# seq_alu

--- src/rtl/seq_alu.sv ---
// seq_alu: registered multi-cycle ALU, valid/ready in and out.
// Define SEQ_ALU_MUL_EN to build the iterative shift-add multiplier.
module seq_alu #(
  parameter int BITWIDTH = 8
) (
  input  logic                clk,
  input  logic                rst_n,
  input  logic                inValid,
  output logic                inReady,
  input  logic [BITWIDTH-1:0] opA,
  input  logic [BITWIDTH-1:0] opB,
  input  logic [3:0]          ALUop,
  output logic                outValid,
  input  logic                outReady,
  output logic [BITWIDTH-1:0] ALUout,
  output logic                zeroFlag,
  output logic                signFlag,
  output logic                carryFlag,
  output logic                overflowFlag,
  output logic                divZeroFlag,
  output logic                illegalFlag
);

  localparam int W = BITWIDTH;
  localparam int M = BITWIDTH - 1;
  localparam int SHAMTW = $clog2(BITWIDTH);

  localparam logic [W-1:0] BW_V = W'(BITWIDTH);
  localparam logic [SHAMTW-1:0] CNT_LAST = SHAMTW'(BITWIDTH - 1);

  localparam logic [3:0] OP_ADD = 4'd0;
  localparam logic [3:0] OP_SUB = 4'd1;
  localparam logic [3:0] OP_AND = 4'd2;
  localparam logic [3:0] OP_OR  = 4'd3;
  localparam logic [3:0] OP_XOR = 4'd4;
  localparam logic [3:0] OP_SHL = 4'd5;
  localparam logic [3:0] OP_SHR = 4'd6;
  localparam logic [3:0] OP_ASR = 4'd7;
  localparam logic [3:0] OP_MUL = 4'd8;
  localparam logic [3:0] OP_DIV = 4'd9;
  localparam logic [3:0] OP_MOD = 4'd10;

  typedef enum logic [1:0] {
    S_IDLE,
    S_BUSY,
    S_DONE
  } state_t;

  state_t            state_q;
  logic [SHAMTW-1:0] cnt_q;
  logic [W-1:0]      b_q;
  logic [3:0]        op_q;
  logic [W-1:0]      rem_q;
  logic [W-1:0]      quo_q;

  logic              vld_q;
  logic [W-1:0]      res_q;
  logic              zf_q;
  logic              sf_q;
  logic              cf_q;
  logic              vf_q;
  logic              dz_q;
  logic              il_q;

  logic [W:0]        sum_w;
  logic [W:0]        dif_w;
  logic              sh_big;
  logic [SHAMTW-1:0] shamt;
  logic [W-1:0]      s_res;
  logic              s_c;
  logic              s_v;
  logic              s_dz;
  logic              s_il;
  logic              s_iter;

  logic [W:0]        rem_sh;
  logic [W:0]        rem_df;
  logic              q_bit;
  logic [W-1:0]      rem_d;
  logic [W-1:0]      quo_d;
  logic [W-1:0]      b_res;
  logic              b_v;
`ifdef SEQ_ALU_MUL_EN
  logic [W:0]        mul_sum;
`endif

  logic [W-1:0]      res_d;
  logic              c_d;
  logic              v_d;
  logic              dz_d;
  logic              il_d;
  logic              load_out;

  assign inReady      = (state_q == S_IDLE);
  assign outValid     = vld_q;
  assign ALUout       = res_q;
  assign zeroFlag     = zf_q;
  assign signFlag     = sf_q;
  assign carryFlag    = cf_q;
  assign overflowFlag = vf_q;
  assign divZeroFlag  = dz_q;
  assign illegalFlag  = il_q;

  // Single-cycle result and op classification from the live inputs.
  always_comb begin
    sum_w  = {1'b0, opA} + {1'b0, opB};
    dif_w  = {1'b0, opA} - {1'b0, opB};
    sh_big = (opB >= BW_V);
    shamt  = opB[SHAMTW-1:0];
    s_res  = '0;
    s_c    = 1'b0;
    s_v    = 1'b0;
    s_dz   = 1'b0;
    s_il   = 1'b0;
    s_iter = 1'b0;
    case (ALUop)
      OP_ADD: begin
        s_res = sum_w[M:0];
        s_c   = sum_w[W];
        s_v   = (opA[M] == opB[M]) &&
                (sum_w[M] != opA[M]);
      end
      OP_SUB: begin
        s_res = dif_w[M:0];
        s_c   = dif_w[W];
        s_v   = (opA[M] != opB[M]) &&
                (dif_w[M] != opA[M]);
      end
      OP_AND: s_res = opA & opB;
      OP_OR:  s_res = opA | opB;
      OP_XOR: s_res = opA ^ opB;
      OP_SHL: s_res = sh_big ? '0 : (opA << shamt);
      OP_SHR: s_res = sh_big ? '0 : (opA >> shamt);
      OP_ASR: begin
        if (sh_big) s_res = {W{opA[M]}};
        else s_res = $unsigned($signed(opA) >>> shamt);
      end
      OP_MUL: begin
`ifdef SEQ_ALU_MUL_EN
        s_iter = 1'b1;
`else
        s_il = 1'b1;
`endif
      end
      OP_DIV: begin
        if (opB == '0) begin
          s_dz  = 1'b1;
          s_res = '1;
        end else begin
          s_iter = 1'b1;
        end
      end
      OP_MOD: begin
        if (opB == '0) begin
          s_dz  = 1'b1;
          s_res = opA;
        end else begin
          s_iter = 1'b1;
        end
      end
      default: s_il = 1'b1;
    endcase
  end

  // One iteration step: restoring divide or shift-add multiply.
  always_comb begin
    rem_sh = {rem_q, quo_q[M]};
    rem_df = rem_sh - {1'b0, b_q};
    q_bit  = ~rem_df[W];
    rem_d  = q_bit ? rem_df[M:0] : rem_sh[M:0];
    quo_d  = {quo_q[M-1:0], q_bit};
    b_res  = (op_q == OP_MOD) ? rem_d : quo_d;
    b_v    = 1'b0;
`ifdef SEQ_ALU_MUL_EN
    mul_sum = {1'b0, rem_q} +
              (quo_q[0] ? {1'b0, b_q} : '0);
    if (op_q == OP_MUL) begin
      rem_d = mul_sum[W:1];
      quo_d = {mul_sum[0], quo_q[M:1]};
      b_res = quo_d;
      b_v   = |rem_d;
    end
`endif
  end

  // Select the value registered on entry to DONE.
  always_comb begin
    if (state_q == S_BUSY) begin
      res_d = b_res;
      c_d   = 1'b0;
      v_d   = b_v;
      dz_d  = 1'b0;
      il_d  = 1'b0;
    end else begin
      res_d = s_res;
      c_d   = s_c;
      v_d   = s_v;
      dz_d  = s_dz;
      il_d  = s_il;
    end
    load_out = ((state_q == S_IDLE) && inValid && !s_iter) ||
               ((state_q == S_BUSY) && (cnt_q == CNT_LAST));
  end

  // Control FSM, iteration datapath and registered outputs.
  always_ff @(posedge clk or negedge rst_n) begin
    if (!rst_n) begin
      state_q <= S_IDLE;
      cnt_q   <= '0;
      b_q     <= '0;
      op_q    <= '0;
      rem_q   <= '0;
      quo_q   <= '0;
      vld_q   <= 1'b0;
      res_q   <= '0;
      zf_q    <= 1'b0;
      sf_q    <= 1'b0;
      cf_q    <= 1'b0;
      vf_q    <= 1'b0;
      dz_q    <= 1'b0;
      il_q    <= 1'b0;
    end else begin
      unique case (state_q)
        S_IDLE: begin
          if (inValid) begin
            b_q   <= opB;
            op_q  <= ALUop;
            rem_q <= '0;
            quo_q <= opA;
            cnt_q <= '0;
            state_q <= s_iter ? S_BUSY : S_DONE;
          end
        end
        S_BUSY: begin
          rem_q <= rem_d;
          quo_q <= quo_d;
          cnt_q <= cnt_q + SHAMTW'(1);
          if (cnt_q == CNT_LAST) state_q <= S_DONE;
        end
        S_DONE: begin
          if (outReady) begin
            state_q <= S_IDLE;
            vld_q   <= 1'b0;
          end
        end
        default: state_q <= S_IDLE;
      endcase
      if (load_out) begin
        vld_q <= 1'b1;
        res_q <= res_d;
        zf_q  <= ~|res_d;
        sf_q  <= res_d[M];
        cf_q  <= c_d;
        vf_q  <= v_d;
        dz_q  <= dz_d;
        il_q  <= il_d;
      end
    end
  end

endmodule
--- config.mk ---
export PLATFORM = sky130hd
export DESIGN_NAME = seq_alu
export DESIGN_NICKNAME = d
export VERILOG_FILES = /design/src/rtl/seq_alu.sv
export SDC_FILE = /design/constraint.sdc
export NUM_CORES = 1
export LEC_CHECK = 0
export ABC_AREA = 1
export ABC_CLOCK_PERIOD_IN_PS = 2110
export CORE_MARGIN = 4
export CORE_UTILIZATION = 40
export CTS_CLUSTER_DIAMETER = 40
export DETAILED_ROUTE_END_ITERATION = 7
export PLACE_DENSITY = 0.69
export SYNTH_ARGS = -nofsm -noshare
export SYNTH_HDL_FRONTEND = slang
export SYNTH_SLANG_ARGS = --single-unit
--- constraint.sdc ---
create_clock -name clk -period 2.11 [get_ports clk]
set_input_delay 0.5275 -clock clk [delete_from_list [all_inputs] [get_ports clk]]
set_output_delay 0.5275 -clock clk [all_outputs]
set_load 0.005 [all_outputs]
# fetch_byte_server

$ cat config.mk
export PLATFORM = sky130hd
export DESIGN_NAME = fetch_byte_server
export DESIGN_NICKNAME = d
export VERILOG_FILES = /design/src/rtl/fetch_byte_server_pkg.sv /design/src/rtl/fetch_byte_server_word_fifo.sv /design/src/rtl/fetch_byte_server.sv
export SDC_FILE = /design/constraint.sdc
export NUM_CORES = 1
export LEC_CHECK = 0
export ABC_AREA = 1
export CAP_MARGIN = 0
export CELL_PAD_IN_SITES_DETAIL_PLACEMENT = 1
export CELL_PAD_IN_SITES_GLOBAL_PLACEMENT = 1
export CORE_UTILIZATION = 43
export CTS_CLUSTER_DIAMETER = 40
export DETAILED_ROUTE_END_ITERATION = 8
export DONT_BUFFER_PORTS = 1
export PLACE_DENSITY_LB_ADDON = 0.08
export SLEW_MARGIN = 20
export SYNTH_ARGS = -nofsm -noshare
export SYNTH_HDL_FRONTEND = slang
export SYNTH_HIERARCHICAL = 1
export SYNTH_SLANG_ARGS = --single-unit
$ cat constraint.sdc
create_clock -name clk -period 1.9 [get_ports clk]
set_input_delay 0.475 -clock clk [delete_from_list [all_inputs] [get_ports clk]]
set_output_delay 0.475 -clock clk [all_outputs]
set_load 0.01 [all_outputs]
$ cat src/rtl/fetch_byte_server_pkg.sv
// Shared types and widths for the fetch byte server and its word FIFO.
package fetch_ser_pkg;

  localparam int unsigned WORD_W    = 16;
  localparam int unsigned BYTE_W    = 8;
  localparam int unsigned GAP_CNT_W = 3;

  typedef enum logic [2:0] {
    IDLE  = 3'd0,
    HI    = 3'd1,
    GAP_H = 3'd2,
    LO    = 3'd3,
    GAP_L = 3'd4
  } fsm_state_e;

endpackage

$ cat src/rtl/fetch_byte_server_word_fifo.sv
// word_fifo: synchronous FIFO, power-of-two DEPTH, asynchronous active-high reset.
// Read data is the current head (show-ahead); pointers wrap modulo DEPTH.
module word_fifo #(
  parameter int unsigned DEPTH = 2,
  parameter int unsigned WIDTH = 16
) (
  input  logic                     clk,
  input  logic                     reset,
  input  logic                     push,
  input  logic                     pop,
  input  logic [WIDTH-1:0]         wdata,
  output logic [WIDTH-1:0]         rdata,
  output logic                     full,
  output logic                     empty,
  output logic [$clog2(DEPTH):0]   count
);

  localparam int unsigned AW = $clog2(DEPTH);
  localparam int unsigned CW = AW + 1;

  logic [WIDTH-1:0] mem_q [DEPTH];
  logic [AW-1:0]    wr_ptr_q, wr_ptr_d;
  logic [AW-1:0]    rd_ptr_q, rd_ptr_d;
  logic [CW-1:0]    count_q, count_d;
  logic             push_ok, pop_ok;

  assign full  = (count_q == CW'(DEPTH));
  assign empty = (count_q == '0);
  assign count = count_q;
  assign rdata = mem_q[rd_ptr_q];

  // Next pointer and occupancy; simultaneous push and pop leave the count unchanged.
  always_comb begin
    push_ok  = push && !full;
    pop_ok   = pop && !empty;
    wr_ptr_d = push_ok ? wr_ptr_q + AW'(1) : wr_ptr_q;
    rd_ptr_d = pop_ok  ? rd_ptr_q + AW'(1) : rd_ptr_q;
    count_d  = count_q + CW'(push_ok) - CW'(pop_ok);
  end

  // Storage array write; contents need no reset since occupancy gates reads.
  always_ff @(posedge clk) begin
    if (push_ok) begin
      mem_q[wr_ptr_q] <= wdata;
    end
  end

  // Pointer and count registers.
  always_ff @(posedge clk or posedge reset) begin
    if (reset) begin
      wr_ptr_q <= '0;
      rd_ptr_q <= '0;
      count_q  <= '0;
    end else begin
      wr_ptr_q <= wr_ptr_d;
      rd_ptr_q <= rd_ptr_d;
      count_q  <= count_d;
    end
  end

endmodule

$ cat src/rtl/fetch_byte_server.sv
// fetch_byte_server: buffers 16-bit instruction words and serialises them,
// high byte first, onto the instruction register's byte-wide load port.
// Optional statistics counters are enabled by FETCH_BYTE_SERVER_STATS_EN.
module fetch_byte_server
  import fetch_ser_pkg::*;
#(
  parameter int unsigned DEPTH      = 2,
  parameter int unsigned GAP_CYCLES = 1
) (
  input  logic               clk,
  input  logic               reset,
  input  logic               word_valid,
  output logic               word_ready,
  input  logic [WORD_W-1:0]  word_in,
  output logic               ena,
  output logic [BYTE_W-1:0]  data,
  output logic               busy,
  output logic               done
`ifdef FETCH_BYTE_SERVER_STATS_EN
  ,
  output logic [15:0]        word_cnt,
  output logic [7:0]         ovf_cnt
`endif
);

  localparam int unsigned CNT_W = $clog2(DEPTH) + 1;
  localparam logic [CNT_W-1:0] FULL_CNT = CNT_W'(DEPTH);
  localparam logic [GAP_CNT_W-1:0] GAP_LOAD =
    (GAP_CYCLES == 0) ? '0 : GAP_CNT_W'(GAP_CYCLES - 1);

  fsm_state_e            state_q, state_d;
  logic [GAP_CNT_W-1:0]  gap_q, gap_d;
  logic [WORD_W-1:0]     shadow_q, shadow_d;
  logic                  ena_q, ena_d;
  logic [BYTE_W-1:0]     data_q, data_d;
  logic                  done_q, done_d;
  logic                  busy_q, busy_d;
  logic                  ready_q, ready_d;

  logic                  push, pop;
  logic [WORD_W-1:0]     fifo_rdata;
  logic                  fifo_full, fifo_empty;
  logic [CNT_W-1:0]      fifo_count;
  logic [CNT_W-1:0]      cnt_nxt;

  assign push = word_valid && ready_q && !fifo_full;

  word_fifo #(
    .DEPTH (DEPTH),
    .WIDTH (WORD_W)
  ) u_fifo (
    .clk   (clk),
    .reset (reset),
    .push  (push),
    .pop   (pop),
    .wdata (word_in),
    .rdata (fifo_rdata),
    .full  (fifo_full),
    .empty (fifo_empty),
    .count (fifo_count)
  );

  // Next state, gap counter and pop request; a pop always coincides with entry to HI.
  always_comb begin
    state_d = state_q;
    gap_d   = gap_q;
    pop     = 1'b0;
    unique case (state_q)
      IDLE: begin
        if (!fifo_empty) begin
          state_d = HI;
          pop     = 1'b1;
        end
      end
      HI: begin
        if (GAP_CYCLES > 0) begin
          state_d = GAP_H;
          gap_d   = GAP_LOAD;
        end else begin
          state_d = LO;
        end
      end
      GAP_H: begin
        if (gap_q == '0) begin
          state_d = LO;
        end else begin
          gap_d = gap_q - GAP_CNT_W'(1);
        end
      end
      LO: begin
        if (GAP_CYCLES > 0) begin
          state_d = GAP_L;
          gap_d   = GAP_LOAD;
        end else if (!fifo_empty) begin
          state_d = HI;
          pop     = 1'b1;
        end else begin
          state_d = IDLE;
        end
      end
      GAP_L: begin
        if (gap_q != '0) begin
          gap_d = gap_q - GAP_CNT_W'(1);
        end else if (!fifo_empty) begin
          state_d = HI;
          pop     = 1'b1;
        end else begin
          state_d = IDLE;
        end
      end
      default: state_d = IDLE;
    endcase
  end

  // Output next-values are derived from the next state so every output is a flop.
  always_comb begin
    shadow_d = pop ? fifo_rdata : shadow_q;
    cnt_nxt  = fifo_count + CNT_W'(push) - CNT_W'(pop);
    ena_d    = (state_d == HI) || (state_d == LO);
    done_d   = (state_d == LO);
    data_d   = data_q;
    if (state_d == HI) begin
      data_d = shadow_d[WORD_W-1:BYTE_W];
    end else if (state_d == LO) begin
      data_d = shadow_q[BYTE_W-1:0];
    end
    busy_d   = (state_d != IDLE) || (cnt_nxt != '0);
    ready_d  = (cnt_nxt != FULL_CNT);
  end

  // FSM, shadow word and registered outputs.
  always_ff @(posedge clk or posedge reset) begin
    if (reset) begin
      state_q  <= IDLE;
      gap_q    <= '0;
      shadow_q <= '0;
      ena_q    <= 1'b0;
      data_q   <= '0;
      done_q   <= 1'b0;
      busy_q   <= 1'b0;
      ready_q  <= 1'b1;
    end else begin
      state_q  <= state_d;
      gap_q    <= gap_d;
      shadow_q <= shadow_d;
      ena_q    <= ena_d;
      data_q   <= data_d;
      done_q   <= done_d;
      busy_q   <= busy_d;
      ready_q  <= ready_d;
    end
  end

  assign word_ready = ready_q;
  assign ena        = ena_q;
  assign data       = data_q;
  assign done       = done_q;
  assign busy       = busy_q;

`ifdef FETCH_BYTE_SERVER_STATS_EN
  logic [15:0] word_cnt_q;
  logic [7:0]  ovf_cnt_q;

  // Saturating counters: completed words (done pulses) and stalled-offer cycles.
  always_ff @(posedge clk or posedge reset) begin
    if (reset) begin
      word_cnt_q <= '0;
      ovf_cnt_q  <= '0;
    end else begin
      if (done_q && (word_cnt_q != '1)) begin
        word_cnt_q <= word_cnt_q + 16'd1;
      end
      if (word_valid && !ready_q && (ovf_cnt_q != '1)) begin
        ovf_cnt_q <= ovf_cnt_q + 8'd1;
      end
    end
  end

  assign word_cnt = word_cnt_q;
  assign ovf_cnt  = ovf_cnt_q;
`endif

endmodule

### Metal layers overlaid, seq_alu

Two of the layers only.
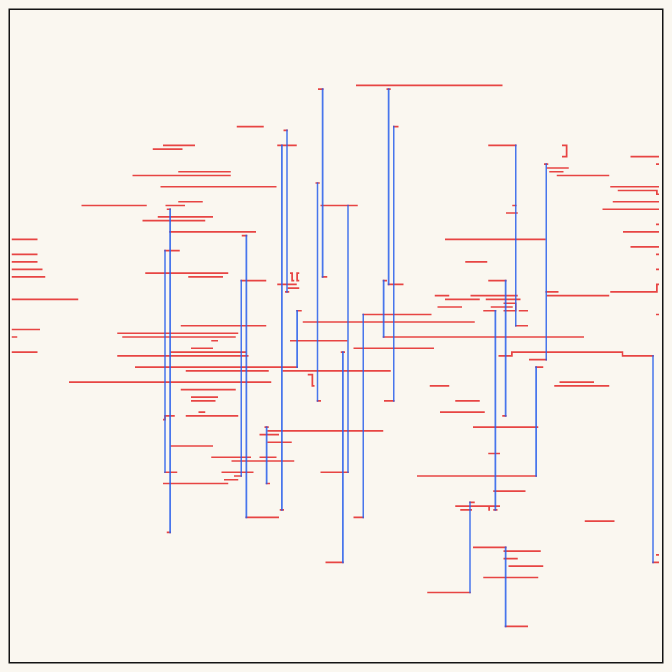
- met3: red (wire length 1,000 microns)
- met4: blue (wire length 809 microns)
wire per inst: 16.5 microns
vias: 5,959

### Signal wires on met3, seq_alu

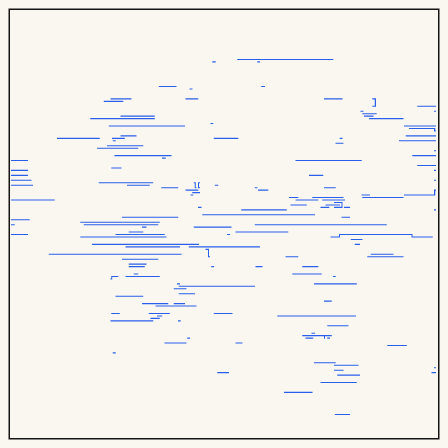
- wire length on this layer: 1,000 microns
- share of all routed wire: 5.4%
- main direction: horizontal
- longest straight run: 36.3 microns
Post-Route WL: 18,500 microns
global routing usage on met3: 2.88%

==> flow_metrics.py, seq_alu <==
# Metrics from the implementation run
metrics = {
    "logic_synthesis": {
        "postSynthAreaPerCell_sq_um": 6.25,
        "yosys_warnings": 0,
        "ys_cells": 774,
        "synth_seq_share_pct": 24.3,
        "common_cells": "243 x nand2_1, 91 x nand3_1, 89 x inv_1",
    },
    "power_and_ir_drop": {
        "leakage_nw": 3.85,
        "p_int_mw": 3.65,
    },
    "final_timing": {
        "slew_headroom_pct": 60.3,
        "worst_slack_ns": -0.160,
        "setup_viol": 11,
    },
    "run": {
        "tool_warnings": 48,
    },
    "cells_and_area": {
        "layout_top_cell": "nand2_1",
        "finalNonFillerCells": 1124,
        "fin_util_pct": 64.0,
        "clkbuf_count": 7,
        "comb_share_pct": 50.2,
        "final_net_count": 1044,
        "n_all_buffers": 222,
        "finalInstanceArea_sq_um": 7430,
        "num_antenna_cells": 0,
    },
    "worst_setup_path": {
        "r2r-start": "quo_q[7]",
        "startpoint": "quo_q[7]",
        "worst-path-buf-inv": 2,
    },
    "clock_network": {
        "tritoncts": "done",
        "clk_transition_reported_paths_ns": 0.07,
        "post_cts_resized": 106,
        "htreeDepth": 2,
    },
    "run_status": {
        "status": "complete, but fails checks",
        "violations": "negative setup slack",
    },
    "routing": {
        "drc": 0,
        "route.met2.wl_microns": 8940,
    },
    "floorplanning": {
        "num_rows": 39,
        "io_pins": 40,
        "core_util_floorplan_pct": 41.7,
    },
    "global_routing": {
        "grt-busiest-layer": "met2",
        "use_met1_pct": 32.4,
        "grt_usage_pct": 25.4,
    },
}
==> seq_alu: cells by family after synthesis <==
family / Yosys count / synth area share, %
DFF: 47 / 24.3
and+or+nand+nor: 458 / 40.4
buffers and inverters: 122 / 10.8
adders and majority gates: 40 / 10.8
AOI/OAI and AO/OA: 102 / 12.8
xor gates and xnor gates: 5 / 0.905
==> seq_alu: state kept, by name, summed over array words and instances, names as in the netlist <==
register,flops
quo_q,8
b_q,8
overflowFlag,1
cnt_q,3
outValid,1
illegalFlag,1
divZeroFlag,1
ALUout,8
rem_q,8
carryFlag,1
op_q,4
state_q,2
zeroFlag,1
### Metal layers overlaid, fetch_byte_server

Two of the layers only.
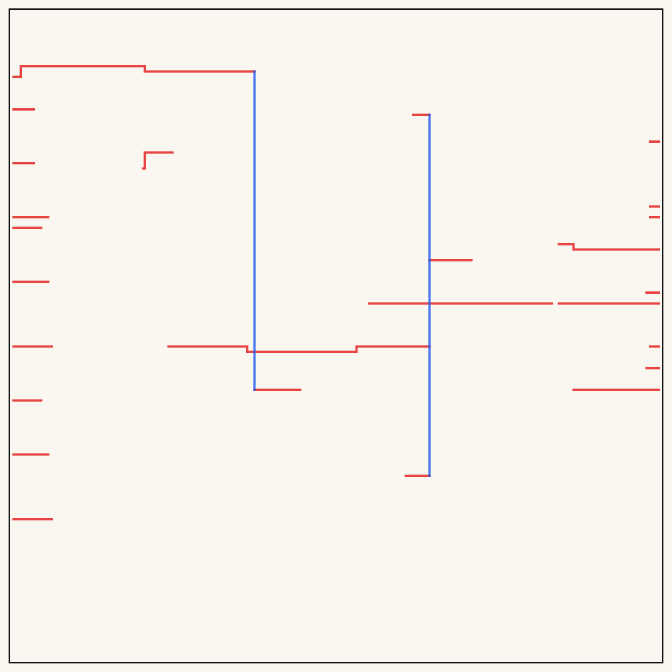
- met4: blue (wire length 85.7 microns)
- met3: red (wire length 190 microns)
gr usage total: 18.8%
vias: 1,817

### Signal wires on met3, fetch_byte_server

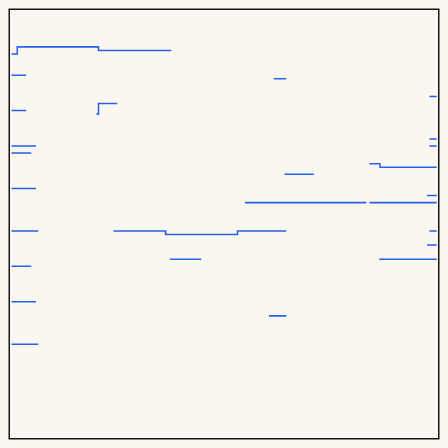
- wire length on this layer: 190 microns
- main direction: horizontal
- share of all routed wire: 3.5%
Post-Route WL: 5400 microns
global routing usage on met3: 4.07%

==> flow_metrics.py, fetch_byte_server <==
# Metrics from the implementation run
metrics = {
    "logic_synthesis": {
        "flop_cell": "edfxtp_1",
        "postSynthAreaPerCell_sq_um": 10.1,
        "common_cells": "115 x nand2_1, 32 x edfxtp_1, 29 x dfrtp_1",
        "topCellsByArea": "edfxtp_1 35%, dfrtp_1 26%, nand2_1 16%, inv_1 3.1%, nand3_1 2.7%",
        "top_area_cell": "edfxtp_1",
        "ys_chip_area_sq_um": 2770,
        "ys_sh_mux_pct": 0,
        "ys_sh_xor_pct": 0.316,
        "synth_nets": 299,
    },
    "power_and_ir_drop": {
        "switching_share_pct": 40.8,
        "comb_cell_power_mw": 2.39,
        "p_comb_share_pct": 41.4,
    },
    "clock_network": {
        "clk_latency_ns": 0.33,
        "htreeDepth": 3,
    },
    "worst_setup_path": {
        "path_delay_family": "adder cells",
        "r2r-start": "gap_q[0]",
        "cp-start-kind": "flip-flop",
        "crit_fanout": 4,
        "crit_type": "flip-flop to flip-flop",
    },
    "cells_and_area": {
        "comb_area_sq_um": 892,
        "clock_tree_area_fraction_pct": 6.06,
        "seqCellArea_sq_um": 1710,
        "inverters_excl_clock": 30,
    },
    "floorplanning": {
        "taps": 75,
    },
    "routing": {
        "detail_route.wl_per_cell_microns": 14.5,
    },
    "placed_design": {
        "dp_cells": 350,
        "place.gp.congestion": 0.751,
    },
    "run_status": {
        "status": "complete, no violations",
    },
}
-- fetch_byte_server: sequential cells by signal, summed over array words and instances, names as in the netlist, 2 cells and up --
| signal | flops |
|---|---|
| gap_q | 3 |
| shadow_q | 8 |
| u_fifo/count | 2 |
| data | 8 |
| u_fifo/mem_q | 32 |
| state_q | 3 |
-- fetch_byte_server: layer usage --
layer  track usage [%]  vias up  wire [microns]
met3              4.07        6             190
met5                 0        -               0
met2              31.4       29            2610
met1              23.0      868            2510
li1                  -      914               -
met4              8.95        0              85

==> screenshots <==
Pin map.
Pins as bars across the die edge, other pins in grey.
picture 1
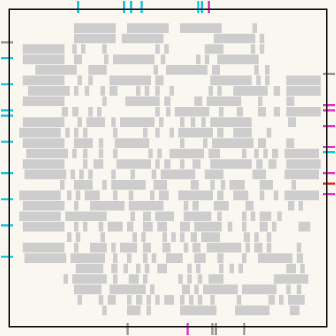
picture 2
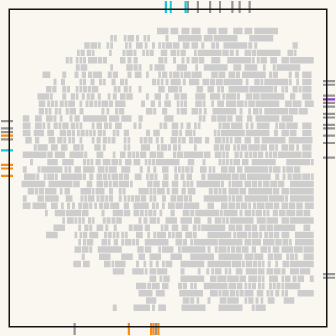
fetch_byte_server: picture 1
seq_alu: picture 2
- most pins: picture 2


# pipe_ctrl

[config.mk]
export PLATFORM = sky130hd
export DESIGN_NAME = pipe_ctrl
export DESIGN_NICKNAME = d
export VERILOG_FILES = /design/src/rtl/pipe_ctrl.sv
export SDC_FILE = /design/constraint.sdc
export NUM_CORES = 1
export LEC_CHECK = 0
export CORE_ASPECT_RATIO = 0.5
export CORE_UTILIZATION = 40
export DETAILED_ROUTE_END_ITERATION = 7
export PLACE_DENSITY = 0.7
export RECOVER_POWER = 25
export SLEW_MARGIN = 20
export SYNTH_ARGS = -nofsm -noshare
export SYNTH_HDL_FRONTEND = slang
export SYNTH_SLANG_ARGS = --single-unit
[constraint.sdc]
create_clock -name clk -period 7.4 [get_ports clk]
set_input_delay 2.22 -clock clk [delete_from_list [all_inputs] [get_ports clk]]
set_output_delay 2.22 -clock clk [all_outputs]
set_load 0.01 [all_outputs]
[src/rtl/pipe_ctrl.sv]
// Pipeline control for an N-stage in-order pipe: per-stage keep (hold) and
// dirty (bubble) from stall/flush/extend requests, plus a front-end stall counter.
module pipe_ctrl #(
  parameter int STAGES     = 5,
  parameter int EXT_CYCLES = 2,
  parameter int EXT_W      = 2,
  parameter int CNT_W      = 16
) (
  input  logic              clk,
  input  logic              rst,
  input  logic [STAGES-1:0] stall,
  input  logic [STAGES-1:0] flush,
  input  logic [STAGES-1:0] extend,
  output logic [STAGES-1:0] keep,
  output logic [STAGES-1:0] dirty,
  output logic              empty,
  output logic [CNT_W-1:0]  stall_cnt
);

  localparam logic [EXT_W-1:0] EXT_LOAD = EXT_W'(EXT_CYCLES - 1);

  logic [STAGES-1:0] dirty_q, dirty_d;
  logic [EXT_W-1:0]  cnt_q [STAGES];
  logic [EXT_W-1:0]  cnt_d [STAGES];
  logic [CNT_W-1:0]  stall_cnt_q, stall_cnt_d;

  logic [STAGES-1:0] ext_busy;
  logic [STAGES-1:0] local_hold;
  logic [STAGES-1:0] hold;
  logic [STAGES-1:0] hold_up;
  logic [STAGES-1:0] dirty_up;

  // Hold propagates from write-back toward fetch: any held stage backs up all above it.
  always_comb begin
    ext_busy = '0;
    hold     = '0;
    for (int i = 0; i < STAGES; i++) begin
      ext_busy[i] = (cnt_q[i] != '0) | (extend[i] & ~dirty_q[i]);
    end
    local_hold = stall | ext_busy;
    hold[0]    = local_hold[0];
    for (int i = 1; i < STAGES; i++) begin
      hold[i] = local_hold[i] | hold[i-1];
    end
  end

  // Upstream view of each stage; zero-filled above fetch so fetch always refills valid.
  assign hold_up  = hold >> 1;
  assign dirty_up = dirty_q >> 1;

  always_comb begin
    dirty_d = dirty_q;
    for (int i = 0; i < STAGES; i++) begin
      cnt_d[i] = cnt_q[i];
      if (flush[i]) begin
        dirty_d[i] = 1'b1;
        cnt_d[i]   = '0;
      end else begin
        if (!hold[i]) begin
          dirty_d[i] = hold_up[i] | dirty_up[i];
        end
        if (cnt_q[i] != '0) begin
          cnt_d[i] = cnt_q[i] - EXT_W'(1);
        end else if (extend[i] & ~dirty_q[i]) begin
          cnt_d[i] = EXT_LOAD;
        end
      end
    end
  end

  always_comb begin
    stall_cnt_d = stall_cnt_q;
    if (hold[STAGES-1] && (stall_cnt_q != '1)) begin
      stall_cnt_d = stall_cnt_q + CNT_W'(1);
    end
  end

  always_ff @(posedge clk) begin
    if (rst) begin
      dirty_q     <= '1;
      stall_cnt_q <= '0;
      for (int i = 0; i < STAGES; i++) begin
        cnt_q[i] <= '0;
      end
    end else begin
      dirty_q     <= dirty_d;
      stall_cnt_q <= stall_cnt_d;
      for (int i = 0; i < STAGES; i++) begin
        cnt_q[i] <= cnt_d[i];
      end
    end
  end

  assign keep      = rst ? '0 : hold;
  assign dirty     = dirty_q;
  assign empty     = &dirty_q;
  assign stall_cnt = stall_cnt_q;

endmodule

# cpu_sequencer_flat

$ cat config.mk
export PLATFORM = sky130hd
export DESIGN_NAME = cpu_sequencer_flat
export DESIGN_NICKNAME = d
export VERILOG_FILES = /design/src/rtl/cpu_sequencer_pkg.sv /design/src/rtl/cpu_sequencer_if.sv /design/src/rtl/cpu_sequencer_timeout.sv /design/src/rtl/cpu_sequencer.sv /design/src/flat_wrapper.sv
export SDC_FILE = /design/constraint.sdc
export NUM_CORES = 1
export LEC_CHECK = 0
export CAP_MARGIN = 10
export CORE_MARGIN = 4
export CORE_UTILIZATION = 25
export DETAILED_ROUTE_END_ITERATION = 12
export GPL_TIMING_DRIVEN = 0
export MAX_ROUTING_LAYER = met4
export SLEW_MARGIN = 10
export SYNTH_ARGS = -nofsm -noshare
export SYNTH_HDL_FRONTEND = slang
export SYNTH_SLANG_ARGS = --single-unit
export TNS_END_PERCENT = 50
$ cat constraint.sdc
create_clock -name clk -period 3.12 [get_ports clk]
set_input_delay 0.312 -clock clk [delete_from_list [all_inputs] [get_ports clk]]
set_output_delay 0.312 -clock clk [all_outputs]
set_load 0.01 [all_outputs]
$ cat src/rtl/cpu_sequencer_pkg.sv
// rtl/cpu_sequencer_pkg.sv - state encodings and memory-class codes for cpu_sequencer
// Purpose: shared FSM state type, decoder mem_control codes and a class helper.
// Ports: none (package).
package cpu_sequencer_pkg;

    typedef enum logic [2:0] {
        ST_FETCH  = 3'd0,
        ST_DECODE = 3'd1,
        ST_EXEC   = 3'd2,
        ST_MEM    = 3'd3,
        ST_WB     = 3'd4,
        ST_HALT   = 3'd5,
        ST_FAULT  = 3'd7
    } seq_state_t;

    localparam logic [2:0] MEMC_NONE  = 3'b000;
    localparam logic [2:0] MEMC_STORE = 3'b101;
    localparam logic [2:0] MEMC_LOAD  = 3'b110;

    // Only the two legal memory codes take the MEM path; every other code,
    // including illegal ones, is executed as an ALU/branch instruction.
    function automatic logic is_mem_access(input logic [2:0] memc);
        return (memc == MEMC_LOAD) || (memc == MEMC_STORE);
    endfunction

endpackage

$ cat src/rtl/cpu_sequencer_if.sv
// rtl/cpu_sequencer_if.sv - decoder/memory/datapath control bundle for cpu_sequencer
// Purpose: groups the sequencer's decoder inputs, memory handshake and datapath controls.
// Signals: dec_mem_control/dec_write_reg/dec_branch (decoder), mem_ack/mem_req/mem_we/
//   mem_addr_sel (memory port), ir_load/pc_en/pc_sel_branch/rf_we/wb_sel_mem (datapath),
//   fault/state (status). With CPU_SEQ_SINGLE_STEP_EN: step (in), halted (out).
// Modports: master = sequencer side, slave = datapath/memory side.
interface cpu_sequencer_if;
    logic [2:0] dec_mem_control;
    logic       dec_write_reg;
    logic       dec_branch;
    logic       mem_ack;
    logic       mem_req;
    logic       mem_we;
    logic       mem_addr_sel;
    logic       ir_load;
    logic       pc_en;
    logic       pc_sel_branch;
    logic       rf_we;
    logic       wb_sel_mem;
    logic       fault;
    logic [2:0] state;
`ifdef CPU_SEQ_SINGLE_STEP_EN
    logic       step;
    logic       halted;
`endif

    modport master (
        input  dec_mem_control, dec_write_reg, dec_branch, mem_ack,
`ifdef CPU_SEQ_SINGLE_STEP_EN
        input  step,
        output halted,
`endif
        output mem_req, mem_we, mem_addr_sel, ir_load, pc_en, pc_sel_branch,
        output rf_we, wb_sel_mem, fault, state
    );

    modport slave (
        output dec_mem_control, dec_write_reg, dec_branch, mem_ack,
`ifdef CPU_SEQ_SINGLE_STEP_EN
        output step,
        input  halted,
`endif
        input  mem_req, mem_we, mem_addr_sel, ir_load, pc_en, pc_sel_branch,
        input  rf_we, wb_sel_mem, fault, state
    );
endinterface

$ cat src/rtl/cpu_sequencer_timeout.sv
// rtl/cpu_sequencer_timeout.sv - memory-stall watchdog counter for cpu_sequencer
// Purpose: counts stalled request cycles; flags expiry on the cycle the count reaches MEM_TIMEOUT.
// Ports: clk, reset (sync, active-high), i_clear, i_inc, o_expired.
module seq_timeout_counter #(
    parameter int MEM_TIMEOUT = 15,
    parameter int TO_W        = 8
) (
    input  logic clk,
    input  logic reset,
    input  logic i_clear,
    input  logic i_inc,
    output logic o_expired
);

    localparam logic [TO_W-1:0] LP_LAST = TO_W'(MEM_TIMEOUT - 1);

    logic [TO_W-1:0] r_cnt;

    always_ff @(posedge clk) begin
        if (reset || i_clear) begin
            r_cnt <= '0;
        end else if (i_inc) begin
            r_cnt <= r_cnt + TO_W'(1);
        end
    end

    // The stalled cycle that would bring the count to MEM_TIMEOUT is the
    // expiring one; i_inc already excludes mem_ack, so an ack there wins.
    assign o_expired = i_inc && (r_cnt == LP_LAST);

endmodule

$ cat src/rtl/cpu_sequencer.sv
// rtl/cpu_sequencer.sv - multicycle fetch/decode/exec/mem/wb control FSM
// Purpose: sequences the 16-bit CPU datapath and arbitrates its single memory port.
// Ports: clk, reset (sync, active-high), bus (cpu_sequencer_if.master).
// Params: MEM_TIMEOUT (1..255 stalled cycles before fault), TO_W (counter width).
// Option: CPU_SEQ_SINGLE_STEP_EN adds HALT state with step input / halted output.
module cpu_sequencer #(
    parameter int MEM_TIMEOUT = 15,
    parameter int TO_W        = 8
) (
    input  logic                   clk,
    input  logic                   reset,
    cpu_sequencer_if.master        bus
);
    import cpu_sequencer_pkg::*;

    seq_state_t r_state;
    seq_state_t w_next;
    seq_state_t w_done_state;

    logic w_mem_req;
    logic w_mem_we;
    logic w_mem_addr_sel;
    logic w_ir_load;
    logic w_pc_en;
    logic w_pc_sel_branch;
    logic w_rf_we;
    logic w_wb_sel_mem;
    logic w_fault;
    logic w_halted;
    logic w_to_clear;
    logic w_to_inc;
    logic w_to_expired;
    logic w_step_rise;

`ifdef CPU_SEQ_SINGLE_STEP_EN
    logic r_step_d1;
    logic r_step_d2;

    always_ff @(posedge clk) begin
        if (reset) begin
            r_step_d1 <= 1'b0;
            r_step_d2 <= 1'b0;
        end else begin
            r_step_d1 <= bus.step;
            r_step_d2 <= r_step_d1;
        end
    end

    assign w_step_rise  = r_step_d1 & ~r_step_d2;
    assign w_done_state = ST_HALT;
`else
    assign w_step_rise  = 1'b0;
    assign w_done_state = ST_FETCH;
`endif

    always_ff @(posedge clk) begin
        if (reset) begin
            r_state <= ST_FETCH;
        end else begin
            r_state <= w_next;
        end
    end

    // Stall counting is derived straight from state so the watchdog path
    // does not loop back through the next-state logic.
    assign w_to_inc   = ((r_state == ST_FETCH) || (r_state == ST_MEM)) && !bus.mem_ack;
    assign w_to_clear = bus.mem_ack || (w_next != r_state);

    seq_timeout_counter #(
        .MEM_TIMEOUT (MEM_TIMEOUT),
        .TO_W        (TO_W)
    ) u_timeout (
        .clk       (clk),
        .reset     (reset),
        .i_clear   (w_to_clear),
        .i_inc     (w_to_inc),
        .o_expired (w_to_expired)
    );

    always_comb begin
        w_next          = r_state;
        w_mem_req       = 1'b0;
        w_mem_we        = 1'b0;
        w_mem_addr_sel  = 1'b0;
        w_ir_load       = 1'b0;
        w_pc_en         = 1'b0;
        w_pc_sel_branch = 1'b0;
        w_rf_we         = 1'b0;
        w_wb_sel_mem    = 1'b0;
        w_fault         = 1'b0;
        w_halted        = 1'b0;

        case (r_state)
            ST_FETCH: begin
                w_mem_req = 1'b1;
                if (bus.mem_ack) begin
                    w_ir_load = 1'b1;
                    w_next    = ST_DECODE;
                end else if (w_to_expired) begin
                    w_next = ST_FAULT;
                end
            end
            ST_DECODE: begin
                w_next = ST_EXEC;
            end
            ST_EXEC: begin
                if (is_mem_access(bus.dec_mem_control)) begin
                    w_next = ST_MEM;
                end else begin
                    w_rf_we         = bus.dec_write_reg;
                    w_pc_en         = 1'b1;
                    w_pc_sel_branch = bus.dec_branch;
                    w_next          = w_done_state;
                end
            end
            ST_MEM: begin
                w_mem_req      = 1'b1;
                w_mem_addr_sel = 1'b1;
                w_mem_we       = (bus.dec_mem_control == MEMC_STORE);
                if (bus.mem_ack) begin
                    if (bus.dec_mem_control == MEMC_STORE) begin
                        w_pc_en = 1'b1;
                        w_next  = w_done_state;
                    end else begin
                        w_next = ST_WB;
                    end
                end else if (w_to_expired) begin
                    w_next = ST_FAULT;
                end
            end
            ST_WB: begin
                w_rf_we      = 1'b1;
                w_wb_sel_mem = 1'b1;
                w_pc_en      = 1'b1;
                w_next       = w_done_state;
            end
`ifdef CPU_SEQ_SINGLE_STEP_EN
            ST_HALT: begin
                w_halted = 1'b1;
                if (w_step_rise) begin
                    w_next = ST_FETCH;
                end
            end
`endif
            ST_FAULT: begin
                w_fault = 1'b1;
            end
            default: begin
                w_next = ST_FETCH;
            end
        endcase
    end

    // Outputs are forced low for the whole reset cycle, even though the
    // state register only returns to FETCH on the reset edge.
    assign bus.mem_req       = w_mem_req       & ~reset;
    assign bus.mem_we        = w_mem_we        & ~reset;
    assign bus.mem_addr_sel  = w_mem_addr_sel  & ~reset;
    assign bus.ir_load       = w_ir_load       & ~reset;
    assign bus.pc_en         = w_pc_en         & ~reset;
    assign bus.pc_sel_branch = w_pc_sel_branch & ~reset;
    assign bus.rf_we         = w_rf_we         & ~reset;
    assign bus.wb_sel_mem    = w_wb_sel_mem    & ~reset;
    assign bus.fault         = w_fault         & ~reset;
    assign bus.state         = reset ? 3'd0 : r_state;
`ifdef CPU_SEQ_SINGLE_STEP_EN
    assign bus.halted        = w_halted        & ~reset;
`endif

    logic w_unused;
    assign w_unused = w_halted ^ w_step_rise;

endmodule

$ cat src/flat_wrapper.sv
// flat-port wrapper written by rule: the top's interface ports become plain ports
module cpu_sequencer_flat import cpu_sequencer_pkg::*;
#(
    parameter int MEM_TIMEOUT = 15,
    parameter int TO_W        = 8
)
  (clk, reset, bus_dec_mem_control, bus_dec_write_reg, bus_dec_branch, bus_mem_ack, bus_mem_req, bus_mem_we, bus_mem_addr_sel, bus_ir_load, bus_pc_en, bus_pc_sel_branch, bus_rf_we, bus_wb_sel_mem, bus_fault, bus_state);
  cpu_sequencer_if bus_i ();
  input  logic clk;
  input  logic reset;
  input wire logic [$bits(bus_i.dec_mem_control)-1:0] bus_dec_mem_control;
  input wire logic [$bits(bus_i.dec_write_reg)-1:0] bus_dec_write_reg;
  input wire logic [$bits(bus_i.dec_branch)-1:0] bus_dec_branch;
  input wire logic [$bits(bus_i.mem_ack)-1:0] bus_mem_ack;
  output wire logic [$bits(bus_i.mem_req)-1:0] bus_mem_req;
  output wire logic [$bits(bus_i.mem_we)-1:0] bus_mem_we;
  output wire logic [$bits(bus_i.mem_addr_sel)-1:0] bus_mem_addr_sel;
  output wire logic [$bits(bus_i.ir_load)-1:0] bus_ir_load;
  output wire logic [$bits(bus_i.pc_en)-1:0] bus_pc_en;
  output wire logic [$bits(bus_i.pc_sel_branch)-1:0] bus_pc_sel_branch;
  output wire logic [$bits(bus_i.rf_we)-1:0] bus_rf_we;
  output wire logic [$bits(bus_i.wb_sel_mem)-1:0] bus_wb_sel_mem;
  output wire logic [$bits(bus_i.fault)-1:0] bus_fault;
  output wire logic [$bits(bus_i.state)-1:0] bus_state;
  assign bus_i.dec_mem_control = bus_dec_mem_control;
  assign bus_i.dec_write_reg = bus_dec_write_reg;
  assign bus_i.dec_branch = bus_dec_branch;
  assign bus_i.mem_ack = bus_mem_ack;
  assign bus_mem_req = bus_i.mem_req;
  assign bus_mem_we = bus_i.mem_we;
  assign bus_mem_addr_sel = bus_i.mem_addr_sel;
  assign bus_ir_load = bus_i.ir_load;
  assign bus_pc_en = bus_i.pc_en;
  assign bus_pc_sel_branch = bus_i.pc_sel_branch;
  assign bus_rf_we = bus_i.rf_we;
  assign bus_wb_sel_mem = bus_i.wb_sel_mem;
  assign bus_fault = bus_i.fault;
  assign bus_state = bus_i.state;
  cpu_sequencer #(.MEM_TIMEOUT(MEM_TIMEOUT), .TO_W(TO_W)) u_core (.clk(clk), .reset(reset), .bus(bus_i));
endmodule
# nes_mem_arbiter

==> config.mk <==
export PLATFORM = sky130hd
export DESIGN_NAME = nes_mem_arbiter
export DESIGN_NICKNAME = d
export VERILOG_FILES = /design/src/rtl/nes_mem_arbiter.sv
export SDC_FILE = /design/constraint.sdc
export NUM_CORES = 1
export LEC_CHECK = 0
export CAP_MARGIN = 0
export CORE_MARGIN = 2
export CORE_UTILIZATION = 40
export CTS_BUF_LIST = sky130_fd_sc_hd__clkbuf_8
export DETAILED_ROUTE_END_ITERATION = 6
export HOLD_SLACK_MARGIN = 0.12
export PLACE_DENSITY = 0.85
export SYNTH_ARGS = -nofsm -noshare
export SYNTH_HDL_FRONTEND = slang
export SYNTH_SLANG_ARGS = --single-unit
==> constraint.sdc <==
create_clock -name clk_sys -period 4.8 [get_ports clk_sys]
set_input_delay 1.44 -clock clk_sys [delete_from_list [all_inputs] [get_ports clk_sys]]
set_output_delay 1.44 -clock clk_sys [all_outputs]
set_load 0.01 [all_outputs]
==> src/rtl/nes_mem_arbiter.sv <==
// nes_mem_arbiter
//
// Arbitrates three requesters (0 = PRG fetch, 1 = CHR window fill,
// 2 = PSRAM work RAM) onto one memory-controller port. It keeps at most one
// transaction outstanding. In IDLE the winner's address, write enable and
// write data are registered. The controller gets a one-cycle m_req pulse and
// the winner a one-cycle rq_ack. In WAIT, m_ready loads rq_rdata, pulses
// rq_rdy to the granted requester and returns to IDLE.
//
// Ports
//   clk_sys, rst          clock, asynchronous active-high reset
//   rq_req/rq_wren [2:0]  per-requester request level and write enable
//   rq_addr0..2 [22:0]    per-requester word address
//   rq_wdata0..2 [15:0]   per-requester write data
//   rq_ack/rq_rdy [2:0]   one-hot grant / completion pulses
//   rq_rdata [15:0]       shared read data, valid with rq_rdy
//   m_addr, m_to_mem,     memory-controller command (registered at grant)
//   m_wren, m_req
//   m_ready, m_from_mem   memory-controller completion and read data
//   busy                  high while a transaction is outstanding
//
// Build option
//   NES_MEM_ARB_ROUND_ROBIN_EN  undefined: fixed priority 0 > 1 > 2.
//                               defined: rotating priority. After a grant to
//                               k the order is k+1, k+2, k.
//
// States
//   IDLE | no transaction outstanding, accepting requests
//   WAIT | command issued, waiting for m_ready

module nes_mem_arbiter (
    input  logic        clk_sys,
    input  logic        rst,
    input  logic [2:0]  rq_req,
    input  logic [22:0] rq_addr0,
    input  logic [22:0] rq_addr1,
    input  logic [22:0] rq_addr2,
    input  logic [2:0]  rq_wren,
    input  logic [15:0] rq_wdata0,
    input  logic [15:0] rq_wdata1,
    input  logic [15:0] rq_wdata2,
    output logic [2:0]  rq_ack,
    output logic [2:0]  rq_rdy,
    output logic [15:0] rq_rdata,
    output logic [22:0] m_addr,
    output logic [15:0] m_to_mem,
    output logic        m_wren,
    output logic        m_req,
    input  logic        m_ready,
    input  logic [15:0] m_from_mem,
    output logic        busy
);

    typedef enum logic {IDLE = 1'b0, WAIT = 1'b1} state_t;

    state_t      state_q, state_d;
    logic [1:0]  gnt_q, gnt_d;
    logic [2:0]  ack_q, ack_d;
    logic [2:0]  rdy_q, rdy_d;
    logic [15:0] rdata_q, rdata_d;
    logic [22:0] addr_q, addr_d;
    logic [15:0] wdata_q, wdata_d;
    logic        wren_q, wren_d;
    logic        mreq_q, mreq_d;
    logic [1:0]  first;
    logic [1:0]  win;
    logic [22:0] win_addr;
    logic [15:0] win_wdata;

    // Scan the three requesters starting at 'first', wrapping after 2.
    function automatic logic [1:0] pick(input logic [2:0] req, input logic [1:0] start);
        logic [1:0] idx;
        logic       found;
        pick  = start;
        found = 1'b0;
        idx   = start;
        for (int j = 0; j < 3; j++) begin
            if (!found && req[idx]) begin
                pick  = idx;
                found = 1'b1;
            end
            idx = (idx == 2'd2) ? 2'd0 : idx + 2'd1;
        end
    endfunction

`ifdef NES_MEM_ARB_ROUND_ROBIN_EN
    logic [1:0] ptr_q, ptr_d;

    assign first = ptr_q;

    always_ff @(posedge clk_sys or posedge rst) begin
        if (rst) ptr_q <= 2'd0;
        else     ptr_q <= ptr_d;
    end

    // The pointer names the highest-priority requester and moves only on a grant.
    always_comb begin
        ptr_d = ptr_q;
        if (state_q == IDLE && |rq_req)
            ptr_d = (win == 2'd2) ? 2'd0 : win + 2'd1;
    end
`else
    assign first = 2'd0;
`endif

    assign win = pick(rq_req, first);

    always_comb begin
        case (win)
            2'd1:    begin win_addr = rq_addr1; win_wdata = rq_wdata1; end
            2'd2:    begin win_addr = rq_addr2; win_wdata = rq_wdata2; end
            default: begin win_addr = rq_addr0; win_wdata = rq_wdata0; end
        endcase
    end

    always_comb begin
        state_d = state_q;
        gnt_d   = gnt_q;
        ack_d   = 3'b000;
        rdy_d   = 3'b000;
        mreq_d  = 1'b0;
        rdata_d = rdata_q;
        addr_d  = addr_q;
        wdata_d = wdata_q;
        wren_d  = wren_q;
        case (state_q)
            IDLE: begin
                if (|rq_req) begin
                    state_d = WAIT;
                    gnt_d   = win;
                    ack_d   = 3'b001 << win;
                    mreq_d  = 1'b1;
                    addr_d  = win_addr;
                    wdata_d = win_wdata;
                    wren_d  = rq_wren[win];
                end
            end
            WAIT: begin
                // Loaded on writes as well; requesters ignore it then.
                if (m_ready) begin
                    state_d = IDLE;
                    rdata_d = m_from_mem;
                    rdy_d   = 3'b001 << gnt_q;
                end
            end
            default: state_d = IDLE;
        endcase
    end

    always_ff @(posedge clk_sys or posedge rst) begin
        if (rst) begin
            state_q <= IDLE;
            gnt_q   <= 2'd0;
            ack_q   <= 3'b000;
            rdy_q   <= 3'b000;
            mreq_q  <= 1'b0;
            rdata_q <= 16'h0000;
            addr_q  <= 23'h0;
            wdata_q <= 16'h0000;
            wren_q  <= 1'b0;
        end else begin
            state_q <= state_d;
            gnt_q   <= gnt_d;
            ack_q   <= ack_d;
            rdy_q   <= rdy_d;
            mreq_q  <= mreq_d;
            rdata_q <= rdata_d;
            addr_q  <= addr_d;
            wdata_q <= wdata_d;
            wren_q  <= wren_d;
        end
    end

    assign rq_ack   = ack_q;
    assign rq_rdy   = rdy_q;
    assign rq_rdata = rdata_q;
    assign m_addr   = addr_q;
    assign m_to_mem = wdata_q;
    assign m_wren   = wren_q;
    assign m_req    = mreq_q;
    assign busy     = (state_q == WAIT);

endmodule

# host_uart_command_dec

==> config.mk <==
export PLATFORM = sky130hd
export DESIGN_NAME = host_uart_command_dec
export DESIGN_NICKNAME = d
export VERILOG_FILES = /design/src/rtl/host_uart_cmd_pkg.sv /design/src/rtl/uart_byte_timeout.sv /design/src/rtl/host_uart_command_dec.sv
export SDC_FILE = /design/constraint.sdc
export NUM_CORES = 1
export LEC_CHECK = 0
export CORE_ASPECT_RATIO = 0.7
export CORE_MARGIN = 5
export CORE_UTILIZATION = 53
export DETAILED_ROUTE_END_ITERATION = 12
export PLACE_DENSITY = 0.82
export SETUP_SLACK_MARGIN = 0.02
export SLEW_MARGIN = 30
export SYNTH_ARGS = -nofsm -noshare
export SYNTH_HDL_FRONTEND = slang
export SYNTH_HIERARCHICAL = 1
export SYNTH_SLANG_ARGS = --single-unit
==> constraint.sdc <==
create_clock -name clk -period 13.76 [get_ports clk]
set_input_delay 2.752 -clock clk [delete_from_list [all_inputs] [get_ports clk]]
set_output_delay 2.752 -clock clk [all_outputs]
set_load 0.03 [all_outputs]
==> src/rtl/host_uart_cmd_pkg.sv <==
// rtl/host_uart_cmd_pkg.sv - shared host UART command/response IDs, select codes, error and state encodings
package host_uart_cmd_pkg;

    localparam logic [7:0] CMD_ID_ENCRYPT_ENABLE = 8'h01;
    localparam logic [7:0] RSP_ID_ENCRYPT_ENABLE = 8'h02;
    localparam logic [7:0] CMD_ID_READ_YAW       = 8'h03;
    localparam logic [7:0] RSP_ID_READ_YAW       = 8'h04;

    localparam logic [15:0] SEL_ENCRYPT_ENABLE = 16'h0001;
    localparam logic [15:0] SEL_READ_YAW       = 16'h0002;

    localparam int CMD_DATA_W = 264;
    localparam int PAY_CNT_W  = 6;

    localparam logic [PAY_CNT_W-1:0] ENCRYPT_ENABLE_PAY_LEN = 6'd1;
    localparam logic [PAY_CNT_W-1:0] READ_YAW_PAY_LEN       = 6'd0;

    typedef enum logic [1:0] {
        ERR_NONE       = 2'd0,
        ERR_UNKNOWN_ID = 2'd1,
        ERR_TIMEOUT    = 2'd2
    } err_code_e;

    typedef enum logic [1:0] {
        ST_IDLE,
        ST_HDR,
        ST_PAYLOAD,
        ST_DONE
    } cmd_state_e;

endpackage

==> src/rtl/uart_byte_timeout.sv <==
// rtl/uart_byte_timeout.sv - inter-byte idle counter with clear, enable and expiry
module uart_byte_timeout #(
    parameter int TIMEOUT_CYCLES = 100000
) (
    input  logic clk,
    input  logic reset,
    input  logic en_i,
    input  logic clear_i,
    output logic expire_o
);

    localparam int CNT_W = (TIMEOUT_CYCLES > 1) ? $clog2(TIMEOUT_CYCLES) : 1;
    localparam logic [CNT_W-1:0] CNT_LAST = CNT_W'(TIMEOUT_CYCLES - 1);

    logic [CNT_W-1:0] cnt_q;

    // A transfer in the expiry cycle wins, so clear masks the expire output.
    assign expire_o = en_i && !clear_i && (cnt_q == CNT_LAST);

    always_ff @(posedge clk or posedge reset) begin
        if (reset) begin
            cnt_q <= '0;
        end else if (!en_i || clear_i) begin
            cnt_q <= '0;
        end else if (cnt_q != CNT_LAST) begin
            cnt_q <= cnt_q + 1'b1;
        end
    end

endmodule

==> src/rtl/host_uart_command_dec.sv <==
// rtl/host_uart_command_dec.sv - assembles host command frames from UART RX bytes and holds the decoded command
module host_uart_command_dec
    import host_uart_cmd_pkg::*;
#(
    parameter int         HDR_BYTES             = 8,
    parameter logic [7:0] ENCRYPT_ENABLE_CMD_ID = CMD_ID_ENCRYPT_ENABLE,
    parameter logic [7:0] READ_YAW_CMD_ID       = CMD_ID_READ_YAW,
    parameter int         TIMEOUT_CYCLES        = 100000
) (
    input  logic                  clk,
    input  logic                  reset,
    input  logic [7:0]            rx_byte,
    input  logic                  rx_valid,
    output logic                  rx_ready,
    output logic                  cmd_valid,
    output logic [15:0]           cmd_select,
    output logic [CMD_DATA_W-1:0] cmd_data,
    input  logic                  cmd_ack,
    output logic                  busy,
    output logic                  error,
    output logic [1:0]            err_code
);

    localparam int HDR_CNT_W = (HDR_BYTES > 1) ? $clog2(HDR_BYTES) : 1;
    localparam logic [HDR_CNT_W-1:0] HDR_LAST = HDR_CNT_W'(HDR_BYTES - 1);

    cmd_state_e             state_q;
    logic [HDR_CNT_W-1:0]   hdr_cnt_q;
    logic [PAY_CNT_W-1:0]   pay_cnt_q;
    logic [PAY_CNT_W-1:0]   pay_len_q;
    logic                   unknown_q;
    logic [15:0]            sel_q;
    logic [CMD_DATA_W-1:0]  acc_q;
    logic                   rx_ready_q;
    logic                   cmd_valid_q;
    logic                   busy_q;
    logic                   error_q;
    err_code_e              err_code_q;

    logic [15:0]            id_sel_d;
    logic [PAY_CNT_W-1:0]   id_len_d;
    logic                   id_unknown_d;
    logic                   xfer;
    logic                   tmo_en;
    logic                   tmo_expire;

    assign xfer   = rx_valid && rx_ready_q;
    assign tmo_en = (state_q == ST_HDR) || (state_q == ST_PAYLOAD);

    always_comb begin
        id_sel_d     = '0;
        id_len_d     = '0;
        id_unknown_d = 1'b1;
        if (rx_byte == ENCRYPT_ENABLE_CMD_ID) begin
            id_sel_d     = SEL_ENCRYPT_ENABLE;
            id_len_d     = ENCRYPT_ENABLE_PAY_LEN;
            id_unknown_d = 1'b0;
        end else if (rx_byte == READ_YAW_CMD_ID) begin
            id_sel_d     = SEL_READ_YAW;
            id_len_d     = READ_YAW_PAY_LEN;
            id_unknown_d = 1'b0;
        end
    end

    uart_byte_timeout #(
        .TIMEOUT_CYCLES(TIMEOUT_CYCLES)
    ) u_timeout (
        .clk      (clk),
        .reset    (reset),
        .en_i     (tmo_en),
        .clear_i  (xfer),
        .expire_o (tmo_expire)
    );

    always_ff @(posedge clk or posedge reset) begin
        if (reset) begin
            state_q     <= ST_IDLE;
            hdr_cnt_q   <= '0;
            pay_cnt_q   <= '0;
            pay_len_q   <= '0;
            unknown_q   <= 1'b0;
            sel_q       <= '0;
            acc_q       <= '0;
            rx_ready_q  <= 1'b1;
            cmd_valid_q <= 1'b0;
            busy_q      <= 1'b0;
            error_q     <= 1'b0;
            err_code_q  <= ERR_NONE;
        end else begin
            error_q <= 1'b0;
            case (state_q)
                ST_IDLE: begin
                    if (xfer) begin
                        sel_q     <= id_sel_d;
                        pay_len_q <= id_len_d;
                        unknown_q <= id_unknown_d;
                        acc_q     <= '0;
                        hdr_cnt_q <= HDR_CNT_W'(1);
                        pay_cnt_q <= '0;
                        busy_q    <= 1'b1;
                        state_q   <= ST_HDR;
                    end
                end
                ST_HDR: begin
                    if (xfer) begin
                        if (hdr_cnt_q == HDR_LAST) begin
                            hdr_cnt_q <= '0;
                            if (unknown_q) begin
                                error_q    <= 1'b1;
                                err_code_q <= ERR_UNKNOWN_ID;
                                busy_q     <= 1'b0;
                                state_q    <= ST_IDLE;
                            end else if (pay_len_q == '0) begin
                                cmd_valid_q <= 1'b1;
                                rx_ready_q  <= 1'b0;
                                state_q     <= ST_DONE;
                            end else begin
                                state_q <= ST_PAYLOAD;
                            end
                        end else begin
                            hdr_cnt_q <= hdr_cnt_q + 1'b1;
                        end
                    end else if (tmo_expire) begin
                        error_q    <= 1'b1;
                        err_code_q <= ERR_TIMEOUT;
                        busy_q     <= 1'b0;
                        hdr_cnt_q  <= '0;
                        state_q    <= ST_IDLE;
                    end
                end
                ST_PAYLOAD: begin
                    if (xfer) begin
                        acc_q[{pay_cnt_q, 3'b000} +: 8] <= rx_byte;
                        if (pay_cnt_q + 1'b1 == pay_len_q) begin
                            cmd_valid_q <= 1'b1;
                            rx_ready_q  <= 1'b0;
                            state_q     <= ST_DONE;
                        end else begin
                            pay_cnt_q <= pay_cnt_q + 1'b1;
                        end
                    end else if (tmo_expire) begin
                        error_q    <= 1'b1;
                        err_code_q <= ERR_TIMEOUT;
                        busy_q     <= 1'b0;
                        state_q    <= ST_IDLE;
                    end
                end
                ST_DONE: begin
                    if (cmd_ack) begin
                        cmd_valid_q <= 1'b0;
                        rx_ready_q  <= 1'b1;
                        busy_q      <= 1'b0;
                        state_q     <= ST_IDLE;
                    end
                end
                default: state_q <= ST_IDLE;
            endcase
        end
    end

    // Select and payload are only presented while a command is held.
    assign cmd_select = cmd_valid_q ? sel_q : '0;
    assign cmd_data   = cmd_valid_q ? acc_q : '0;
    assign cmd_valid  = cmd_valid_q;
    assign rx_ready   = rx_ready_q;
    assign busy       = busy_q;
    assign error      = error_q;
    assign err_code   = err_code_q;

endmodule

### Routing congestion map, nes_mem_arbiter

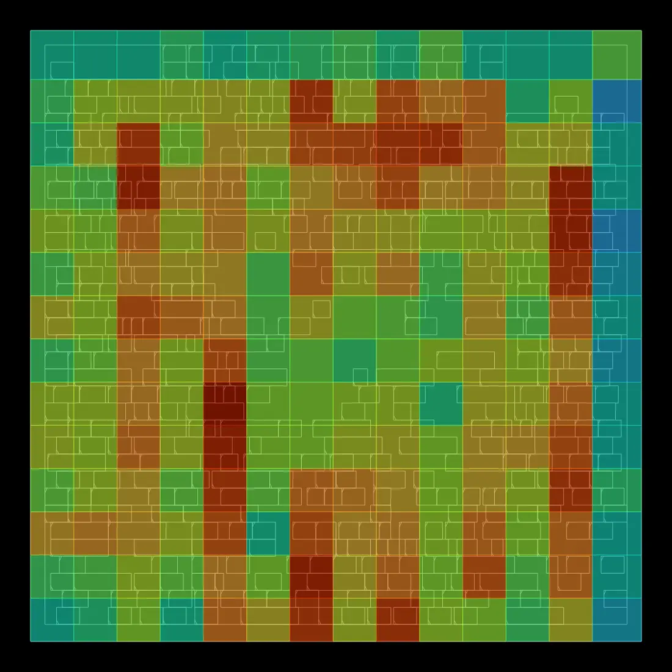
met2 GRT Util: 39.5%
global routing usage on met3: 7.84%
wire per inst: 18.7 microns

==> flow_metrics.py, nes_mem_arbiter <==
# Metrics from the implementation run
metrics = {
    "run_status": {
        "status": "complete, no violations",
    },
    "global_routing": {
        "grt_max_degree": 50,
        "grt_usage_pct": 23.1,
    },
    "worst_setup_path": {
        "max_stage_delay_ns": 1.00,
        "critPathCapture": "m_to_mem[0]",
        "path_delay_family": "buffers and inverters",
    },
    "routing": {
        "via_per_inst": 5.48,
        "wl_met1_microns": 4520,
    },
    "power_and_ir_drop": {
        "power_density_nw_per_um2": 312,
        "p_int_mw": 1.27,
        "p_seq_mw": 0.710,
    },
    "clock_network": {
        "cts_root_buf": "clkbuf_8",
    },
    "logic_synthesis": {
        "yosys_warnings": 0,
        "syn_inst": 291,
    },
    "placed_design": {
        "place.gp.congestion": 0.843,
        "preCtsSetupSlack_ns": 0.918,
    },
    "final_timing": {
        "finalCriticalPeriod_ns": 3.50,
    },
}
nes_mem_arbiter: metal layers:
layer	vias up	track usage, %
li1	1509	-
met1	1601	27.3
met2	144	39.5
met3	22	7.84
met4	0	7.69
met5	-	0
nes_mem_arbiter: cells by family (layout without fill, tap and decap cells):
family | count (synthesis) | in the layout | synth area share, %
multiplexers | 16 | 16 | 5.15
flip-flops | 66 | 66 | 47.2
AND-OR/OR-AND | 124 | 124 | 28.0
buffers and inverters | 37 | 236 | 8.01
AND/OR/NAND/NOR | 48 | 48 | 11.7
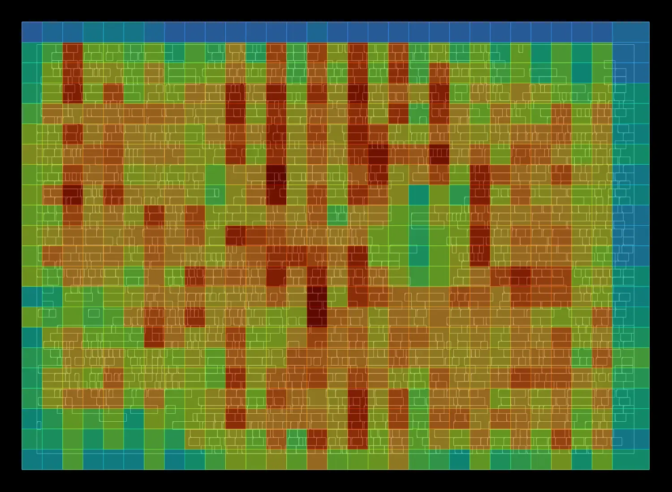
*Routing congestion map, host_uart_command_dec*
GRT busiest layer: met2
gr usage total: 27.4%

==> flow_metrics.py, host_uart_command_dec <==
# Metrics from the implementation run
metrics = {
    "run_status": {
        "status": "complete, no violations",
    },
    "cells_and_area": {
        "fin_util_pct": 68.5,
        "num_antenna_cells": 0,
        "final_net_count": 1699,
        "seq-cell-share_pct": 39.2,
        "logic_gates": 990,
        "top_register": "acc_q",
    },
    "logic_synthesis": {
        "ys_cells": 1450,
        "syn_area_sq_um": 15200,
    },
    "floorplanning": {
        "taps": 371,
    },
    "worst_hold_path": {
        "worstHoldStart": "acc_q[177]",
        "min_delay_path_depth": 1,
    },
    "worst_setup_path": {
        "crit_type": "flip-flop to output port",
    },
    "clock_network": {
        "tritoncts": "done",
        "cts_setup_buffers": 0,
        "cts_hold_buf": 0,
    },
    "power_and_ir_drop": {
        "leakage_nw": 8.91,
        "comb_cell_power_mw": 0.603,
    },
    "routing": {
        "drc": 0,
    },
    "final_timing": {
        "setup_viol": 0,
        "hold_viol": 0,
    },
    "placed_design": {
        "port_buffers": 283,
    },
    "global_routing": {
        "grt_pass1_wl_microns": 71800,
    },
}
host_uart_command_dec: routing by layer:
metal	routed length, microns	part of all wire [%]	vias to the layer above
met5	0	0	-
met4	1470	3.2	0
met3	3750	8.2	101
met2	20500	45	576
met1	19900	44	6106
li1	-	-	5531
host_uart_command_dec: stage by stage:
stage / area, sq um / std cells
2_1_floorplan: 15300 / 1463
3_3_place_gp: 18200 / 2014
3_5_place_dp: 18200 / 2014
4_1_cts: 19200 / 2063
5_1_grt: 19200 / 2066
6_report: 19200 / 2066
### Metal layers overlaid, pipe_ctrl

Two of the layers only.
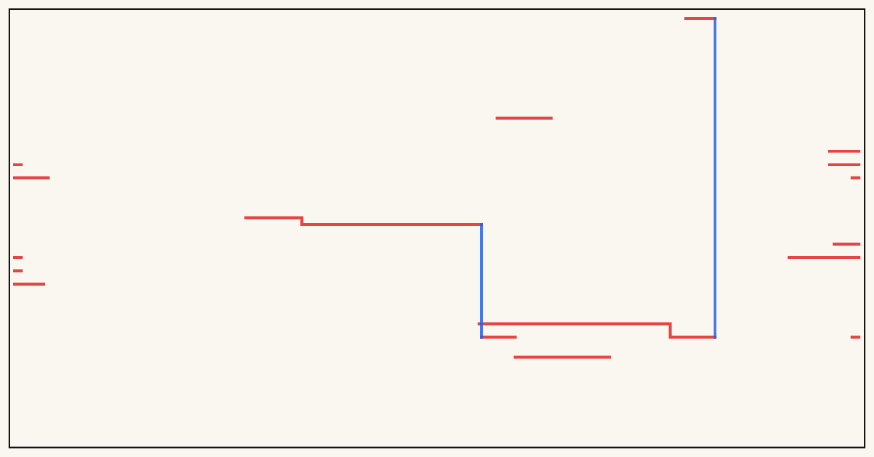
- met3: red (wire length 97.5 microns)
- met4: blue (wire length 44.2 microns)
vias: 1,318
gr usage total: 17.4%

### Signal wires on met3, pipe_ctrl

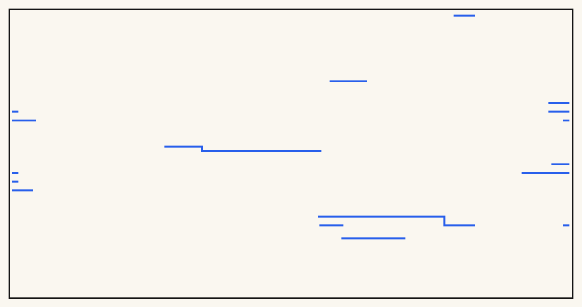
- main direction: horizontal
- longest straight run: 19.6 microns
- wire length on this layer: 97.5 microns
- nets with wire on the layer: 14
- share of all routed wire: 3.1%
global routing usage on met3: 6.03%
Post-Route WL: 3130 microns

==> flow_metrics.py, pipe_ctrl <==
# Metrics from the implementation run
metrics = {
    "cells_and_area": {
        "num-fill-cells": 325,
        "fin_util_pct": 57.5,
        "nonClkBufAreaFrac_pct": 21.9,
        "clkbuf_count": 6,
        "n_all_buffers": 44,
        "inverters_excl_clock": 6,
        "largest_cell_class": "logic gates",
        "finalInstanceArea_sq_um": 2000,
        "layout-drive-gt1-share_pct": 7.39,
        "clock_tree_area_fraction_pct": 3.63,
    },
    "final_timing": {
        "finalSetupTns_ns": 0,
        "tightest_slew_ns": 0.895,
        "worst_slack_ns": 0.715,
        "maxSlewViolCount": 0,
        "finalCriticalPeriod_ns": 6.69,
    },
    "logic_synthesis": {
        "synth_seq_share_pct": 42.5,
        "synth.distinct_cells": 40,
        "synth_nets": 177,
        "syn_inst": 159,
        "yosys.area_share.simple_pct": 26.9,
        "ys_cells": 159,
    },
    "floorplanning": {
        "core_util_floorplan_pct": 42.1,
        "chipArea_sq_um": 3910,
        "die_h_microns": 44.7,
        "core_sq_um": 3470,
    },
    "worst_setup_path": {
        "worst-path-buf-inv": 2,
        "path_cells": "clkdlybuf4s50_1 -> a2111oi_4 -> nand4_4 -> or2_1 -> nor2b_1 -> clkdlybuf4s50_1",
        "crit_fanout": 8,
        "critPathCapture": "keep[4]",
    },
    "placed_design": {
        "port_buffers": 43,
    },
    "power_and_ir_drop": {
        "clockPowerShare_pct": 36.8,
        "p_comb_share_pct": 10.4,
        "power_density_nw_per_um2": 162,
    },
    "routing": {
        "drc": 0,
        "route.met2.wl_microns": 1360,
        "ant_nets": 0,
        "highest-signal-layer": "met4",
    },
    "clock_network": {
        "htreeDepth": 2,
        "tritoncts": "done",
        "cts_setup_buffers": 0,
    },
    "run_status": {
        "status": "complete, no violations",
    },
    "global_routing": {
        "use_met1_pct": 23.1,
        "grt_max_degree": 25,
    },
    "worst_hold_path": {
        "min_path_type": "flip-flop to flip-flop",
        "min_to": "cnt_q[0][9]",
    },
}
## pipe_ctrl: cell usage in the layout, fill, tap and decap left out, types with 4 or more instances in the layout
cell,instances
clkdlybuf4s50_1,32
dfxtp_1,31
a21oi_1,15
nor2_1,12
nand2_1,12
dlygate4sd3_1,11
o21ai_0,9
or3_1,7
nand3_1,6
inv_1,5
nor2b_1,5
and3_1,5
clkbuf_8,5
nor4_1,4
## pipe_ctrl: registers in the layout, indices dropped and copies added (netlist names)
signal and count:
cnt_q 10, stall_cnt 16, dirty 5
### Register map, names as in the netlist, cpu_sequencer_flat

Other cells in grey.
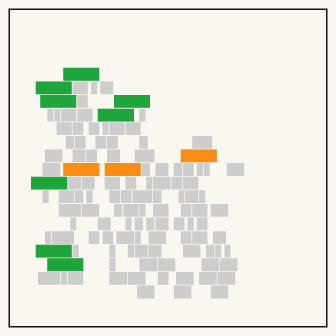
- u_core.u_timeout.r_cnt: green (placed flops 8)
- u_core.r_state: orange (placed flops 3)
Flop area: 220 sq um
fin util: 35.9%
flop share of the area: 21.7%

==> flow_metrics.py, cpu_sequencer_flat <==
# Metrics from the implementation run
metrics = {
    "run_status": {
        "status": "complete, no violations",
    },
    "clock_network": {
        "cts_root_buf": "clkbuf_4",
        "htreeDepth": 1,
        "ctsLongestPathBuffers": 2,
    },
    "cells_and_area": {
        "layout_top_cell": "clkdlybuf4s50_1",
        "layout-drive-gt1-share_pct": 10.2,
    },
    "logic_synthesis": {
        "ys_chip_area_sq_um": 761,
        "syn_inst": 95,
        "yosys.area_share.simple_pct": 36.0,
        "syn_area_sq_um": 761,
        "top_cell": "nor2_1",
        "synth_seq_share_pct": 28.9,
    },
    "run": {
        "tool_warnings": 27,
    },
    "routing": {
        "ant_nets": 0,
        "drt_pre_antenna_iters": 4,
        "wirelength_microns": 1830,
        "via_per_inst": 4.88,
        "drt-initial-drc-count": 22,
        "highest-signal-layer": "met4",
    },
    "global_routing": {
        "grt_usage_pct": 9.94,
        "grtUsageMet3_pct": 1.60,
        "use_met1_pct": 11.6,
    },
    "worst_setup_path": {
        "max_stage_delay_ns": 0.55,
        "worstPathRequired_ns": 2.81,
        "worst-path-buf-inv": 2,
    },
    "floorplanning": {
        "num_rows": 19,
    },
    "power_and_ir_drop": {
        "switching_share_pct": 28.3,
        "maxPowerGroup": "registers",
    },
    "final_timing": {
        "hold_slack_ns": 0.524,
    },
}
==> cpu_sequencer_flat: final timing paths <==
path / to / cells after the start
setup / recovery: bus_pc_en / 6
hold / removal: u_core.u_timeout.r_cnt[7] / 2
setup reg to reg: u_core.r_state[2] / 5
hold reg to reg: u_core.u_timeout.r_cnt[7] / 2
==> cpu_sequencer_flat: area by class of cell <==
type,count,share of cell area [%]
Inverter,5,1.85
Clock buffer,4,2.59
Buffer,4,3.08
Multi-Input combinational cell,75,48.3
Sequential cell,11,21.7
Tap cell,31,3.82
Timing Repair Buffer,19,18.7

# icmp_ping_tx

### Pin map, icmp_ping_tx

Pins as bars across the die edge, other pins in grey.
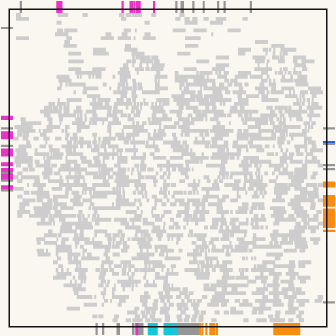

--- src/rtl/icmp_ping_tx.sv ---
// -----------------------------------------------------------------------------
// icmp_ping_tx
//   Builds and transmits one ICMP echo request (Ethernet II / IPv4 / ICMP) on a
//   GMII transmit port, then waits for the matching echo reply or a timeout.
//
//   Ports
//     clk, rst_n        GMII transmit clock, asynchronous active-low reset
//     ping_start        one-cycle request; accepted only while idle
//     pc_mac, pc_ip     destination addresses, latched when a request is taken
//     rx_reply_valid    echo-reply pulse from the receive parser
//     rx_identify/_sequence  identifier / sequence of that reply
//     gmii_eth_txc/_txctl/_txd  GMII transmit clock, enable and data
//     busy              high whenever the engine is not idle
//     ping_ok           one-cycle pulse on a matching reply
//     ping_timeout      one-cycle pulse when the reply wait expires
//     seq_out           sequence number of the current / next request
// -----------------------------------------------------------------------------
module icmp_ping_tx #(
  parameter logic [47:0] BOARD_MAC   = 48'h00_11_22_33_44_55,
  parameter logic [31:0] BOARD_IP    = 32'hC0_A8_01_0A,
  parameter logic [15:0] IDENTIFY    = 16'h1234,
  parameter int unsigned PAYLOAD_LEN = 32,
  parameter int unsigned TIMEOUT_CYC = 125_000_000
) (
  input  logic        clk,
  input  logic        rst_n,
  input  logic        ping_start,
  input  logic [47:0] pc_mac,
  input  logic [31:0] pc_ip,
  input  logic        rx_reply_valid,
  input  logic [15:0] rx_identify,
  input  logic [15:0] rx_sequence,
  output logic        gmii_eth_txc,
  output logic        gmii_eth_txctl,
  output logic [7:0]  gmii_eth_txd,
  output logic        busy,
  output logic        ping_ok,
  output logic        ping_timeout,
  output logic [15:0] seq_out
);

  typedef enum logic [3:0] {
    IDLE, PREP, PREAMBLE, ETH_HDR, IP_HDR, ICMP_HDR, PAYLOAD, FCS, IFG, WAIT_REPLY
  } state_t;

  // Ones-complement sum of the payload words; the payload pattern (byte i =
  // i mod 256) is fixed, so this folds to a constant at elaboration.
  function automatic logic [31:0] payload_sum(input int unsigned len);
    logic [31:0] s;
    logic [7:0]  hi;
    logic [7:0]  lo;
    s = '0;
    for (int unsigned i = 0; i < len; i += 2) begin
      hi = 8'(i);
      lo = (i + 1 < len) ? 8'(i + 1) : 8'h00;
      s  = s + {16'h0000, hi, lo};
    end
    return s;
  endfunction

  // Two end-around-carry folds bring any 32-bit partial sum into 16 bits.
  function automatic logic [15:0] csum_fold(input logic [31:0] s);
    logic [31:0] t;
    t = {16'h0000, s[15:0]} + {16'h0000, s[31:16]};
    t = {16'h0000, t[15:0]} + {16'h0000, t[31:16]};
    return ~t[15:0];
  endfunction

  // Reflected CRC-32, one byte per call, LSB of the byte first.
  function automatic logic [31:0] crc_byte(input logic [31:0] crc, input logic [7:0] b);
    logic [31:0] c;
    c = crc;
    for (int i = 0; i < 8; i++) begin
      if (c[0] ^ b[i]) c = (c >> 1) ^ 32'hEDB8_8320;
      else             c = c >> 1;
    end
    return c;
  endfunction

  localparam logic [15:0] TOTAL_LEN      = 16'(28 + PAYLOAD_LEN);
  localparam logic [10:0] PL_LEN         = 11'(PAYLOAD_LEN);
  localparam logic [31:0] TMO_LAST       = 32'(TIMEOUT_CYC - 1);
  // Address-independent part of the IPv4 header sum (checksum field is 0).
  localparam logic [31:0] IP_CONST_SUM   = 32'h4500 + 32'(TOTAL_LEN) + 32'h4000 + 32'h4001
                                         + 32'(BOARD_IP[31:16]) + 32'(BOARD_IP[15:0]);
  localparam logic [31:0] ICMP_CONST_SUM = 32'h0800 + 32'(IDENTIFY) + payload_sum(PAYLOAD_LEN);

  state_t      state_q, state_d;
  logic [10:0] cnt_q, cnt_d;
  logic [31:0] tmo_q, tmo_d;
  logic [15:0] seq_q, seq_d;
  logic [47:0] mac_q, mac_d;
  logic [31:0] ip_q, ip_d;
  logic [31:0] ip_sum_q, ip_sum_d;
  logic [31:0] icmp_sum_q, icmp_sum_d;
  logic [15:0] ip_csum_q, ip_csum_d;
  logic [15:0] icmp_csum_q, icmp_csum_d;
  logic [31:0] crc_q, crc_d;
  logic [7:0]  txd_q, txd_d;
  logic        txctl_q, txctl_d;
  logic        ping_ok_q, ping_ok_d;
  logic        ping_timeout_q, ping_timeout_d;

  logic [111:0] eth_hdr;
  logic [159:0] ip_hdr;
  logic [63:0]  icmp_hdr;
  logic [31:0]  fcs_word;

  logic [7:0]  tx_byte;
  logic        seg_step;
  logic [10:0] seg_len;
  state_t      seg_next;
  logic        reply_match;

  assign eth_hdr  = {mac_q, BOARD_MAC, 16'h0800};
  assign ip_hdr   = {16'h4500, TOTAL_LEN, seq_q, 16'h4000, 8'h40, 8'h01,
                     ip_csum_q, BOARD_IP, ip_q};
  assign icmp_hdr = {8'h08, 8'h00, icmp_csum_q, IDENTIFY, seq_q};
  assign fcs_word = ~crc_q;

  assign reply_match = rx_reply_valid && (rx_identify == IDENTIFY) && (rx_sequence == seq_q);

  // NOTE: every variable gets a default before the case so no path leaves it
  // unassigned; otherwise synthesis infers a latch to hold the old value.
  always_comb begin
    state_d        = state_q;
    cnt_d          = cnt_q;
    tmo_d          = tmo_q;
    seq_d          = seq_q;
    mac_d          = mac_q;
    ip_d           = ip_q;
    ip_sum_d       = ip_sum_q;
    icmp_sum_d     = icmp_sum_q;
    ip_csum_d      = ip_csum_q;
    icmp_csum_d    = icmp_csum_q;
    crc_d          = crc_q;
    txctl_d        = 1'b0;
    ping_ok_d      = 1'b0;
    ping_timeout_d = 1'b0;
    tx_byte        = 8'h00;
    seg_step       = 1'b0;
    seg_len        = 11'd1;
    seg_next       = state_q;

    case (state_q)
      IDLE: begin
        if (ping_start) begin
          mac_d   = pc_mac;
          ip_d    = pc_ip;
          cnt_d   = '0;
          state_d = PREP;
        end
      end
      PREP: begin
        // Cycle 0 accumulates, cycle 1 folds and inverts.
        seg_step = 1'b1;
        seg_len  = 11'd2;
        seg_next = PREAMBLE;
        crc_d    = '1;
        if (cnt_q == 11'd0) begin
          ip_sum_d   = IP_CONST_SUM + 32'(seq_q) + 32'(ip_q[31:16]) + 32'(ip_q[15:0]);
          icmp_sum_d = ICMP_CONST_SUM + 32'(seq_q);
        end else begin
          ip_csum_d   = csum_fold(ip_sum_q);
          icmp_csum_d = csum_fold(icmp_sum_q);
        end
      end
      PREAMBLE: begin
        seg_step = 1'b1;
        seg_len  = 11'd8;
        seg_next = ETH_HDR;
        txctl_d  = 1'b1;
        tx_byte  = (cnt_q == 11'd7) ? 8'hD5 : 8'h55;
      end
      ETH_HDR: begin
        seg_step = 1'b1;
        seg_len  = 11'd14;
        seg_next = IP_HDR;
        txctl_d  = 1'b1;
        tx_byte  = eth_hdr[8*(13 - int'(cnt_q)) +: 8];
      end
      IP_HDR: begin
        seg_step = 1'b1;
        seg_len  = 11'd20;
        seg_next = ICMP_HDR;
        txctl_d  = 1'b1;
        tx_byte  = ip_hdr[8*(19 - int'(cnt_q)) +: 8];
      end
      ICMP_HDR: begin
        seg_step = 1'b1;
        seg_len  = 11'd8;
        seg_next = PAYLOAD;
        txctl_d  = 1'b1;
        tx_byte  = icmp_hdr[8*(7 - int'(cnt_q)) +: 8];
      end
      PAYLOAD: begin
        seg_step = 1'b1;
        seg_len  = PL_LEN;
        seg_next = FCS;
        txctl_d  = 1'b1;
        tx_byte  = cnt_q[7:0];
      end
      FCS: begin
        seg_step = 1'b1;
        seg_len  = 11'd4;
        seg_next = IFG;
        txctl_d  = 1'b1;
        tx_byte  = fcs_word[8*int'(cnt_q[1:0]) +: 8];
      end
      IFG: begin
        seg_step = 1'b1;
        seg_len  = 11'd12;
        seg_next = WAIT_REPLY;
        tmo_d    = '0;
      end
      WAIT_REPLY: begin
        tmo_d = tmo_q + 32'd1;
        // A match on the deadline cycle takes priority over the timeout.
        if (reply_match) begin
          ping_ok_d = 1'b1;
          seq_d     = seq_q + 16'd1;
          state_d   = IDLE;
        end else if (tmo_q == TMO_LAST) begin
          ping_timeout_d = 1'b1;
          seq_d          = seq_q + 16'd1;
          state_d        = IDLE;
        end
      end
      default: state_d = IDLE;
    endcase

    // CRC covers destination MAC through the last payload byte.
    if (state_q inside {ETH_HDR, IP_HDR, ICMP_HDR, PAYLOAD})
      crc_d = crc_byte(crc_q, tx_byte);

    if (seg_step) begin
      if (cnt_q == seg_len - 11'd1) begin
        state_d = seg_next;
        cnt_d   = '0;
      end else begin
        cnt_d = cnt_q + 11'd1;
      end
    end

    txd_d = tx_byte;
  end

  // NOTE: state registers use non-blocking assignments so every flop samples
  // the pre-edge values regardless of statement order.
  always_ff @(posedge clk or negedge rst_n) begin
    if (!rst_n) begin
      state_q        <= IDLE;
      cnt_q          <= '0;
      tmo_q          <= '0;
      seq_q          <= '0;
      mac_q          <= '0;
      ip_q           <= '0;
      ip_sum_q       <= '0;
      icmp_sum_q     <= '0;
      ip_csum_q      <= '0;
      icmp_csum_q    <= '0;
      crc_q          <= '0;
      txd_q          <= '0;
      txctl_q        <= 1'b0;
      ping_ok_q      <= 1'b0;
      ping_timeout_q <= 1'b0;
    end else begin
      state_q        <= state_d;
      cnt_q          <= cnt_d;
      tmo_q          <= tmo_d;
      seq_q          <= seq_d;
      mac_q          <= mac_d;
      ip_q           <= ip_d;
      ip_sum_q       <= ip_sum_d;
      icmp_sum_q     <= icmp_sum_d;
      ip_csum_q      <= ip_csum_d;
      icmp_csum_q    <= icmp_csum_d;
      crc_q          <= crc_d;
      txd_q          <= txd_d;
      txctl_q        <= txctl_d;
      ping_ok_q      <= ping_ok_d;
      ping_timeout_q <= ping_timeout_d;
    end
  end

  assign gmii_eth_txc   = clk;
  assign gmii_eth_txctl = txctl_q;
  assign gmii_eth_txd   = txd_q;
  assign busy           = (state_q != IDLE);
  assign ping_ok        = ping_ok_q;
  assign ping_timeout   = ping_timeout_q;
  assign seq_out        = seq_q;

endmodule

--- config.mk ---
export PLATFORM = sky130hd
export DESIGN_NAME = icmp_ping_tx
export DESIGN_NICKNAME = d
export VERILOG_FILES = /design/src/rtl/icmp_ping_tx.sv
export SDC_FILE = /design/constraint.sdc
export NUM_CORES = 1
export LEC_CHECK = 0
export CORE_MARGIN = 2
export CORE_UTILIZATION = 35
export DETAILED_ROUTE_END_ITERATION = 10
export PLACE_DENSITY = 0.54
export SLEW_MARGIN = 5
export SYNTH_ARGS = -nofsm -noshare
export SYNTH_HDL_FRONTEND = slang
export SYNTH_SLANG_ARGS = --single-unit
--- constraint.sdc ---
create_clock -name clk -period 3.95 [get_ports clk]
set_clock_uncertainty 0.15 [all_clocks]
set_input_delay 0.395 -clock clk [delete_from_list [all_inputs] [get_ports clk]]
set_output_delay 0.395 -clock clk [all_outputs]
set_load 0.005 [all_outputs]
# gpio_capture_fifo_flat

<file path="src/rtl/gpio_capture_fifo_if.sv">
`default_nettype none
// +--------------------------------------------------------------------------+
// | gpio_capture_fifo_if                                                     |
// | Valid/ready byte stream from the GPIO capture FIFO to its consumer.      |
// | Revision: 1.0                                                            |
// +--------------------------------------------------------------------------+
interface gpio_capture_fifo_if;
   logic [7:0] out_data;
   logic       out_valid;
   logic       out_ready;

   modport master (output out_data, output out_valid, input out_ready);
   modport slave  (input out_data, input out_valid, output out_ready);
endinterface
`default_nettype wire

</file>
<file path="src/rtl/gpio_capture_fifo.sv">
`default_nettype none
// +--------------------------------------------------------------------------+
// | gpio_capture_fifo                                                        |
// | Commits GPIO bytes on GPIOEn falls into a show-ahead FIFO; counts frames.|
// | Revision: 1.0                                                            |
// +--------------------------------------------------------------------------+
module gpio_capture_fifo #(
   parameter int DEPTH       = 16,
   parameter int FRAME_BYTES = 152100,
   parameter int CNT_W       = 18
) (
   input  wire logic                     clk,
   input  wire logic                     rst,
   input  wire logic [7:0]               GPIO,
   input  wire logic                     GPIOEn,
   gpio_capture_fifo_if.master           out_if,
   output logic [$clog2(DEPTH):0]        fifo_count,
   output logic                          overflow,
   output logic [CNT_W-1:0]              byte_count,
   output logic                          frame_done
);
   localparam int               C_AW    = $clog2(DEPTH);
   localparam int               C_CW    = C_AW + 1;
   localparam logic [C_CW-1:0]  C_DEPTH = C_CW'(DEPTH);
   localparam logic [CNT_W-1:0] C_LAST  = CNT_W'(FRAME_BYTES - 1);

   logic [7:0]      mem [DEPTH];
   logic            en_q;
   logic [7:0]      hold_q,     hold_d;
   logic [C_AW-1:0] wr_ptr_q,   wr_ptr_d;
   logic [C_AW-1:0] rd_ptr_q,   rd_ptr_d;
   logic [C_CW-1:0] count_q,    count_d;
   logic            overflow_q, overflow_d;
   logic [CNT_W-1:0] bcnt_q,    bcnt_d;
   logic            fdone_q,    fdone_d;
   logic            fall, pop, full, push;

   always_comb begin
      fall       = en_q & ~GPIOEn;
      pop        = (count_q != '0) & out_if.out_ready;
      full       = (count_q == C_DEPTH);
      // A full FIFO still takes the byte if the head leaves on the same edge.
      push       = fall & (~full | pop);
      hold_d     = GPIOEn ? GPIO : hold_q;
      wr_ptr_d   = push ? wr_ptr_q + C_AW'(1) : wr_ptr_q;
      rd_ptr_d   = pop  ? rd_ptr_q + C_AW'(1) : rd_ptr_q;
      overflow_d = overflow_q | (fall & ~push);
      count_d    = count_q;
      case ({push, pop})
         2'b10:   count_d = count_q + C_CW'(1);
         2'b01:   count_d = count_q - C_CW'(1);
         default: count_d = count_q;
      endcase
      bcnt_d  = bcnt_q;
      fdone_d = 1'b0;
      if (fall) begin
         if (bcnt_q == C_LAST) begin
            bcnt_d  = '0;
            fdone_d = 1'b1;
         end else begin
            bcnt_d  = bcnt_q + CNT_W'(1);
         end
      end
   end

   always_ff @(posedge clk) begin
      if (rst) begin
         en_q       <= 1'b0;
         hold_q     <= 8'h00;
         wr_ptr_q   <= '0;
         rd_ptr_q   <= '0;
         count_q    <= '0;
         overflow_q <= 1'b0;
         bcnt_q     <= '0;
         fdone_q    <= 1'b0;
      end else begin
         en_q       <= GPIOEn;
         hold_q     <= hold_d;
         wr_ptr_q   <= wr_ptr_d;
         rd_ptr_q   <= rd_ptr_d;
         count_q    <= count_d;
         overflow_q <= overflow_d;
         bcnt_q     <= bcnt_d;
         fdone_q    <= fdone_d;
      end
   end

   always_ff @(posedge clk) begin
      if (!rst && push) begin
         mem[wr_ptr_q] <= hold_q;
      end
   end

   assign out_if.out_data  = mem[rd_ptr_q];
   assign out_if.out_valid = (count_q != '0);
   assign fifo_count       = count_q;
   assign overflow         = overflow_q;
   assign byte_count       = bcnt_q;
   assign frame_done       = fdone_q;
endmodule
`default_nettype wire

</file>
<file path="src/flat_wrapper.sv">
// flat-port wrapper written by rule: the top's interface ports become plain ports
module gpio_capture_fifo_flat 
#(
   parameter int DEPTH       = 16,
   parameter int FRAME_BYTES = 152100,
   parameter int CNT_W       = 18
)
  (clk, rst, GPIO, GPIOEn, fifo_count, overflow, byte_count, frame_done, out_if_out_data, out_if_out_valid, out_if_out_ready);
  gpio_capture_fifo_if out_if_i ();
  input  wire logic clk;
  input  wire logic rst;
  input  wire logic [7:0] GPIO;
  input  wire logic GPIOEn;
  output logic [$clog2(DEPTH):0] fifo_count;
  output logic overflow;
  output logic [CNT_W-1:0] byte_count;
  output logic frame_done;
  output wire logic [$bits(out_if_i.out_data)-1:0] out_if_out_data;
  output wire logic [$bits(out_if_i.out_valid)-1:0] out_if_out_valid;
  input wire logic [$bits(out_if_i.out_ready)-1:0] out_if_out_ready;
  assign out_if_out_data = out_if_i.out_data;
  assign out_if_out_valid = out_if_i.out_valid;
  assign out_if_i.out_ready = out_if_out_ready;
  gpio_capture_fifo #(.DEPTH(DEPTH), .FRAME_BYTES(FRAME_BYTES), .CNT_W(CNT_W)) u_core (.clk(clk), .rst(rst), .GPIO(GPIO), .GPIOEn(GPIOEn), .out_if(out_if_i), .fifo_count(fifo_count), .overflow(overflow), .byte_count(byte_count), .frame_done(frame_done));
endmodule
</file>
<file path="config.mk">
export PLATFORM = sky130hd
export DESIGN_NAME = gpio_capture_fifo_flat
export DESIGN_NICKNAME = d
export VERILOG_FILES = /design/src/rtl/gpio_capture_fifo_if.sv /design/src/rtl/gpio_capture_fifo.sv /design/src/flat_wrapper.sv
export SDC_FILE = /design/constraint.sdc
export NUM_CORES = 1
export LEC_CHECK = 0
export CAP_MARGIN = 25
export CORE_AREA = 4 4 130 132
export CTS_CLUSTER_DIAMETER = 80
export DETAILED_ROUTE_END_ITERATION = 7
export DIE_AREA = 0 0 134 136
export GPL_TIMING_DRIVEN = 0
export SLEW_MARGIN = 40
export SYNTH_ARGS = -nofsm -noshare
export SYNTH_HDL_FRONTEND = slang
export SYNTH_SLANG_ARGS = --single-unit
</file>
<file path="constraint.sdc">
create_clock -name clk -period 4.05 [get_ports clk]
set_clock_uncertainty 0.2 [all_clocks]
set_input_delay 0.6075 -clock clk [delete_from_list [all_inputs] [get_ports clk]]
set_output_delay 0.6075 -clock clk [all_outputs]
set_load 0.05 [all_outputs]
</file>
# arb_grant_executor

`src/rtl/arb_grant_executor.sv`:
```
// rtl/arb_grant_executor.sv - executes one bus transfer per arbiter grant
//
// Captures the command of the requester selected by a one-hot grant, issues it
// as a single valid/ready transfer, reports done or timeout error per requester,
// then holds off for two cycles so the arbiter can observe the request drop.
//
// Ports:
//   clk, rst                  clock, asynchronous active-high reset
//   grant[1:0]                one-hot grant from arbiter (11 treated as 01)
//   req0_addr/wdata/we        requester 0 command
//   req1_addr/wdata/we        requester 1 command
//   bus_valid/addr/wdata/we   registered transfer request to shared resource
//   bus_ready, bus_rdata      resource handshake and read data
//   done[1:0], err[1:0]       one-cycle completion / timeout pulse per requester
//   rdata                     read data of last completed read
//   busy                      high whenever not idle
module arb_grant_executor #(
    parameter int DATA_W   = 8,
    parameter int ADDR_W   = 4,
    parameter int MAX_WAIT = 8
) (
    input  logic              clk,
    input  logic              rst,
    input  logic [1:0]        grant,
    input  logic [ADDR_W-1:0] req0_addr,
    input  logic [DATA_W-1:0] req0_wdata,
    input  logic              req0_we,
    input  logic [ADDR_W-1:0] req1_addr,
    input  logic [DATA_W-1:0] req1_wdata,
    input  logic              req1_we,
    output logic              bus_valid,
    output logic [ADDR_W-1:0] bus_addr,
    output logic [DATA_W-1:0] bus_wdata,
    output logic              bus_we,
    input  logic              bus_ready,
    input  logic [DATA_W-1:0] bus_rdata,
    output logic [1:0]        done,
    output logic [1:0]        err,
    output logic [DATA_W-1:0] rdata,
    output logic              busy
);

    typedef enum logic [2:0] {
        S_IDLE,
        S_ISSUE,
        S_DONE,
        S_FAIL,
        S_GAP
    } state_t;

    // Counter value at which an unanswered request gives up; bus_valid is then
    // held for exactly MAX_WAIT cycles.
    localparam logic [7:0] WAIT_LAST = 8'(MAX_WAIT - 1);

    state_t            state_q;
    logic [7:0]        wait_q;
    logic              gap_q;
    logic              owner_q;
    logic              bus_valid_q;
    logic [ADDR_W-1:0] bus_addr_q;
    logic [DATA_W-1:0] bus_wdata_q;
    logic              bus_we_q;
    logic [1:0]        done_q;
    logic [1:0]        err_q;
    logic [DATA_W-1:0] rdata_q;
    logic              busy_q;

    always_ff @(posedge clk or posedge rst) begin
        if (rst) begin
            state_q     <= S_IDLE;
            wait_q      <= '0;
            gap_q       <= 1'b0;
            owner_q     <= 1'b0;
            bus_valid_q <= 1'b0;
            bus_addr_q  <= '0;
            bus_wdata_q <= '0;
            bus_we_q    <= 1'b0;
            done_q      <= '0;
            err_q       <= '0;
            rdata_q     <= '0;
            busy_q      <= 1'b0;
        end else begin
            // Pulses last a single cycle unless re-armed below.
            done_q <= '0;
            err_q  <= '0;
            case (state_q)
                S_IDLE: begin
                    if (grant != 2'b00) begin
                        // grant[0] wins so the illegal 11 behaves as 01.
                        if (grant[0]) begin
                            owner_q     <= 1'b0;
                            bus_addr_q  <= req0_addr;
                            bus_wdata_q <= req0_wdata;
                            bus_we_q    <= req0_we;
                        end else begin
                            owner_q     <= 1'b1;
                            bus_addr_q  <= req1_addr;
                            bus_wdata_q <= req1_wdata;
                            bus_we_q    <= req1_we;
                        end
                        wait_q      <= '0;
                        bus_valid_q <= 1'b1;
                        busy_q      <= 1'b1;
                        state_q     <= S_ISSUE;
                    end
                end
                S_ISSUE: begin
                    // Acceptance takes priority over timeout on the last cycle.
                    if (bus_ready) begin
                        if (!bus_we_q) begin
                            rdata_q <= bus_rdata;
                        end
                        bus_valid_q     <= 1'b0;
                        done_q[owner_q] <= 1'b1;
                        state_q         <= S_DONE;
                    end else if (wait_q == WAIT_LAST) begin
                        bus_valid_q    <= 1'b0;
                        err_q[owner_q] <= 1'b1;
                        state_q        <= S_FAIL;
                    end else begin
                        wait_q <= wait_q + 8'd1;
                    end
                end
                S_DONE, S_FAIL: begin
                    gap_q   <= 1'b0;
                    state_q <= S_GAP;
                end
                S_GAP: begin
                    // Two cycles with grant ignored: requester drop plus the
                    // arbiter's registered grant update.
                    if (gap_q) begin
                        busy_q  <= 1'b0;
                        state_q <= S_IDLE;
                    end else begin
                        gap_q <= 1'b1;
                    end
                end
                default: begin
                    bus_valid_q <= 1'b0;
                    busy_q      <= 1'b0;
                    state_q     <= S_IDLE;
                end
            endcase
        end
    end

    assign bus_valid = bus_valid_q;
    assign bus_addr  = bus_addr_q;
    assign bus_wdata = bus_wdata_q;
    assign bus_we    = bus_we_q;
    assign done      = done_q;
    assign err       = err_q;
    assign rdata     = rdata_q;
    assign busy      = busy_q;

endmodule
```
`config.mk`:
```
export PLATFORM = sky130hd
export DESIGN_NAME = arb_grant_executor
export DESIGN_NICKNAME = d
export VERILOG_FILES = /design/src/rtl/arb_grant_executor.sv
export SDC_FILE = /design/constraint.sdc
export NUM_CORES = 1
export LEC_CHECK = 0
export ABC_AREA = 1
export CAP_MARGIN = 20
export CORE_MARGIN = 2
export CORE_UTILIZATION = 47
export CTS_BUF_LIST = sky130_fd_sc_hd__clkbuf_2
export DETAILED_ROUTE_END_ITERATION = 8
export GPL_ROUTABILITY_DRIVEN = 1
export HOLD_SLACK_MARGIN = 0.1
export PLACE_DENSITY = 0.86
export SYNTH_ARGS = -nofsm -noshare
export SYNTH_HDL_FRONTEND = slang
export SYNTH_SLANG_ARGS = --single-unit
```
`constraint.sdc`:
```
create_clock -name clk -period 1.68 [get_ports clk]
set_input_delay 0.336 -clock clk [delete_from_list [all_inputs] [get_ports clk]]
set_output_delay 0.336 -clock clk [all_outputs]
set_load 0.01 [all_outputs]
```
# binary_to_gray_counter_flat

$ cat config.mk
export PLATFORM = sky130hd
export DESIGN_NAME = binary_to_gray_counter_flat
export DESIGN_NICKNAME = d
export VERILOG_FILES = /design/src/rtl/binary_to_gray_counter_pkg.sv /design/src/rtl/binary_to_gray_counter_if.sv /design/src/rtl/binary_to_gray_counter_enc.sv /design/src/rtl/binary_to_gray_counter.sv /design/src/flat_wrapper.sv
export SDC_FILE = /design/constraint.sdc
export NUM_CORES = 1
export LEC_CHECK = 0
export CAP_MARGIN = 40
export CORE_AREA = 10 10 47 49
export DETAILED_ROUTE_END_ITERATION = 6
export DIE_AREA = 0 0 57 59
export HOLD_SLACK_MARGIN = 0.1
export SETUP_SLACK_MARGIN = 0.05
export SYNTH_ARGS = -nofsm -noshare
export SYNTH_HDL_FRONTEND = slang
export SYNTH_SLANG_ARGS = --single-unit
$ cat constraint.sdc
create_clock -name clk -period 1.6 [get_ports clk]
set_clock_uncertainty 0.2 [all_clocks]
set_input_delay 0.32 -clock clk [delete_from_list [all_inputs] [get_ports clk]]
set_output_delay 0.32 -clock clk [all_outputs]
set_load 0.01 [all_outputs]
$ cat src/rtl/binary_to_gray_counter_pkg.sv
// Shared constants and helpers for the binary/Gray up-down counter.
// Optional parallel load is enabled by defining GRAY_CNT_LOAD_EN.
package binary_to_gray_counter_pkg;

  localparam int GRAY_CNT_WIDTH = 4;

  localparam logic DIR_UP   = 1'b1;
  localparam logic DIR_DOWN = 1'b0;

  function automatic logic [GRAY_CNT_WIDTH-1:0] bin2gray(
    input logic [GRAY_CNT_WIDTH-1:0] bin
  );
    return bin ^ (bin >> 1);
  endfunction

endpackage

$ cat src/rtl/binary_to_gray_counter_if.sv
// Control/status bundle between a counter user and the counter.
// load/load_bin exist only when GRAY_CNT_LOAD_EN is defined.
interface binary_to_gray_counter_if #(
  parameter int WIDTH = 4
);

  logic             en;
  logic             dir;
`ifdef GRAY_CNT_LOAD_EN
  logic             load;
  logic [WIDTH-1:0] load_bin;
`endif
  logic [WIDTH-1:0] out_binary;
  logic [WIDTH-1:0] out_gray;
  logic             wrap;

`ifdef GRAY_CNT_LOAD_EN
  modport master (
    output en, dir, load, load_bin,
    input  out_binary, out_gray, wrap
  );
  modport slave (
    input  en, dir, load, load_bin,
    output out_binary, out_gray, wrap
  );
`else
  modport master (
    output en, dir,
    input  out_binary, out_gray, wrap
  );
  modport slave (
    input  en, dir,
    output out_binary, out_gray, wrap
  );
`endif

endinterface

$ cat src/rtl/binary_to_gray_counter_enc.sv
// Combinational binary to reflected-Gray encoder.
// Inverse of the Gray-to-binary decoder.
module binary_to_gray #(
  parameter int WIDTH = 4
) (
  input  logic [WIDTH-1:0] i_bin,
  output logic [WIDTH-1:0] o_gray
);

  assign o_gray = i_bin ^ (i_bin >> 1);

endmodule

$ cat src/rtl/binary_to_gray_counter.sv
// Registered up/down counter with binary and Gray outputs.
// Define GRAY_CNT_LOAD_EN to add a parallel load (priority over en).
module binary_to_gray_counter
  import binary_to_gray_counter_pkg::*;
#(
  parameter int WIDTH = GRAY_CNT_WIDTH
) (
  input logic                     clk,
  input logic                     rst_n,
  binary_to_gray_counter_if.slave bus
);

  localparam logic [WIDTH-1:0] ONES = '1;
  localparam logic [WIDTH-1:0] ZERO = '0;
  localparam logic [WIDTH-1:0] ONE  =
    {{(WIDTH-1){1'b0}}, 1'b1};

  logic [WIDTH-1:0] r_bin;
  logic [WIDTH-1:0] r_gray;
  logic             r_wrap;

  logic [WIDTH-1:0] w_next_bin;
  logic [WIDTH-1:0] w_next_gray;
  logic             w_next_wrap;

  always_comb begin
    w_next_bin  = r_bin;
    w_next_wrap = 1'b0;
`ifdef GRAY_CNT_LOAD_EN
    if (bus.load) begin
      w_next_bin = bus.load_bin;
    end else
`endif
    if (bus.en) begin
      if (bus.dir == DIR_UP) begin
        w_next_bin  = r_bin + ONE;
        w_next_wrap = (r_bin == ONES);
      end else begin
        w_next_bin  = r_bin - ONE;
        w_next_wrap = (r_bin == ZERO);
      end
    end
  end

  // Gray is always re-encoded from the next binary, never stepped itself
  binary_to_gray #(
    .WIDTH (WIDTH)
  ) u_enc (
    .i_bin  (w_next_bin),
    .o_gray (w_next_gray)
  );

  always_ff @(posedge clk or negedge rst_n) begin
    if (!rst_n) begin
      r_bin  <= '0;
      r_gray <= '0;
      r_wrap <= 1'b0;
    end else begin
      r_bin  <= w_next_bin;
      r_gray <= w_next_gray;
      r_wrap <= w_next_wrap;
    end
  end

  assign bus.out_binary = r_bin;
  assign bus.out_gray   = r_gray;
  assign bus.wrap       = r_wrap;

endmodule

$ cat src/flat_wrapper.sv
// flat-port wrapper written by rule: the top's interface ports become plain ports
module binary_to_gray_counter_flat import binary_to_gray_counter_pkg::*;
#(
  parameter int WIDTH = GRAY_CNT_WIDTH
)
  (clk, rst_n, bus_en, bus_dir, bus_out_binary, bus_out_gray, bus_wrap);
  binary_to_gray_counter_if #(.WIDTH(WIDTH)) bus_i ();
  input logic clk;
  input logic rst_n;
  input wire logic [$bits(bus_i.en)-1:0] bus_en;
  input wire logic [$bits(bus_i.dir)-1:0] bus_dir;
  output wire logic [$bits(bus_i.out_binary)-1:0] bus_out_binary;
  output wire logic [$bits(bus_i.out_gray)-1:0] bus_out_gray;
  output wire logic [$bits(bus_i.wrap)-1:0] bus_wrap;
  assign bus_i.en = bus_en;
  assign bus_i.dir = bus_dir;
  assign bus_out_binary = bus_i.out_binary;
  assign bus_out_gray = bus_i.out_gray;
  assign bus_wrap = bus_i.wrap;
  binary_to_gray_counter #(.WIDTH(WIDTH)) u_core (.clk(clk), .rst_n(rst_n), .bus(bus_i));
endmodule
### Register map, names as in the netlist, arb_grant_executor

Other sequential cells in the stronger grey, the rest of the logic in the fainter grey.
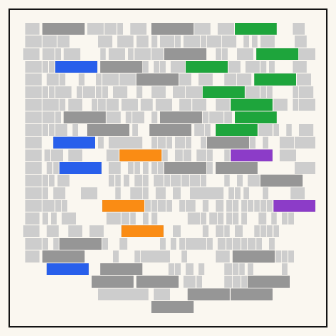
- bus_addr: blue (placed flops 4)
- state_q: orange (placed flops 3)
- err: purple (placed flops 2)
- rdata: green (placed flops 8; where north-east)
flop share of the area: 35.8%
fin util: 70.3%
sequential power: 1.51 mW
Flop area: 1000 sq um

==> flow_metrics.py, arb_grant_executor <==
# Metrics from the implementation run
metrics = {
    "run_status": {
        "status": "complete, no violations",
    },
    "logic_synthesis": {
        "ys_sh_mux_pct": 0,
        "top_cell_area_share_pct": 52.0,
        "postSynthAreaPerCell_sq_um": 8.05,
        "aoi_share_pct": 11.8,
    },
    "floorplanning": {
        "io_pins": 66,
    },
    "clock_network": {
        "ctsLongestPathBuffers": 2,
        "clk_latency_ns": 0.41,
    },
    "final_timing": {
        "slew_headroom_pct": 74.5,
        "timing.final.crit_share_pct": 89.9,
    },
    "routing": {
        "wirelength_microns": 4670,
        "ant_nets": 0,
    },
    "worst_setup_path": {
        "max_stage_delay_ns": 0.45,
        "path_cells": "inv_2 -> nand3_4 -> clkinv_2 -> nand2_2 -> or2_1 -> buf_12 -> nand2_1 -> o21ai_2",
    },
    "global_routing": {
        "grt_use_met2_pct": 39.4,
        "grtUsageMet3_pct": 9.70,
    },
    "cells_and_area": {
        "comb_area_sq_um": 797,
    },
}
-- arb_grant_executor: sequential cells by signal, indices dropped and copies added (netlist names) --
| register | count |
|---|---|
| done | 2 |
| busy | 1 |
| err | 2 |
| bus_we | 1 |
| wait_q | 8 |
| bus_wdata | 8 |
| state_q | 3 |
| rdata | 8 |
| gap_q | 1 |
| bus_addr | 4 |
| owner_q | 1 |
| bus_valid | 1 |
-- arb_grant_executor: report_power, final --
group | internal (mW) | total [mW] | switching [mW]
clock network | 0.250 | 0.571 | 0.321
logic | 0.903 | 2.01 | 1.10
registers | 1.32 | 1.51 | 0.198
total | 2.47 | 4.09 | 1.62
### Register map, names as in the netlist, binary_to_gray_counter_flat

Other sequential cells in the stronger grey, the rest of the logic in the fainter grey.
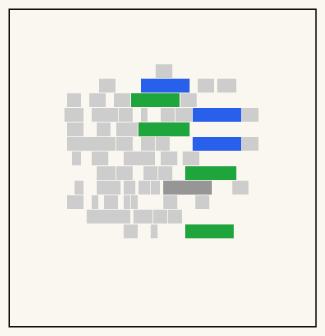
- u_core.bus.out_gray: blue (placed flops 3)
- u_core.bus.out_binary: green (placed flops 4; where centre)
- not coloured: 1
sequential power: 0.376 mW
flop share of the area: 30.5%
fin util: 47.4%

### Signal wires on met3, binary_to_gray_counter_flat

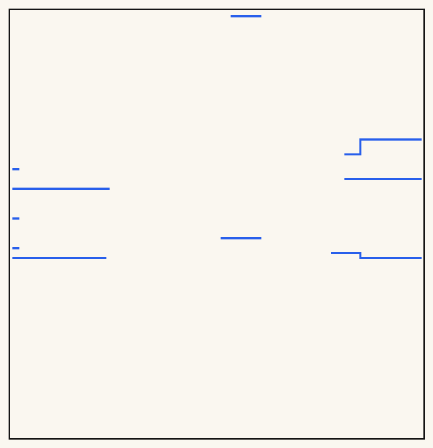
- share of all routed wire: 8.5%
- wire length on this layer: 72.6 microns
- longest straight run: 13.1 microns
vias: 318
Post-Route WL: 856 microns
global routing usage on met3: 3.22%

==> flow_metrics.py, binary_to_gray_counter_flat <==
# Metrics from the implementation run
metrics = {
    "placed_design": {
        "dp_cells": 72,
        "placed_cell_area_sq_um": 637,
        "port_buffers": 12,
    },
    "global_routing": {
        "grt_pass1_wl_microns": 1570,
    },
    "cells_and_area": {
        "finalInstanceArea_sq_um": 664,
        "seqCellArea_sq_um": 203,
        "inverters_excl_clock": 4,
        "num-fill-cells": 147,
        "clkbuf_count": 3,
        "logic_gates": 22,
        "layout-drive-gt1-share_pct": 47.5,
        "area_growth_pct": 61.4,
    },
    "logic_synthesis": {
        "ys_chip_area_sq_um": 412,
        "synth_nets": 42,
        "synth.distinct_cells": 16,
        "edf_count": 0,
        "syn_area_sq_um": 412,
        "synth_flops": 8,
        "top_area_cell": "dfrtp_1",
        "syn_inst": 35,
    },
    "routing": {
        "drt_pre_antenna_iters": 1,
        "highest-signal-layer": "met4",
        "route.met2.wl_microns": 375,
    },
    "power_and_ir_drop": {
        "ir_drop_mv": 0.984,
        "power_density_nw_per_um2": 2100,
        "power_clock_mw": 0.143,
    },
    "final_timing": {
        "setup_viol": 5,
        "worst_slack_ns": -0.0873,
        "hold_slack_ns": 0.149,
    },
    "worst_setup_path": {
        "worst-path-buf-inv": 1,
        "max_stage_delay_ns": 0.38,
        "cpMostUsedCell": "xnor2_1",
        "path_delay_family": "XOR/XNOR gates",
        "worstPathRequired_ns": 1.56,
        "cp-start-kind": "flip-flop",
    },
    "floorplanning": {
        "taps": 16,
        "chipArea_sq_um": 3360,
        "core_sq_um": 1400,
    },
    "clock_network": {
        "htreeDepth": 1,
        "cts_inserted_buffers": 3,
        "cts_setup_buffers": 0,
    },
    "run": {
        "tool_warnings": 29,
    },
    "worst_hold_path": {
        "min_path_type": "input pin to asynchronous set/reset pin",
    },
    "run_status": {
        "status": "complete, but fails checks",
        "violations": "negative setup slack",
    },
}
==> binary_to_gray_counter_flat: kinds of logic (layout without fill, tap and decap cells) <==
| logic type | count (synthesis) | after routing | share of synthesized area [%] |
|---|---|---|---|
| simple gates | 6 | 6 | 7.90 |
| xor+xnor | 7 | 7 | 14.9 |
| compound gates | 4 | 4 | 6.38 |
| fa+ha+maj | 3 | 3 | 10.9 |
| mux | 2 | 2 | 5.77 |
| buf+inv | 5 | 29 | 5.47 |
| flops | 8 | 8 | 48.6 |
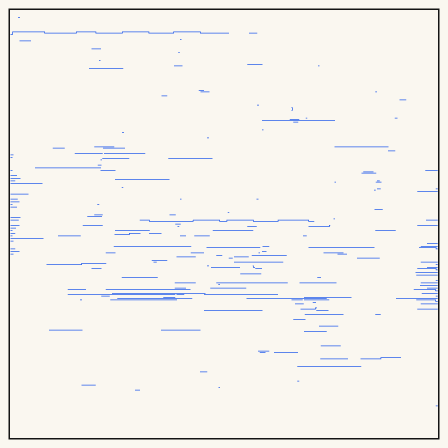
*Signal wires on met3, icmp_ping_tx*
- nets with wire on the layer: 136
- share of all routed wire: 4.0%
- wire length on this layer: 2,000 microns
- longest straight run: 55.7 microns
vias: 13,400
Post-Route WL: 50,200 microns
global routing usage on met3: 2.83%

### Register map, names as in the netlist, icmp_ping_tx

Other sequential cells in the stronger grey, the rest of the logic in the fainter grey.
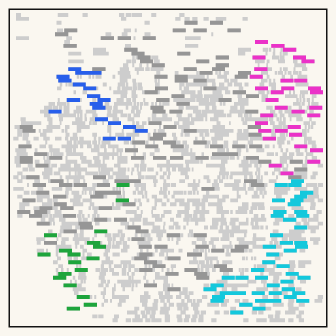
- icmp_sum_q: green (placed flops 18; where south-west)
- mac_q: cyan (placed flops 48; where south-east)
- ip_sum_q: blue (placed flops 19)
- tmo_q: magenta (placed flops 32)
- not coloured: 138
fin util: 43.1%
sequential power: 2.63 mW
flop share of the area: 31.3%
Flop area: 6390 sq um

About 'Pin map' of icmp_ping_tx:
- ping_timeout: blue (pins 1; direction output; edge east)
- rx_sequence: cyan (pins 16; direction input; edge south)
- pc_ip: magenta (pins 32; direction input; edge 19 west, 12 north, 1 south)
- pc_mac: orange (pins 48; direction input; edge 28 south, 20 east)
Die H: 222 microns
DIE WIDTH: 222 microns
IO Port Bufs: 144

==> flow_metrics.py, icmp_ping_tx <==
# Metrics from the implementation run
metrics = {
    "cells_and_area": {
        "layout_top_cell": "dfrtp_1",
        "logic_gates": 1290,
        "nonClkBufAreaFrac_pct": 10.6,
        "top_register": "mac_q",
        "inverters_excl_clock": 70,
        "clkbuf_count": 47,
    },
    "logic_synthesis": {
        "topCellsByArea": "dfrtp_1 38%, mux2_2 5.5%, xnor2_1 4.7%, o21ai_0 4.6%, ha_1 4.2%",
        "top_area_cell": "dfrtp_1",
        "common_cells": "255 x dfrtp_1, 183 x nand2_1, 152 x o21ai_0",
        "synth_nets": 1911,
        "syn_inst": 1721,
        "synth_flops": 255,
    },
    "global_routing": {
        "grt_overflow": 0,
        "grt_max_degree": 92,
        "antenna_found_initial": 0,
        "grt_pass1_vias": 13400,
        "use_met1_pct": 26.8,
    },
    "final_timing": {
        "rsz0062_at_grt": "no",
        "finalCriticalPeriod_ns": 3.77,
    },
    "run": {
        "drv_cap": 0,
        "tool_warnings": 34,
    },
    "worst_setup_path": {
        "worst-path-buf-inv": 3,
        "worstRegToRegCells": 12,
        "r2r_end": "crc_q[26]",
        "crit_fanout": 15,
        "r2r-start": "cnt_q[2]",
        "cp-start-kind": "flip-flop",
        "startpoint": "cnt_q[2]",
        "max_stage_delay_ns": 0.51,
        "rrSetupSlack_ns": 0.18,
        "worstPathRequired_ns": 4.33,
        "slowest_stage": "dfrtp_1",
    },
    "floorplanning": {
        "core_sq_um": 47400,
        "chipArea_sq_um": 49500,
        "io_pins": 145,
    },
    "placed_design": {
        "place.gp.congestion": 0.938,
        "preCtsSetupSlack_ns": 0.0893,
    },
    "clock_network": {
        "clk_latency_ns": 0.69,
        "clk_transition_reported_paths_ns": 0.06,
    },
    "worst_hold_path": {
        "min_to": "ip_q[10]",
    },
    "routing": {
        "met3_length_microns": 2000,
        "ant_nets": 0,
    },
    "run_status": {
        "status": "complete, no violations",
    },
    "power_and_ir_drop": {
        "ir_drop_mv": 0.281,
    },
}
icmp_ping_tx: cells by family after synthesis:
| group | share of synthesized area [%] |
|---|---|
| adder cells (fa/ha/maj) | 6.35 |
| XOR/XNOR | 10.7 |
| AND-OR/OR-AND | 14.4 |
| multiplexers | 9.98 |
| AND/OR/NAND/NOR | 15.8 |
| buffers and inverters | 4.61 |
| flip-flops | 38.2 |
icmp_ping_tx: per-stage QoR:
stage / cells / util (%)
after floorplan: 1721 / -
after global placement: 2461 / 40.4
after detailed placement: 2461 / 40.4
after CTS: 2522 / 43.0
after global routing: 2522 / 43.1
final: 2522 / 43.1
### Metal layers overlaid, gpio_capture_fifo_flat

Two of the layers only.
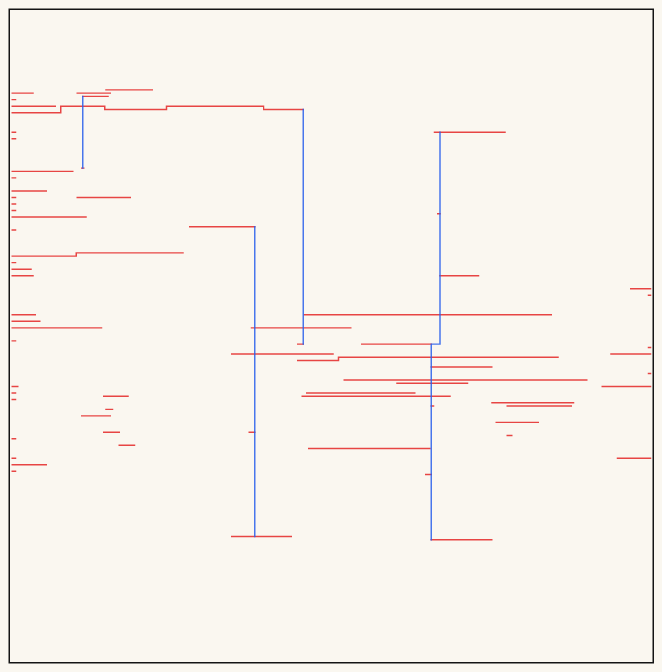
- met3: red (wire length 713 microns)
- met4: blue (wire length 215 microns)
vias: 4,087
wire per inst: 19.5 microns

### Routing congestion map, gpio_capture_fifo_flat

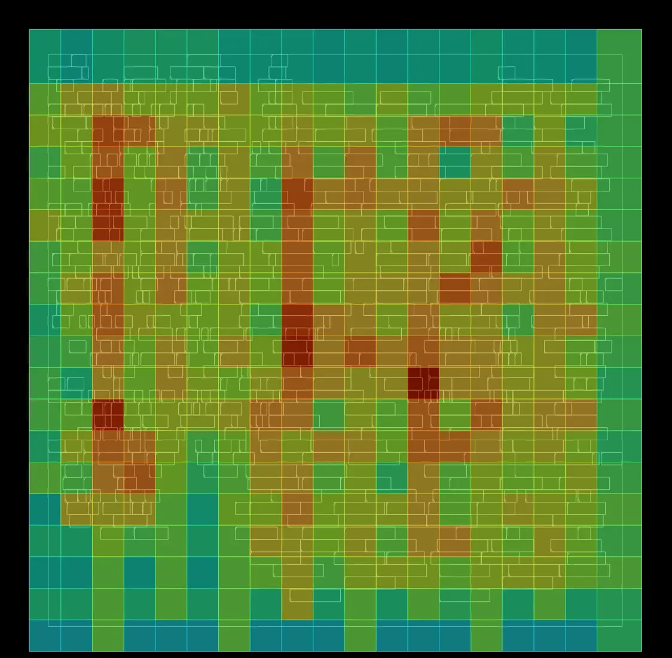
gr usage total: 17.3%
met1 Track Usage GR: 24.1%

==> flow_metrics.py, gpio_capture_fifo_flat <==
# Metrics from the implementation run
metrics = {
    "run_status": {
        "status": "complete, no violations",
    },
    "floorplanning": {
        "core_sq_um": 15700,
        "num_rows": 46,
        "io_pins": 46,
    },
    "placed_design": {
        "dp_hpwl_microns": 9850,
        "place.gp.congestion": 0.808,
    },
    "logic_synthesis": {
        "yosys.area_share.simple_pct": 9.83,
        "yosys_warnings": 0,
        "postSynthAreaPerCell_sq_um": 15.4,
        "synthArstFlopShare_pct": 0,
        "synth_seq_share_pct": 67.1,
        "top_cell": "edfxtp_1",
        "ys_chip_area_sq_um": 7100,
        "synth.distinct_cells": 51,
        "ys_sh_mux_pct": 11.8,
    },
    "global_routing": {
        "grt_overflow": 0,
        "grtUsageMet3_pct": 3.40,
        "grt_max_degree": 18,
        "antenna_found_initial": 0,
    },
    "power_and_ir_drop": {
        "p_comb_share_pct": 20.0,
        "power_switching_mw": 1.29,
        "pwr-share-seq_pct": 43.4,
    },
    "cells_and_area": {
        "layout_top_cell": "edfxtp_1",
        "nonClkBufAreaFrac_pct": 6.62,
        "seqCellArea_sq_um": 4760,
        "clock_tree_area_fraction_pct": 7.54,
        "area_growth_pct": 19.7,
    },
    "final_timing": {
        "hold_viol": 0,
        "setup_viol": 0,
        "timing.final.crit_share_pct": 95.8,
        "fmax_mhz": 258,
        "maxSlewViolCount": 0,
    },
    "clock_network": {
        "tritoncts": "done",
        "cts_inserted_buffers": 17,
        "cts_hold_buf": 0,
    },
    "routing": {
        "wirelength_microns": 14700,
    },
    "worst_setup_path": {
        "worst-endpoint-arrival_ns": 3.07,
        "worst-path-buf-inv": 3,
        "crit_type": "flip-flop to output port",
        "crit_fanout": 10,
        "slowest_stage": "clkdlybuf4s50_1",
        "rrSetupSlack_ns": 0.81,
        "path_cells": "clkbuf_1 -> buf_2 -> mux4_2 -> a22oi_1 -> nand2_1 -> clkdlybuf4s50_1",
    },
}
## gpio_capture_fifo_flat: stage by stage
step / util, % / cell area, sq um / cells / total power, mW
floorplan: - / 7100 / 462 / 2.72
global placement: 49.8 / 7820 / 723 / 2.97
detailed placement: 49.9 / 7850 / 723 / 2.98
CTS: 54.0 / 8490 / 755 / 4.68
global route: 54.1 / 8500 / 755 / 4.84
finish: 54.1 / 8500 / 755 / 4.65


==> screenshots <==
Register map, names as in the netlist.
(a)
Other sequential cells in the stronger grey, the rest of the logic in the fainter grey.
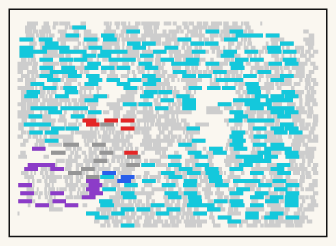
(b)
Other sequential cells in the stronger grey, the rest of the logic in the fainter grey.
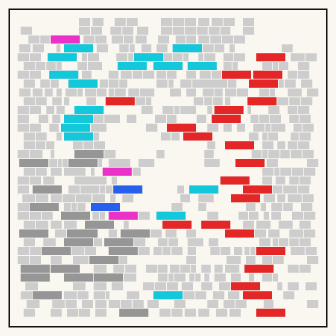
(c)
Other sequential cells in the stronger grey, the rest of the logic in the fainter grey.
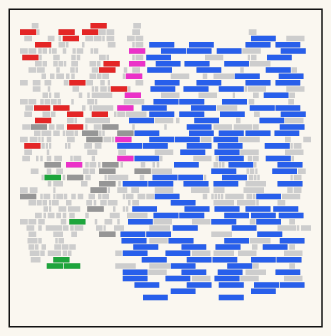
(d)
Other sequential cells in the stronger grey, the rest of the logic in the fainter grey.
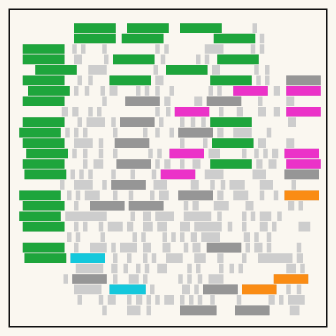
(e)
Other cells in grey.
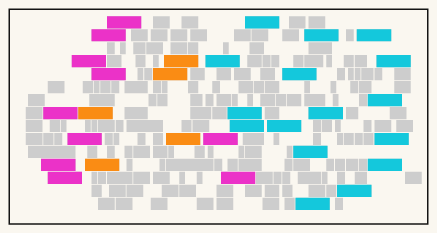
(f)
Other sequential cells in the stronger grey, the rest of the logic in the fainter grey.
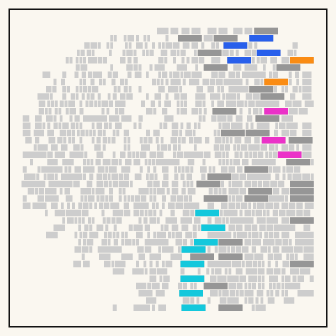
nes_mem_arbiter -> (b)
pipe_ctrl -> (e)
host_uart_command_dec -> (a)
fetch_byte_server -> (d)
gpio_capture_fifo_flat -> (c)
seq_alu -> (f)
The one with the fewest sequential cells is (e).


==> gallery <==
Pin map.
Pins as bars across the die edge, other pins in grey.
image #1
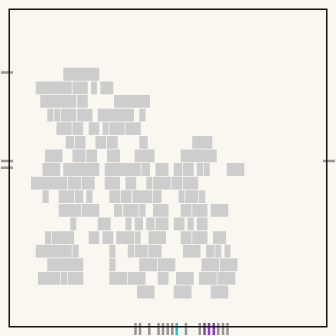
image #2
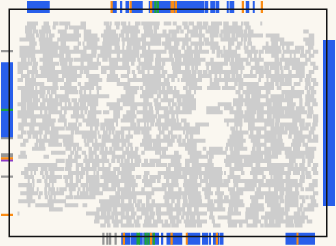
image #3
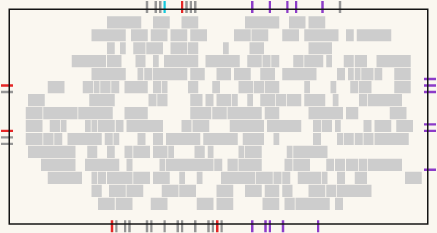
image #4
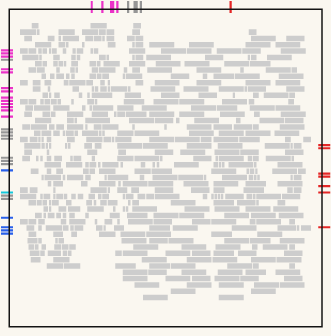
image #5
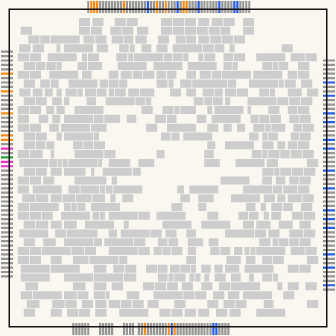
image #6
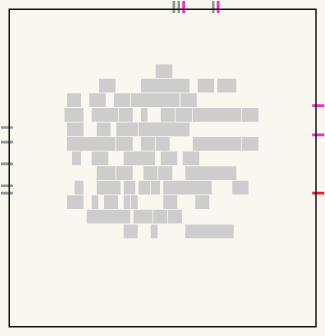
The one with the most pins is image #2.
cpu_sequencer_flat is image #1.
host_uart_command_dec is image #2.
nes_mem_arbiter is image #5.
pipe_ctrl is image #3.
binary_to_gray_counter_flat is image #6.
gpio_capture_fifo_flat is image #4.

Key to image #3:
- flush: red (pins 5; direction input; edge 2 south, 2 west, 1 north)
- stall_cnt: purple (pins 16; direction output; edge 6 east, 5 south, 5 north)
- empty: cyan (pins 1; direction output; edge north)
- all pins by edge: 19 south, 14 north, 6 east, 5 west

Power figures rest on the tool's default switching activity, not on a simulated workload.
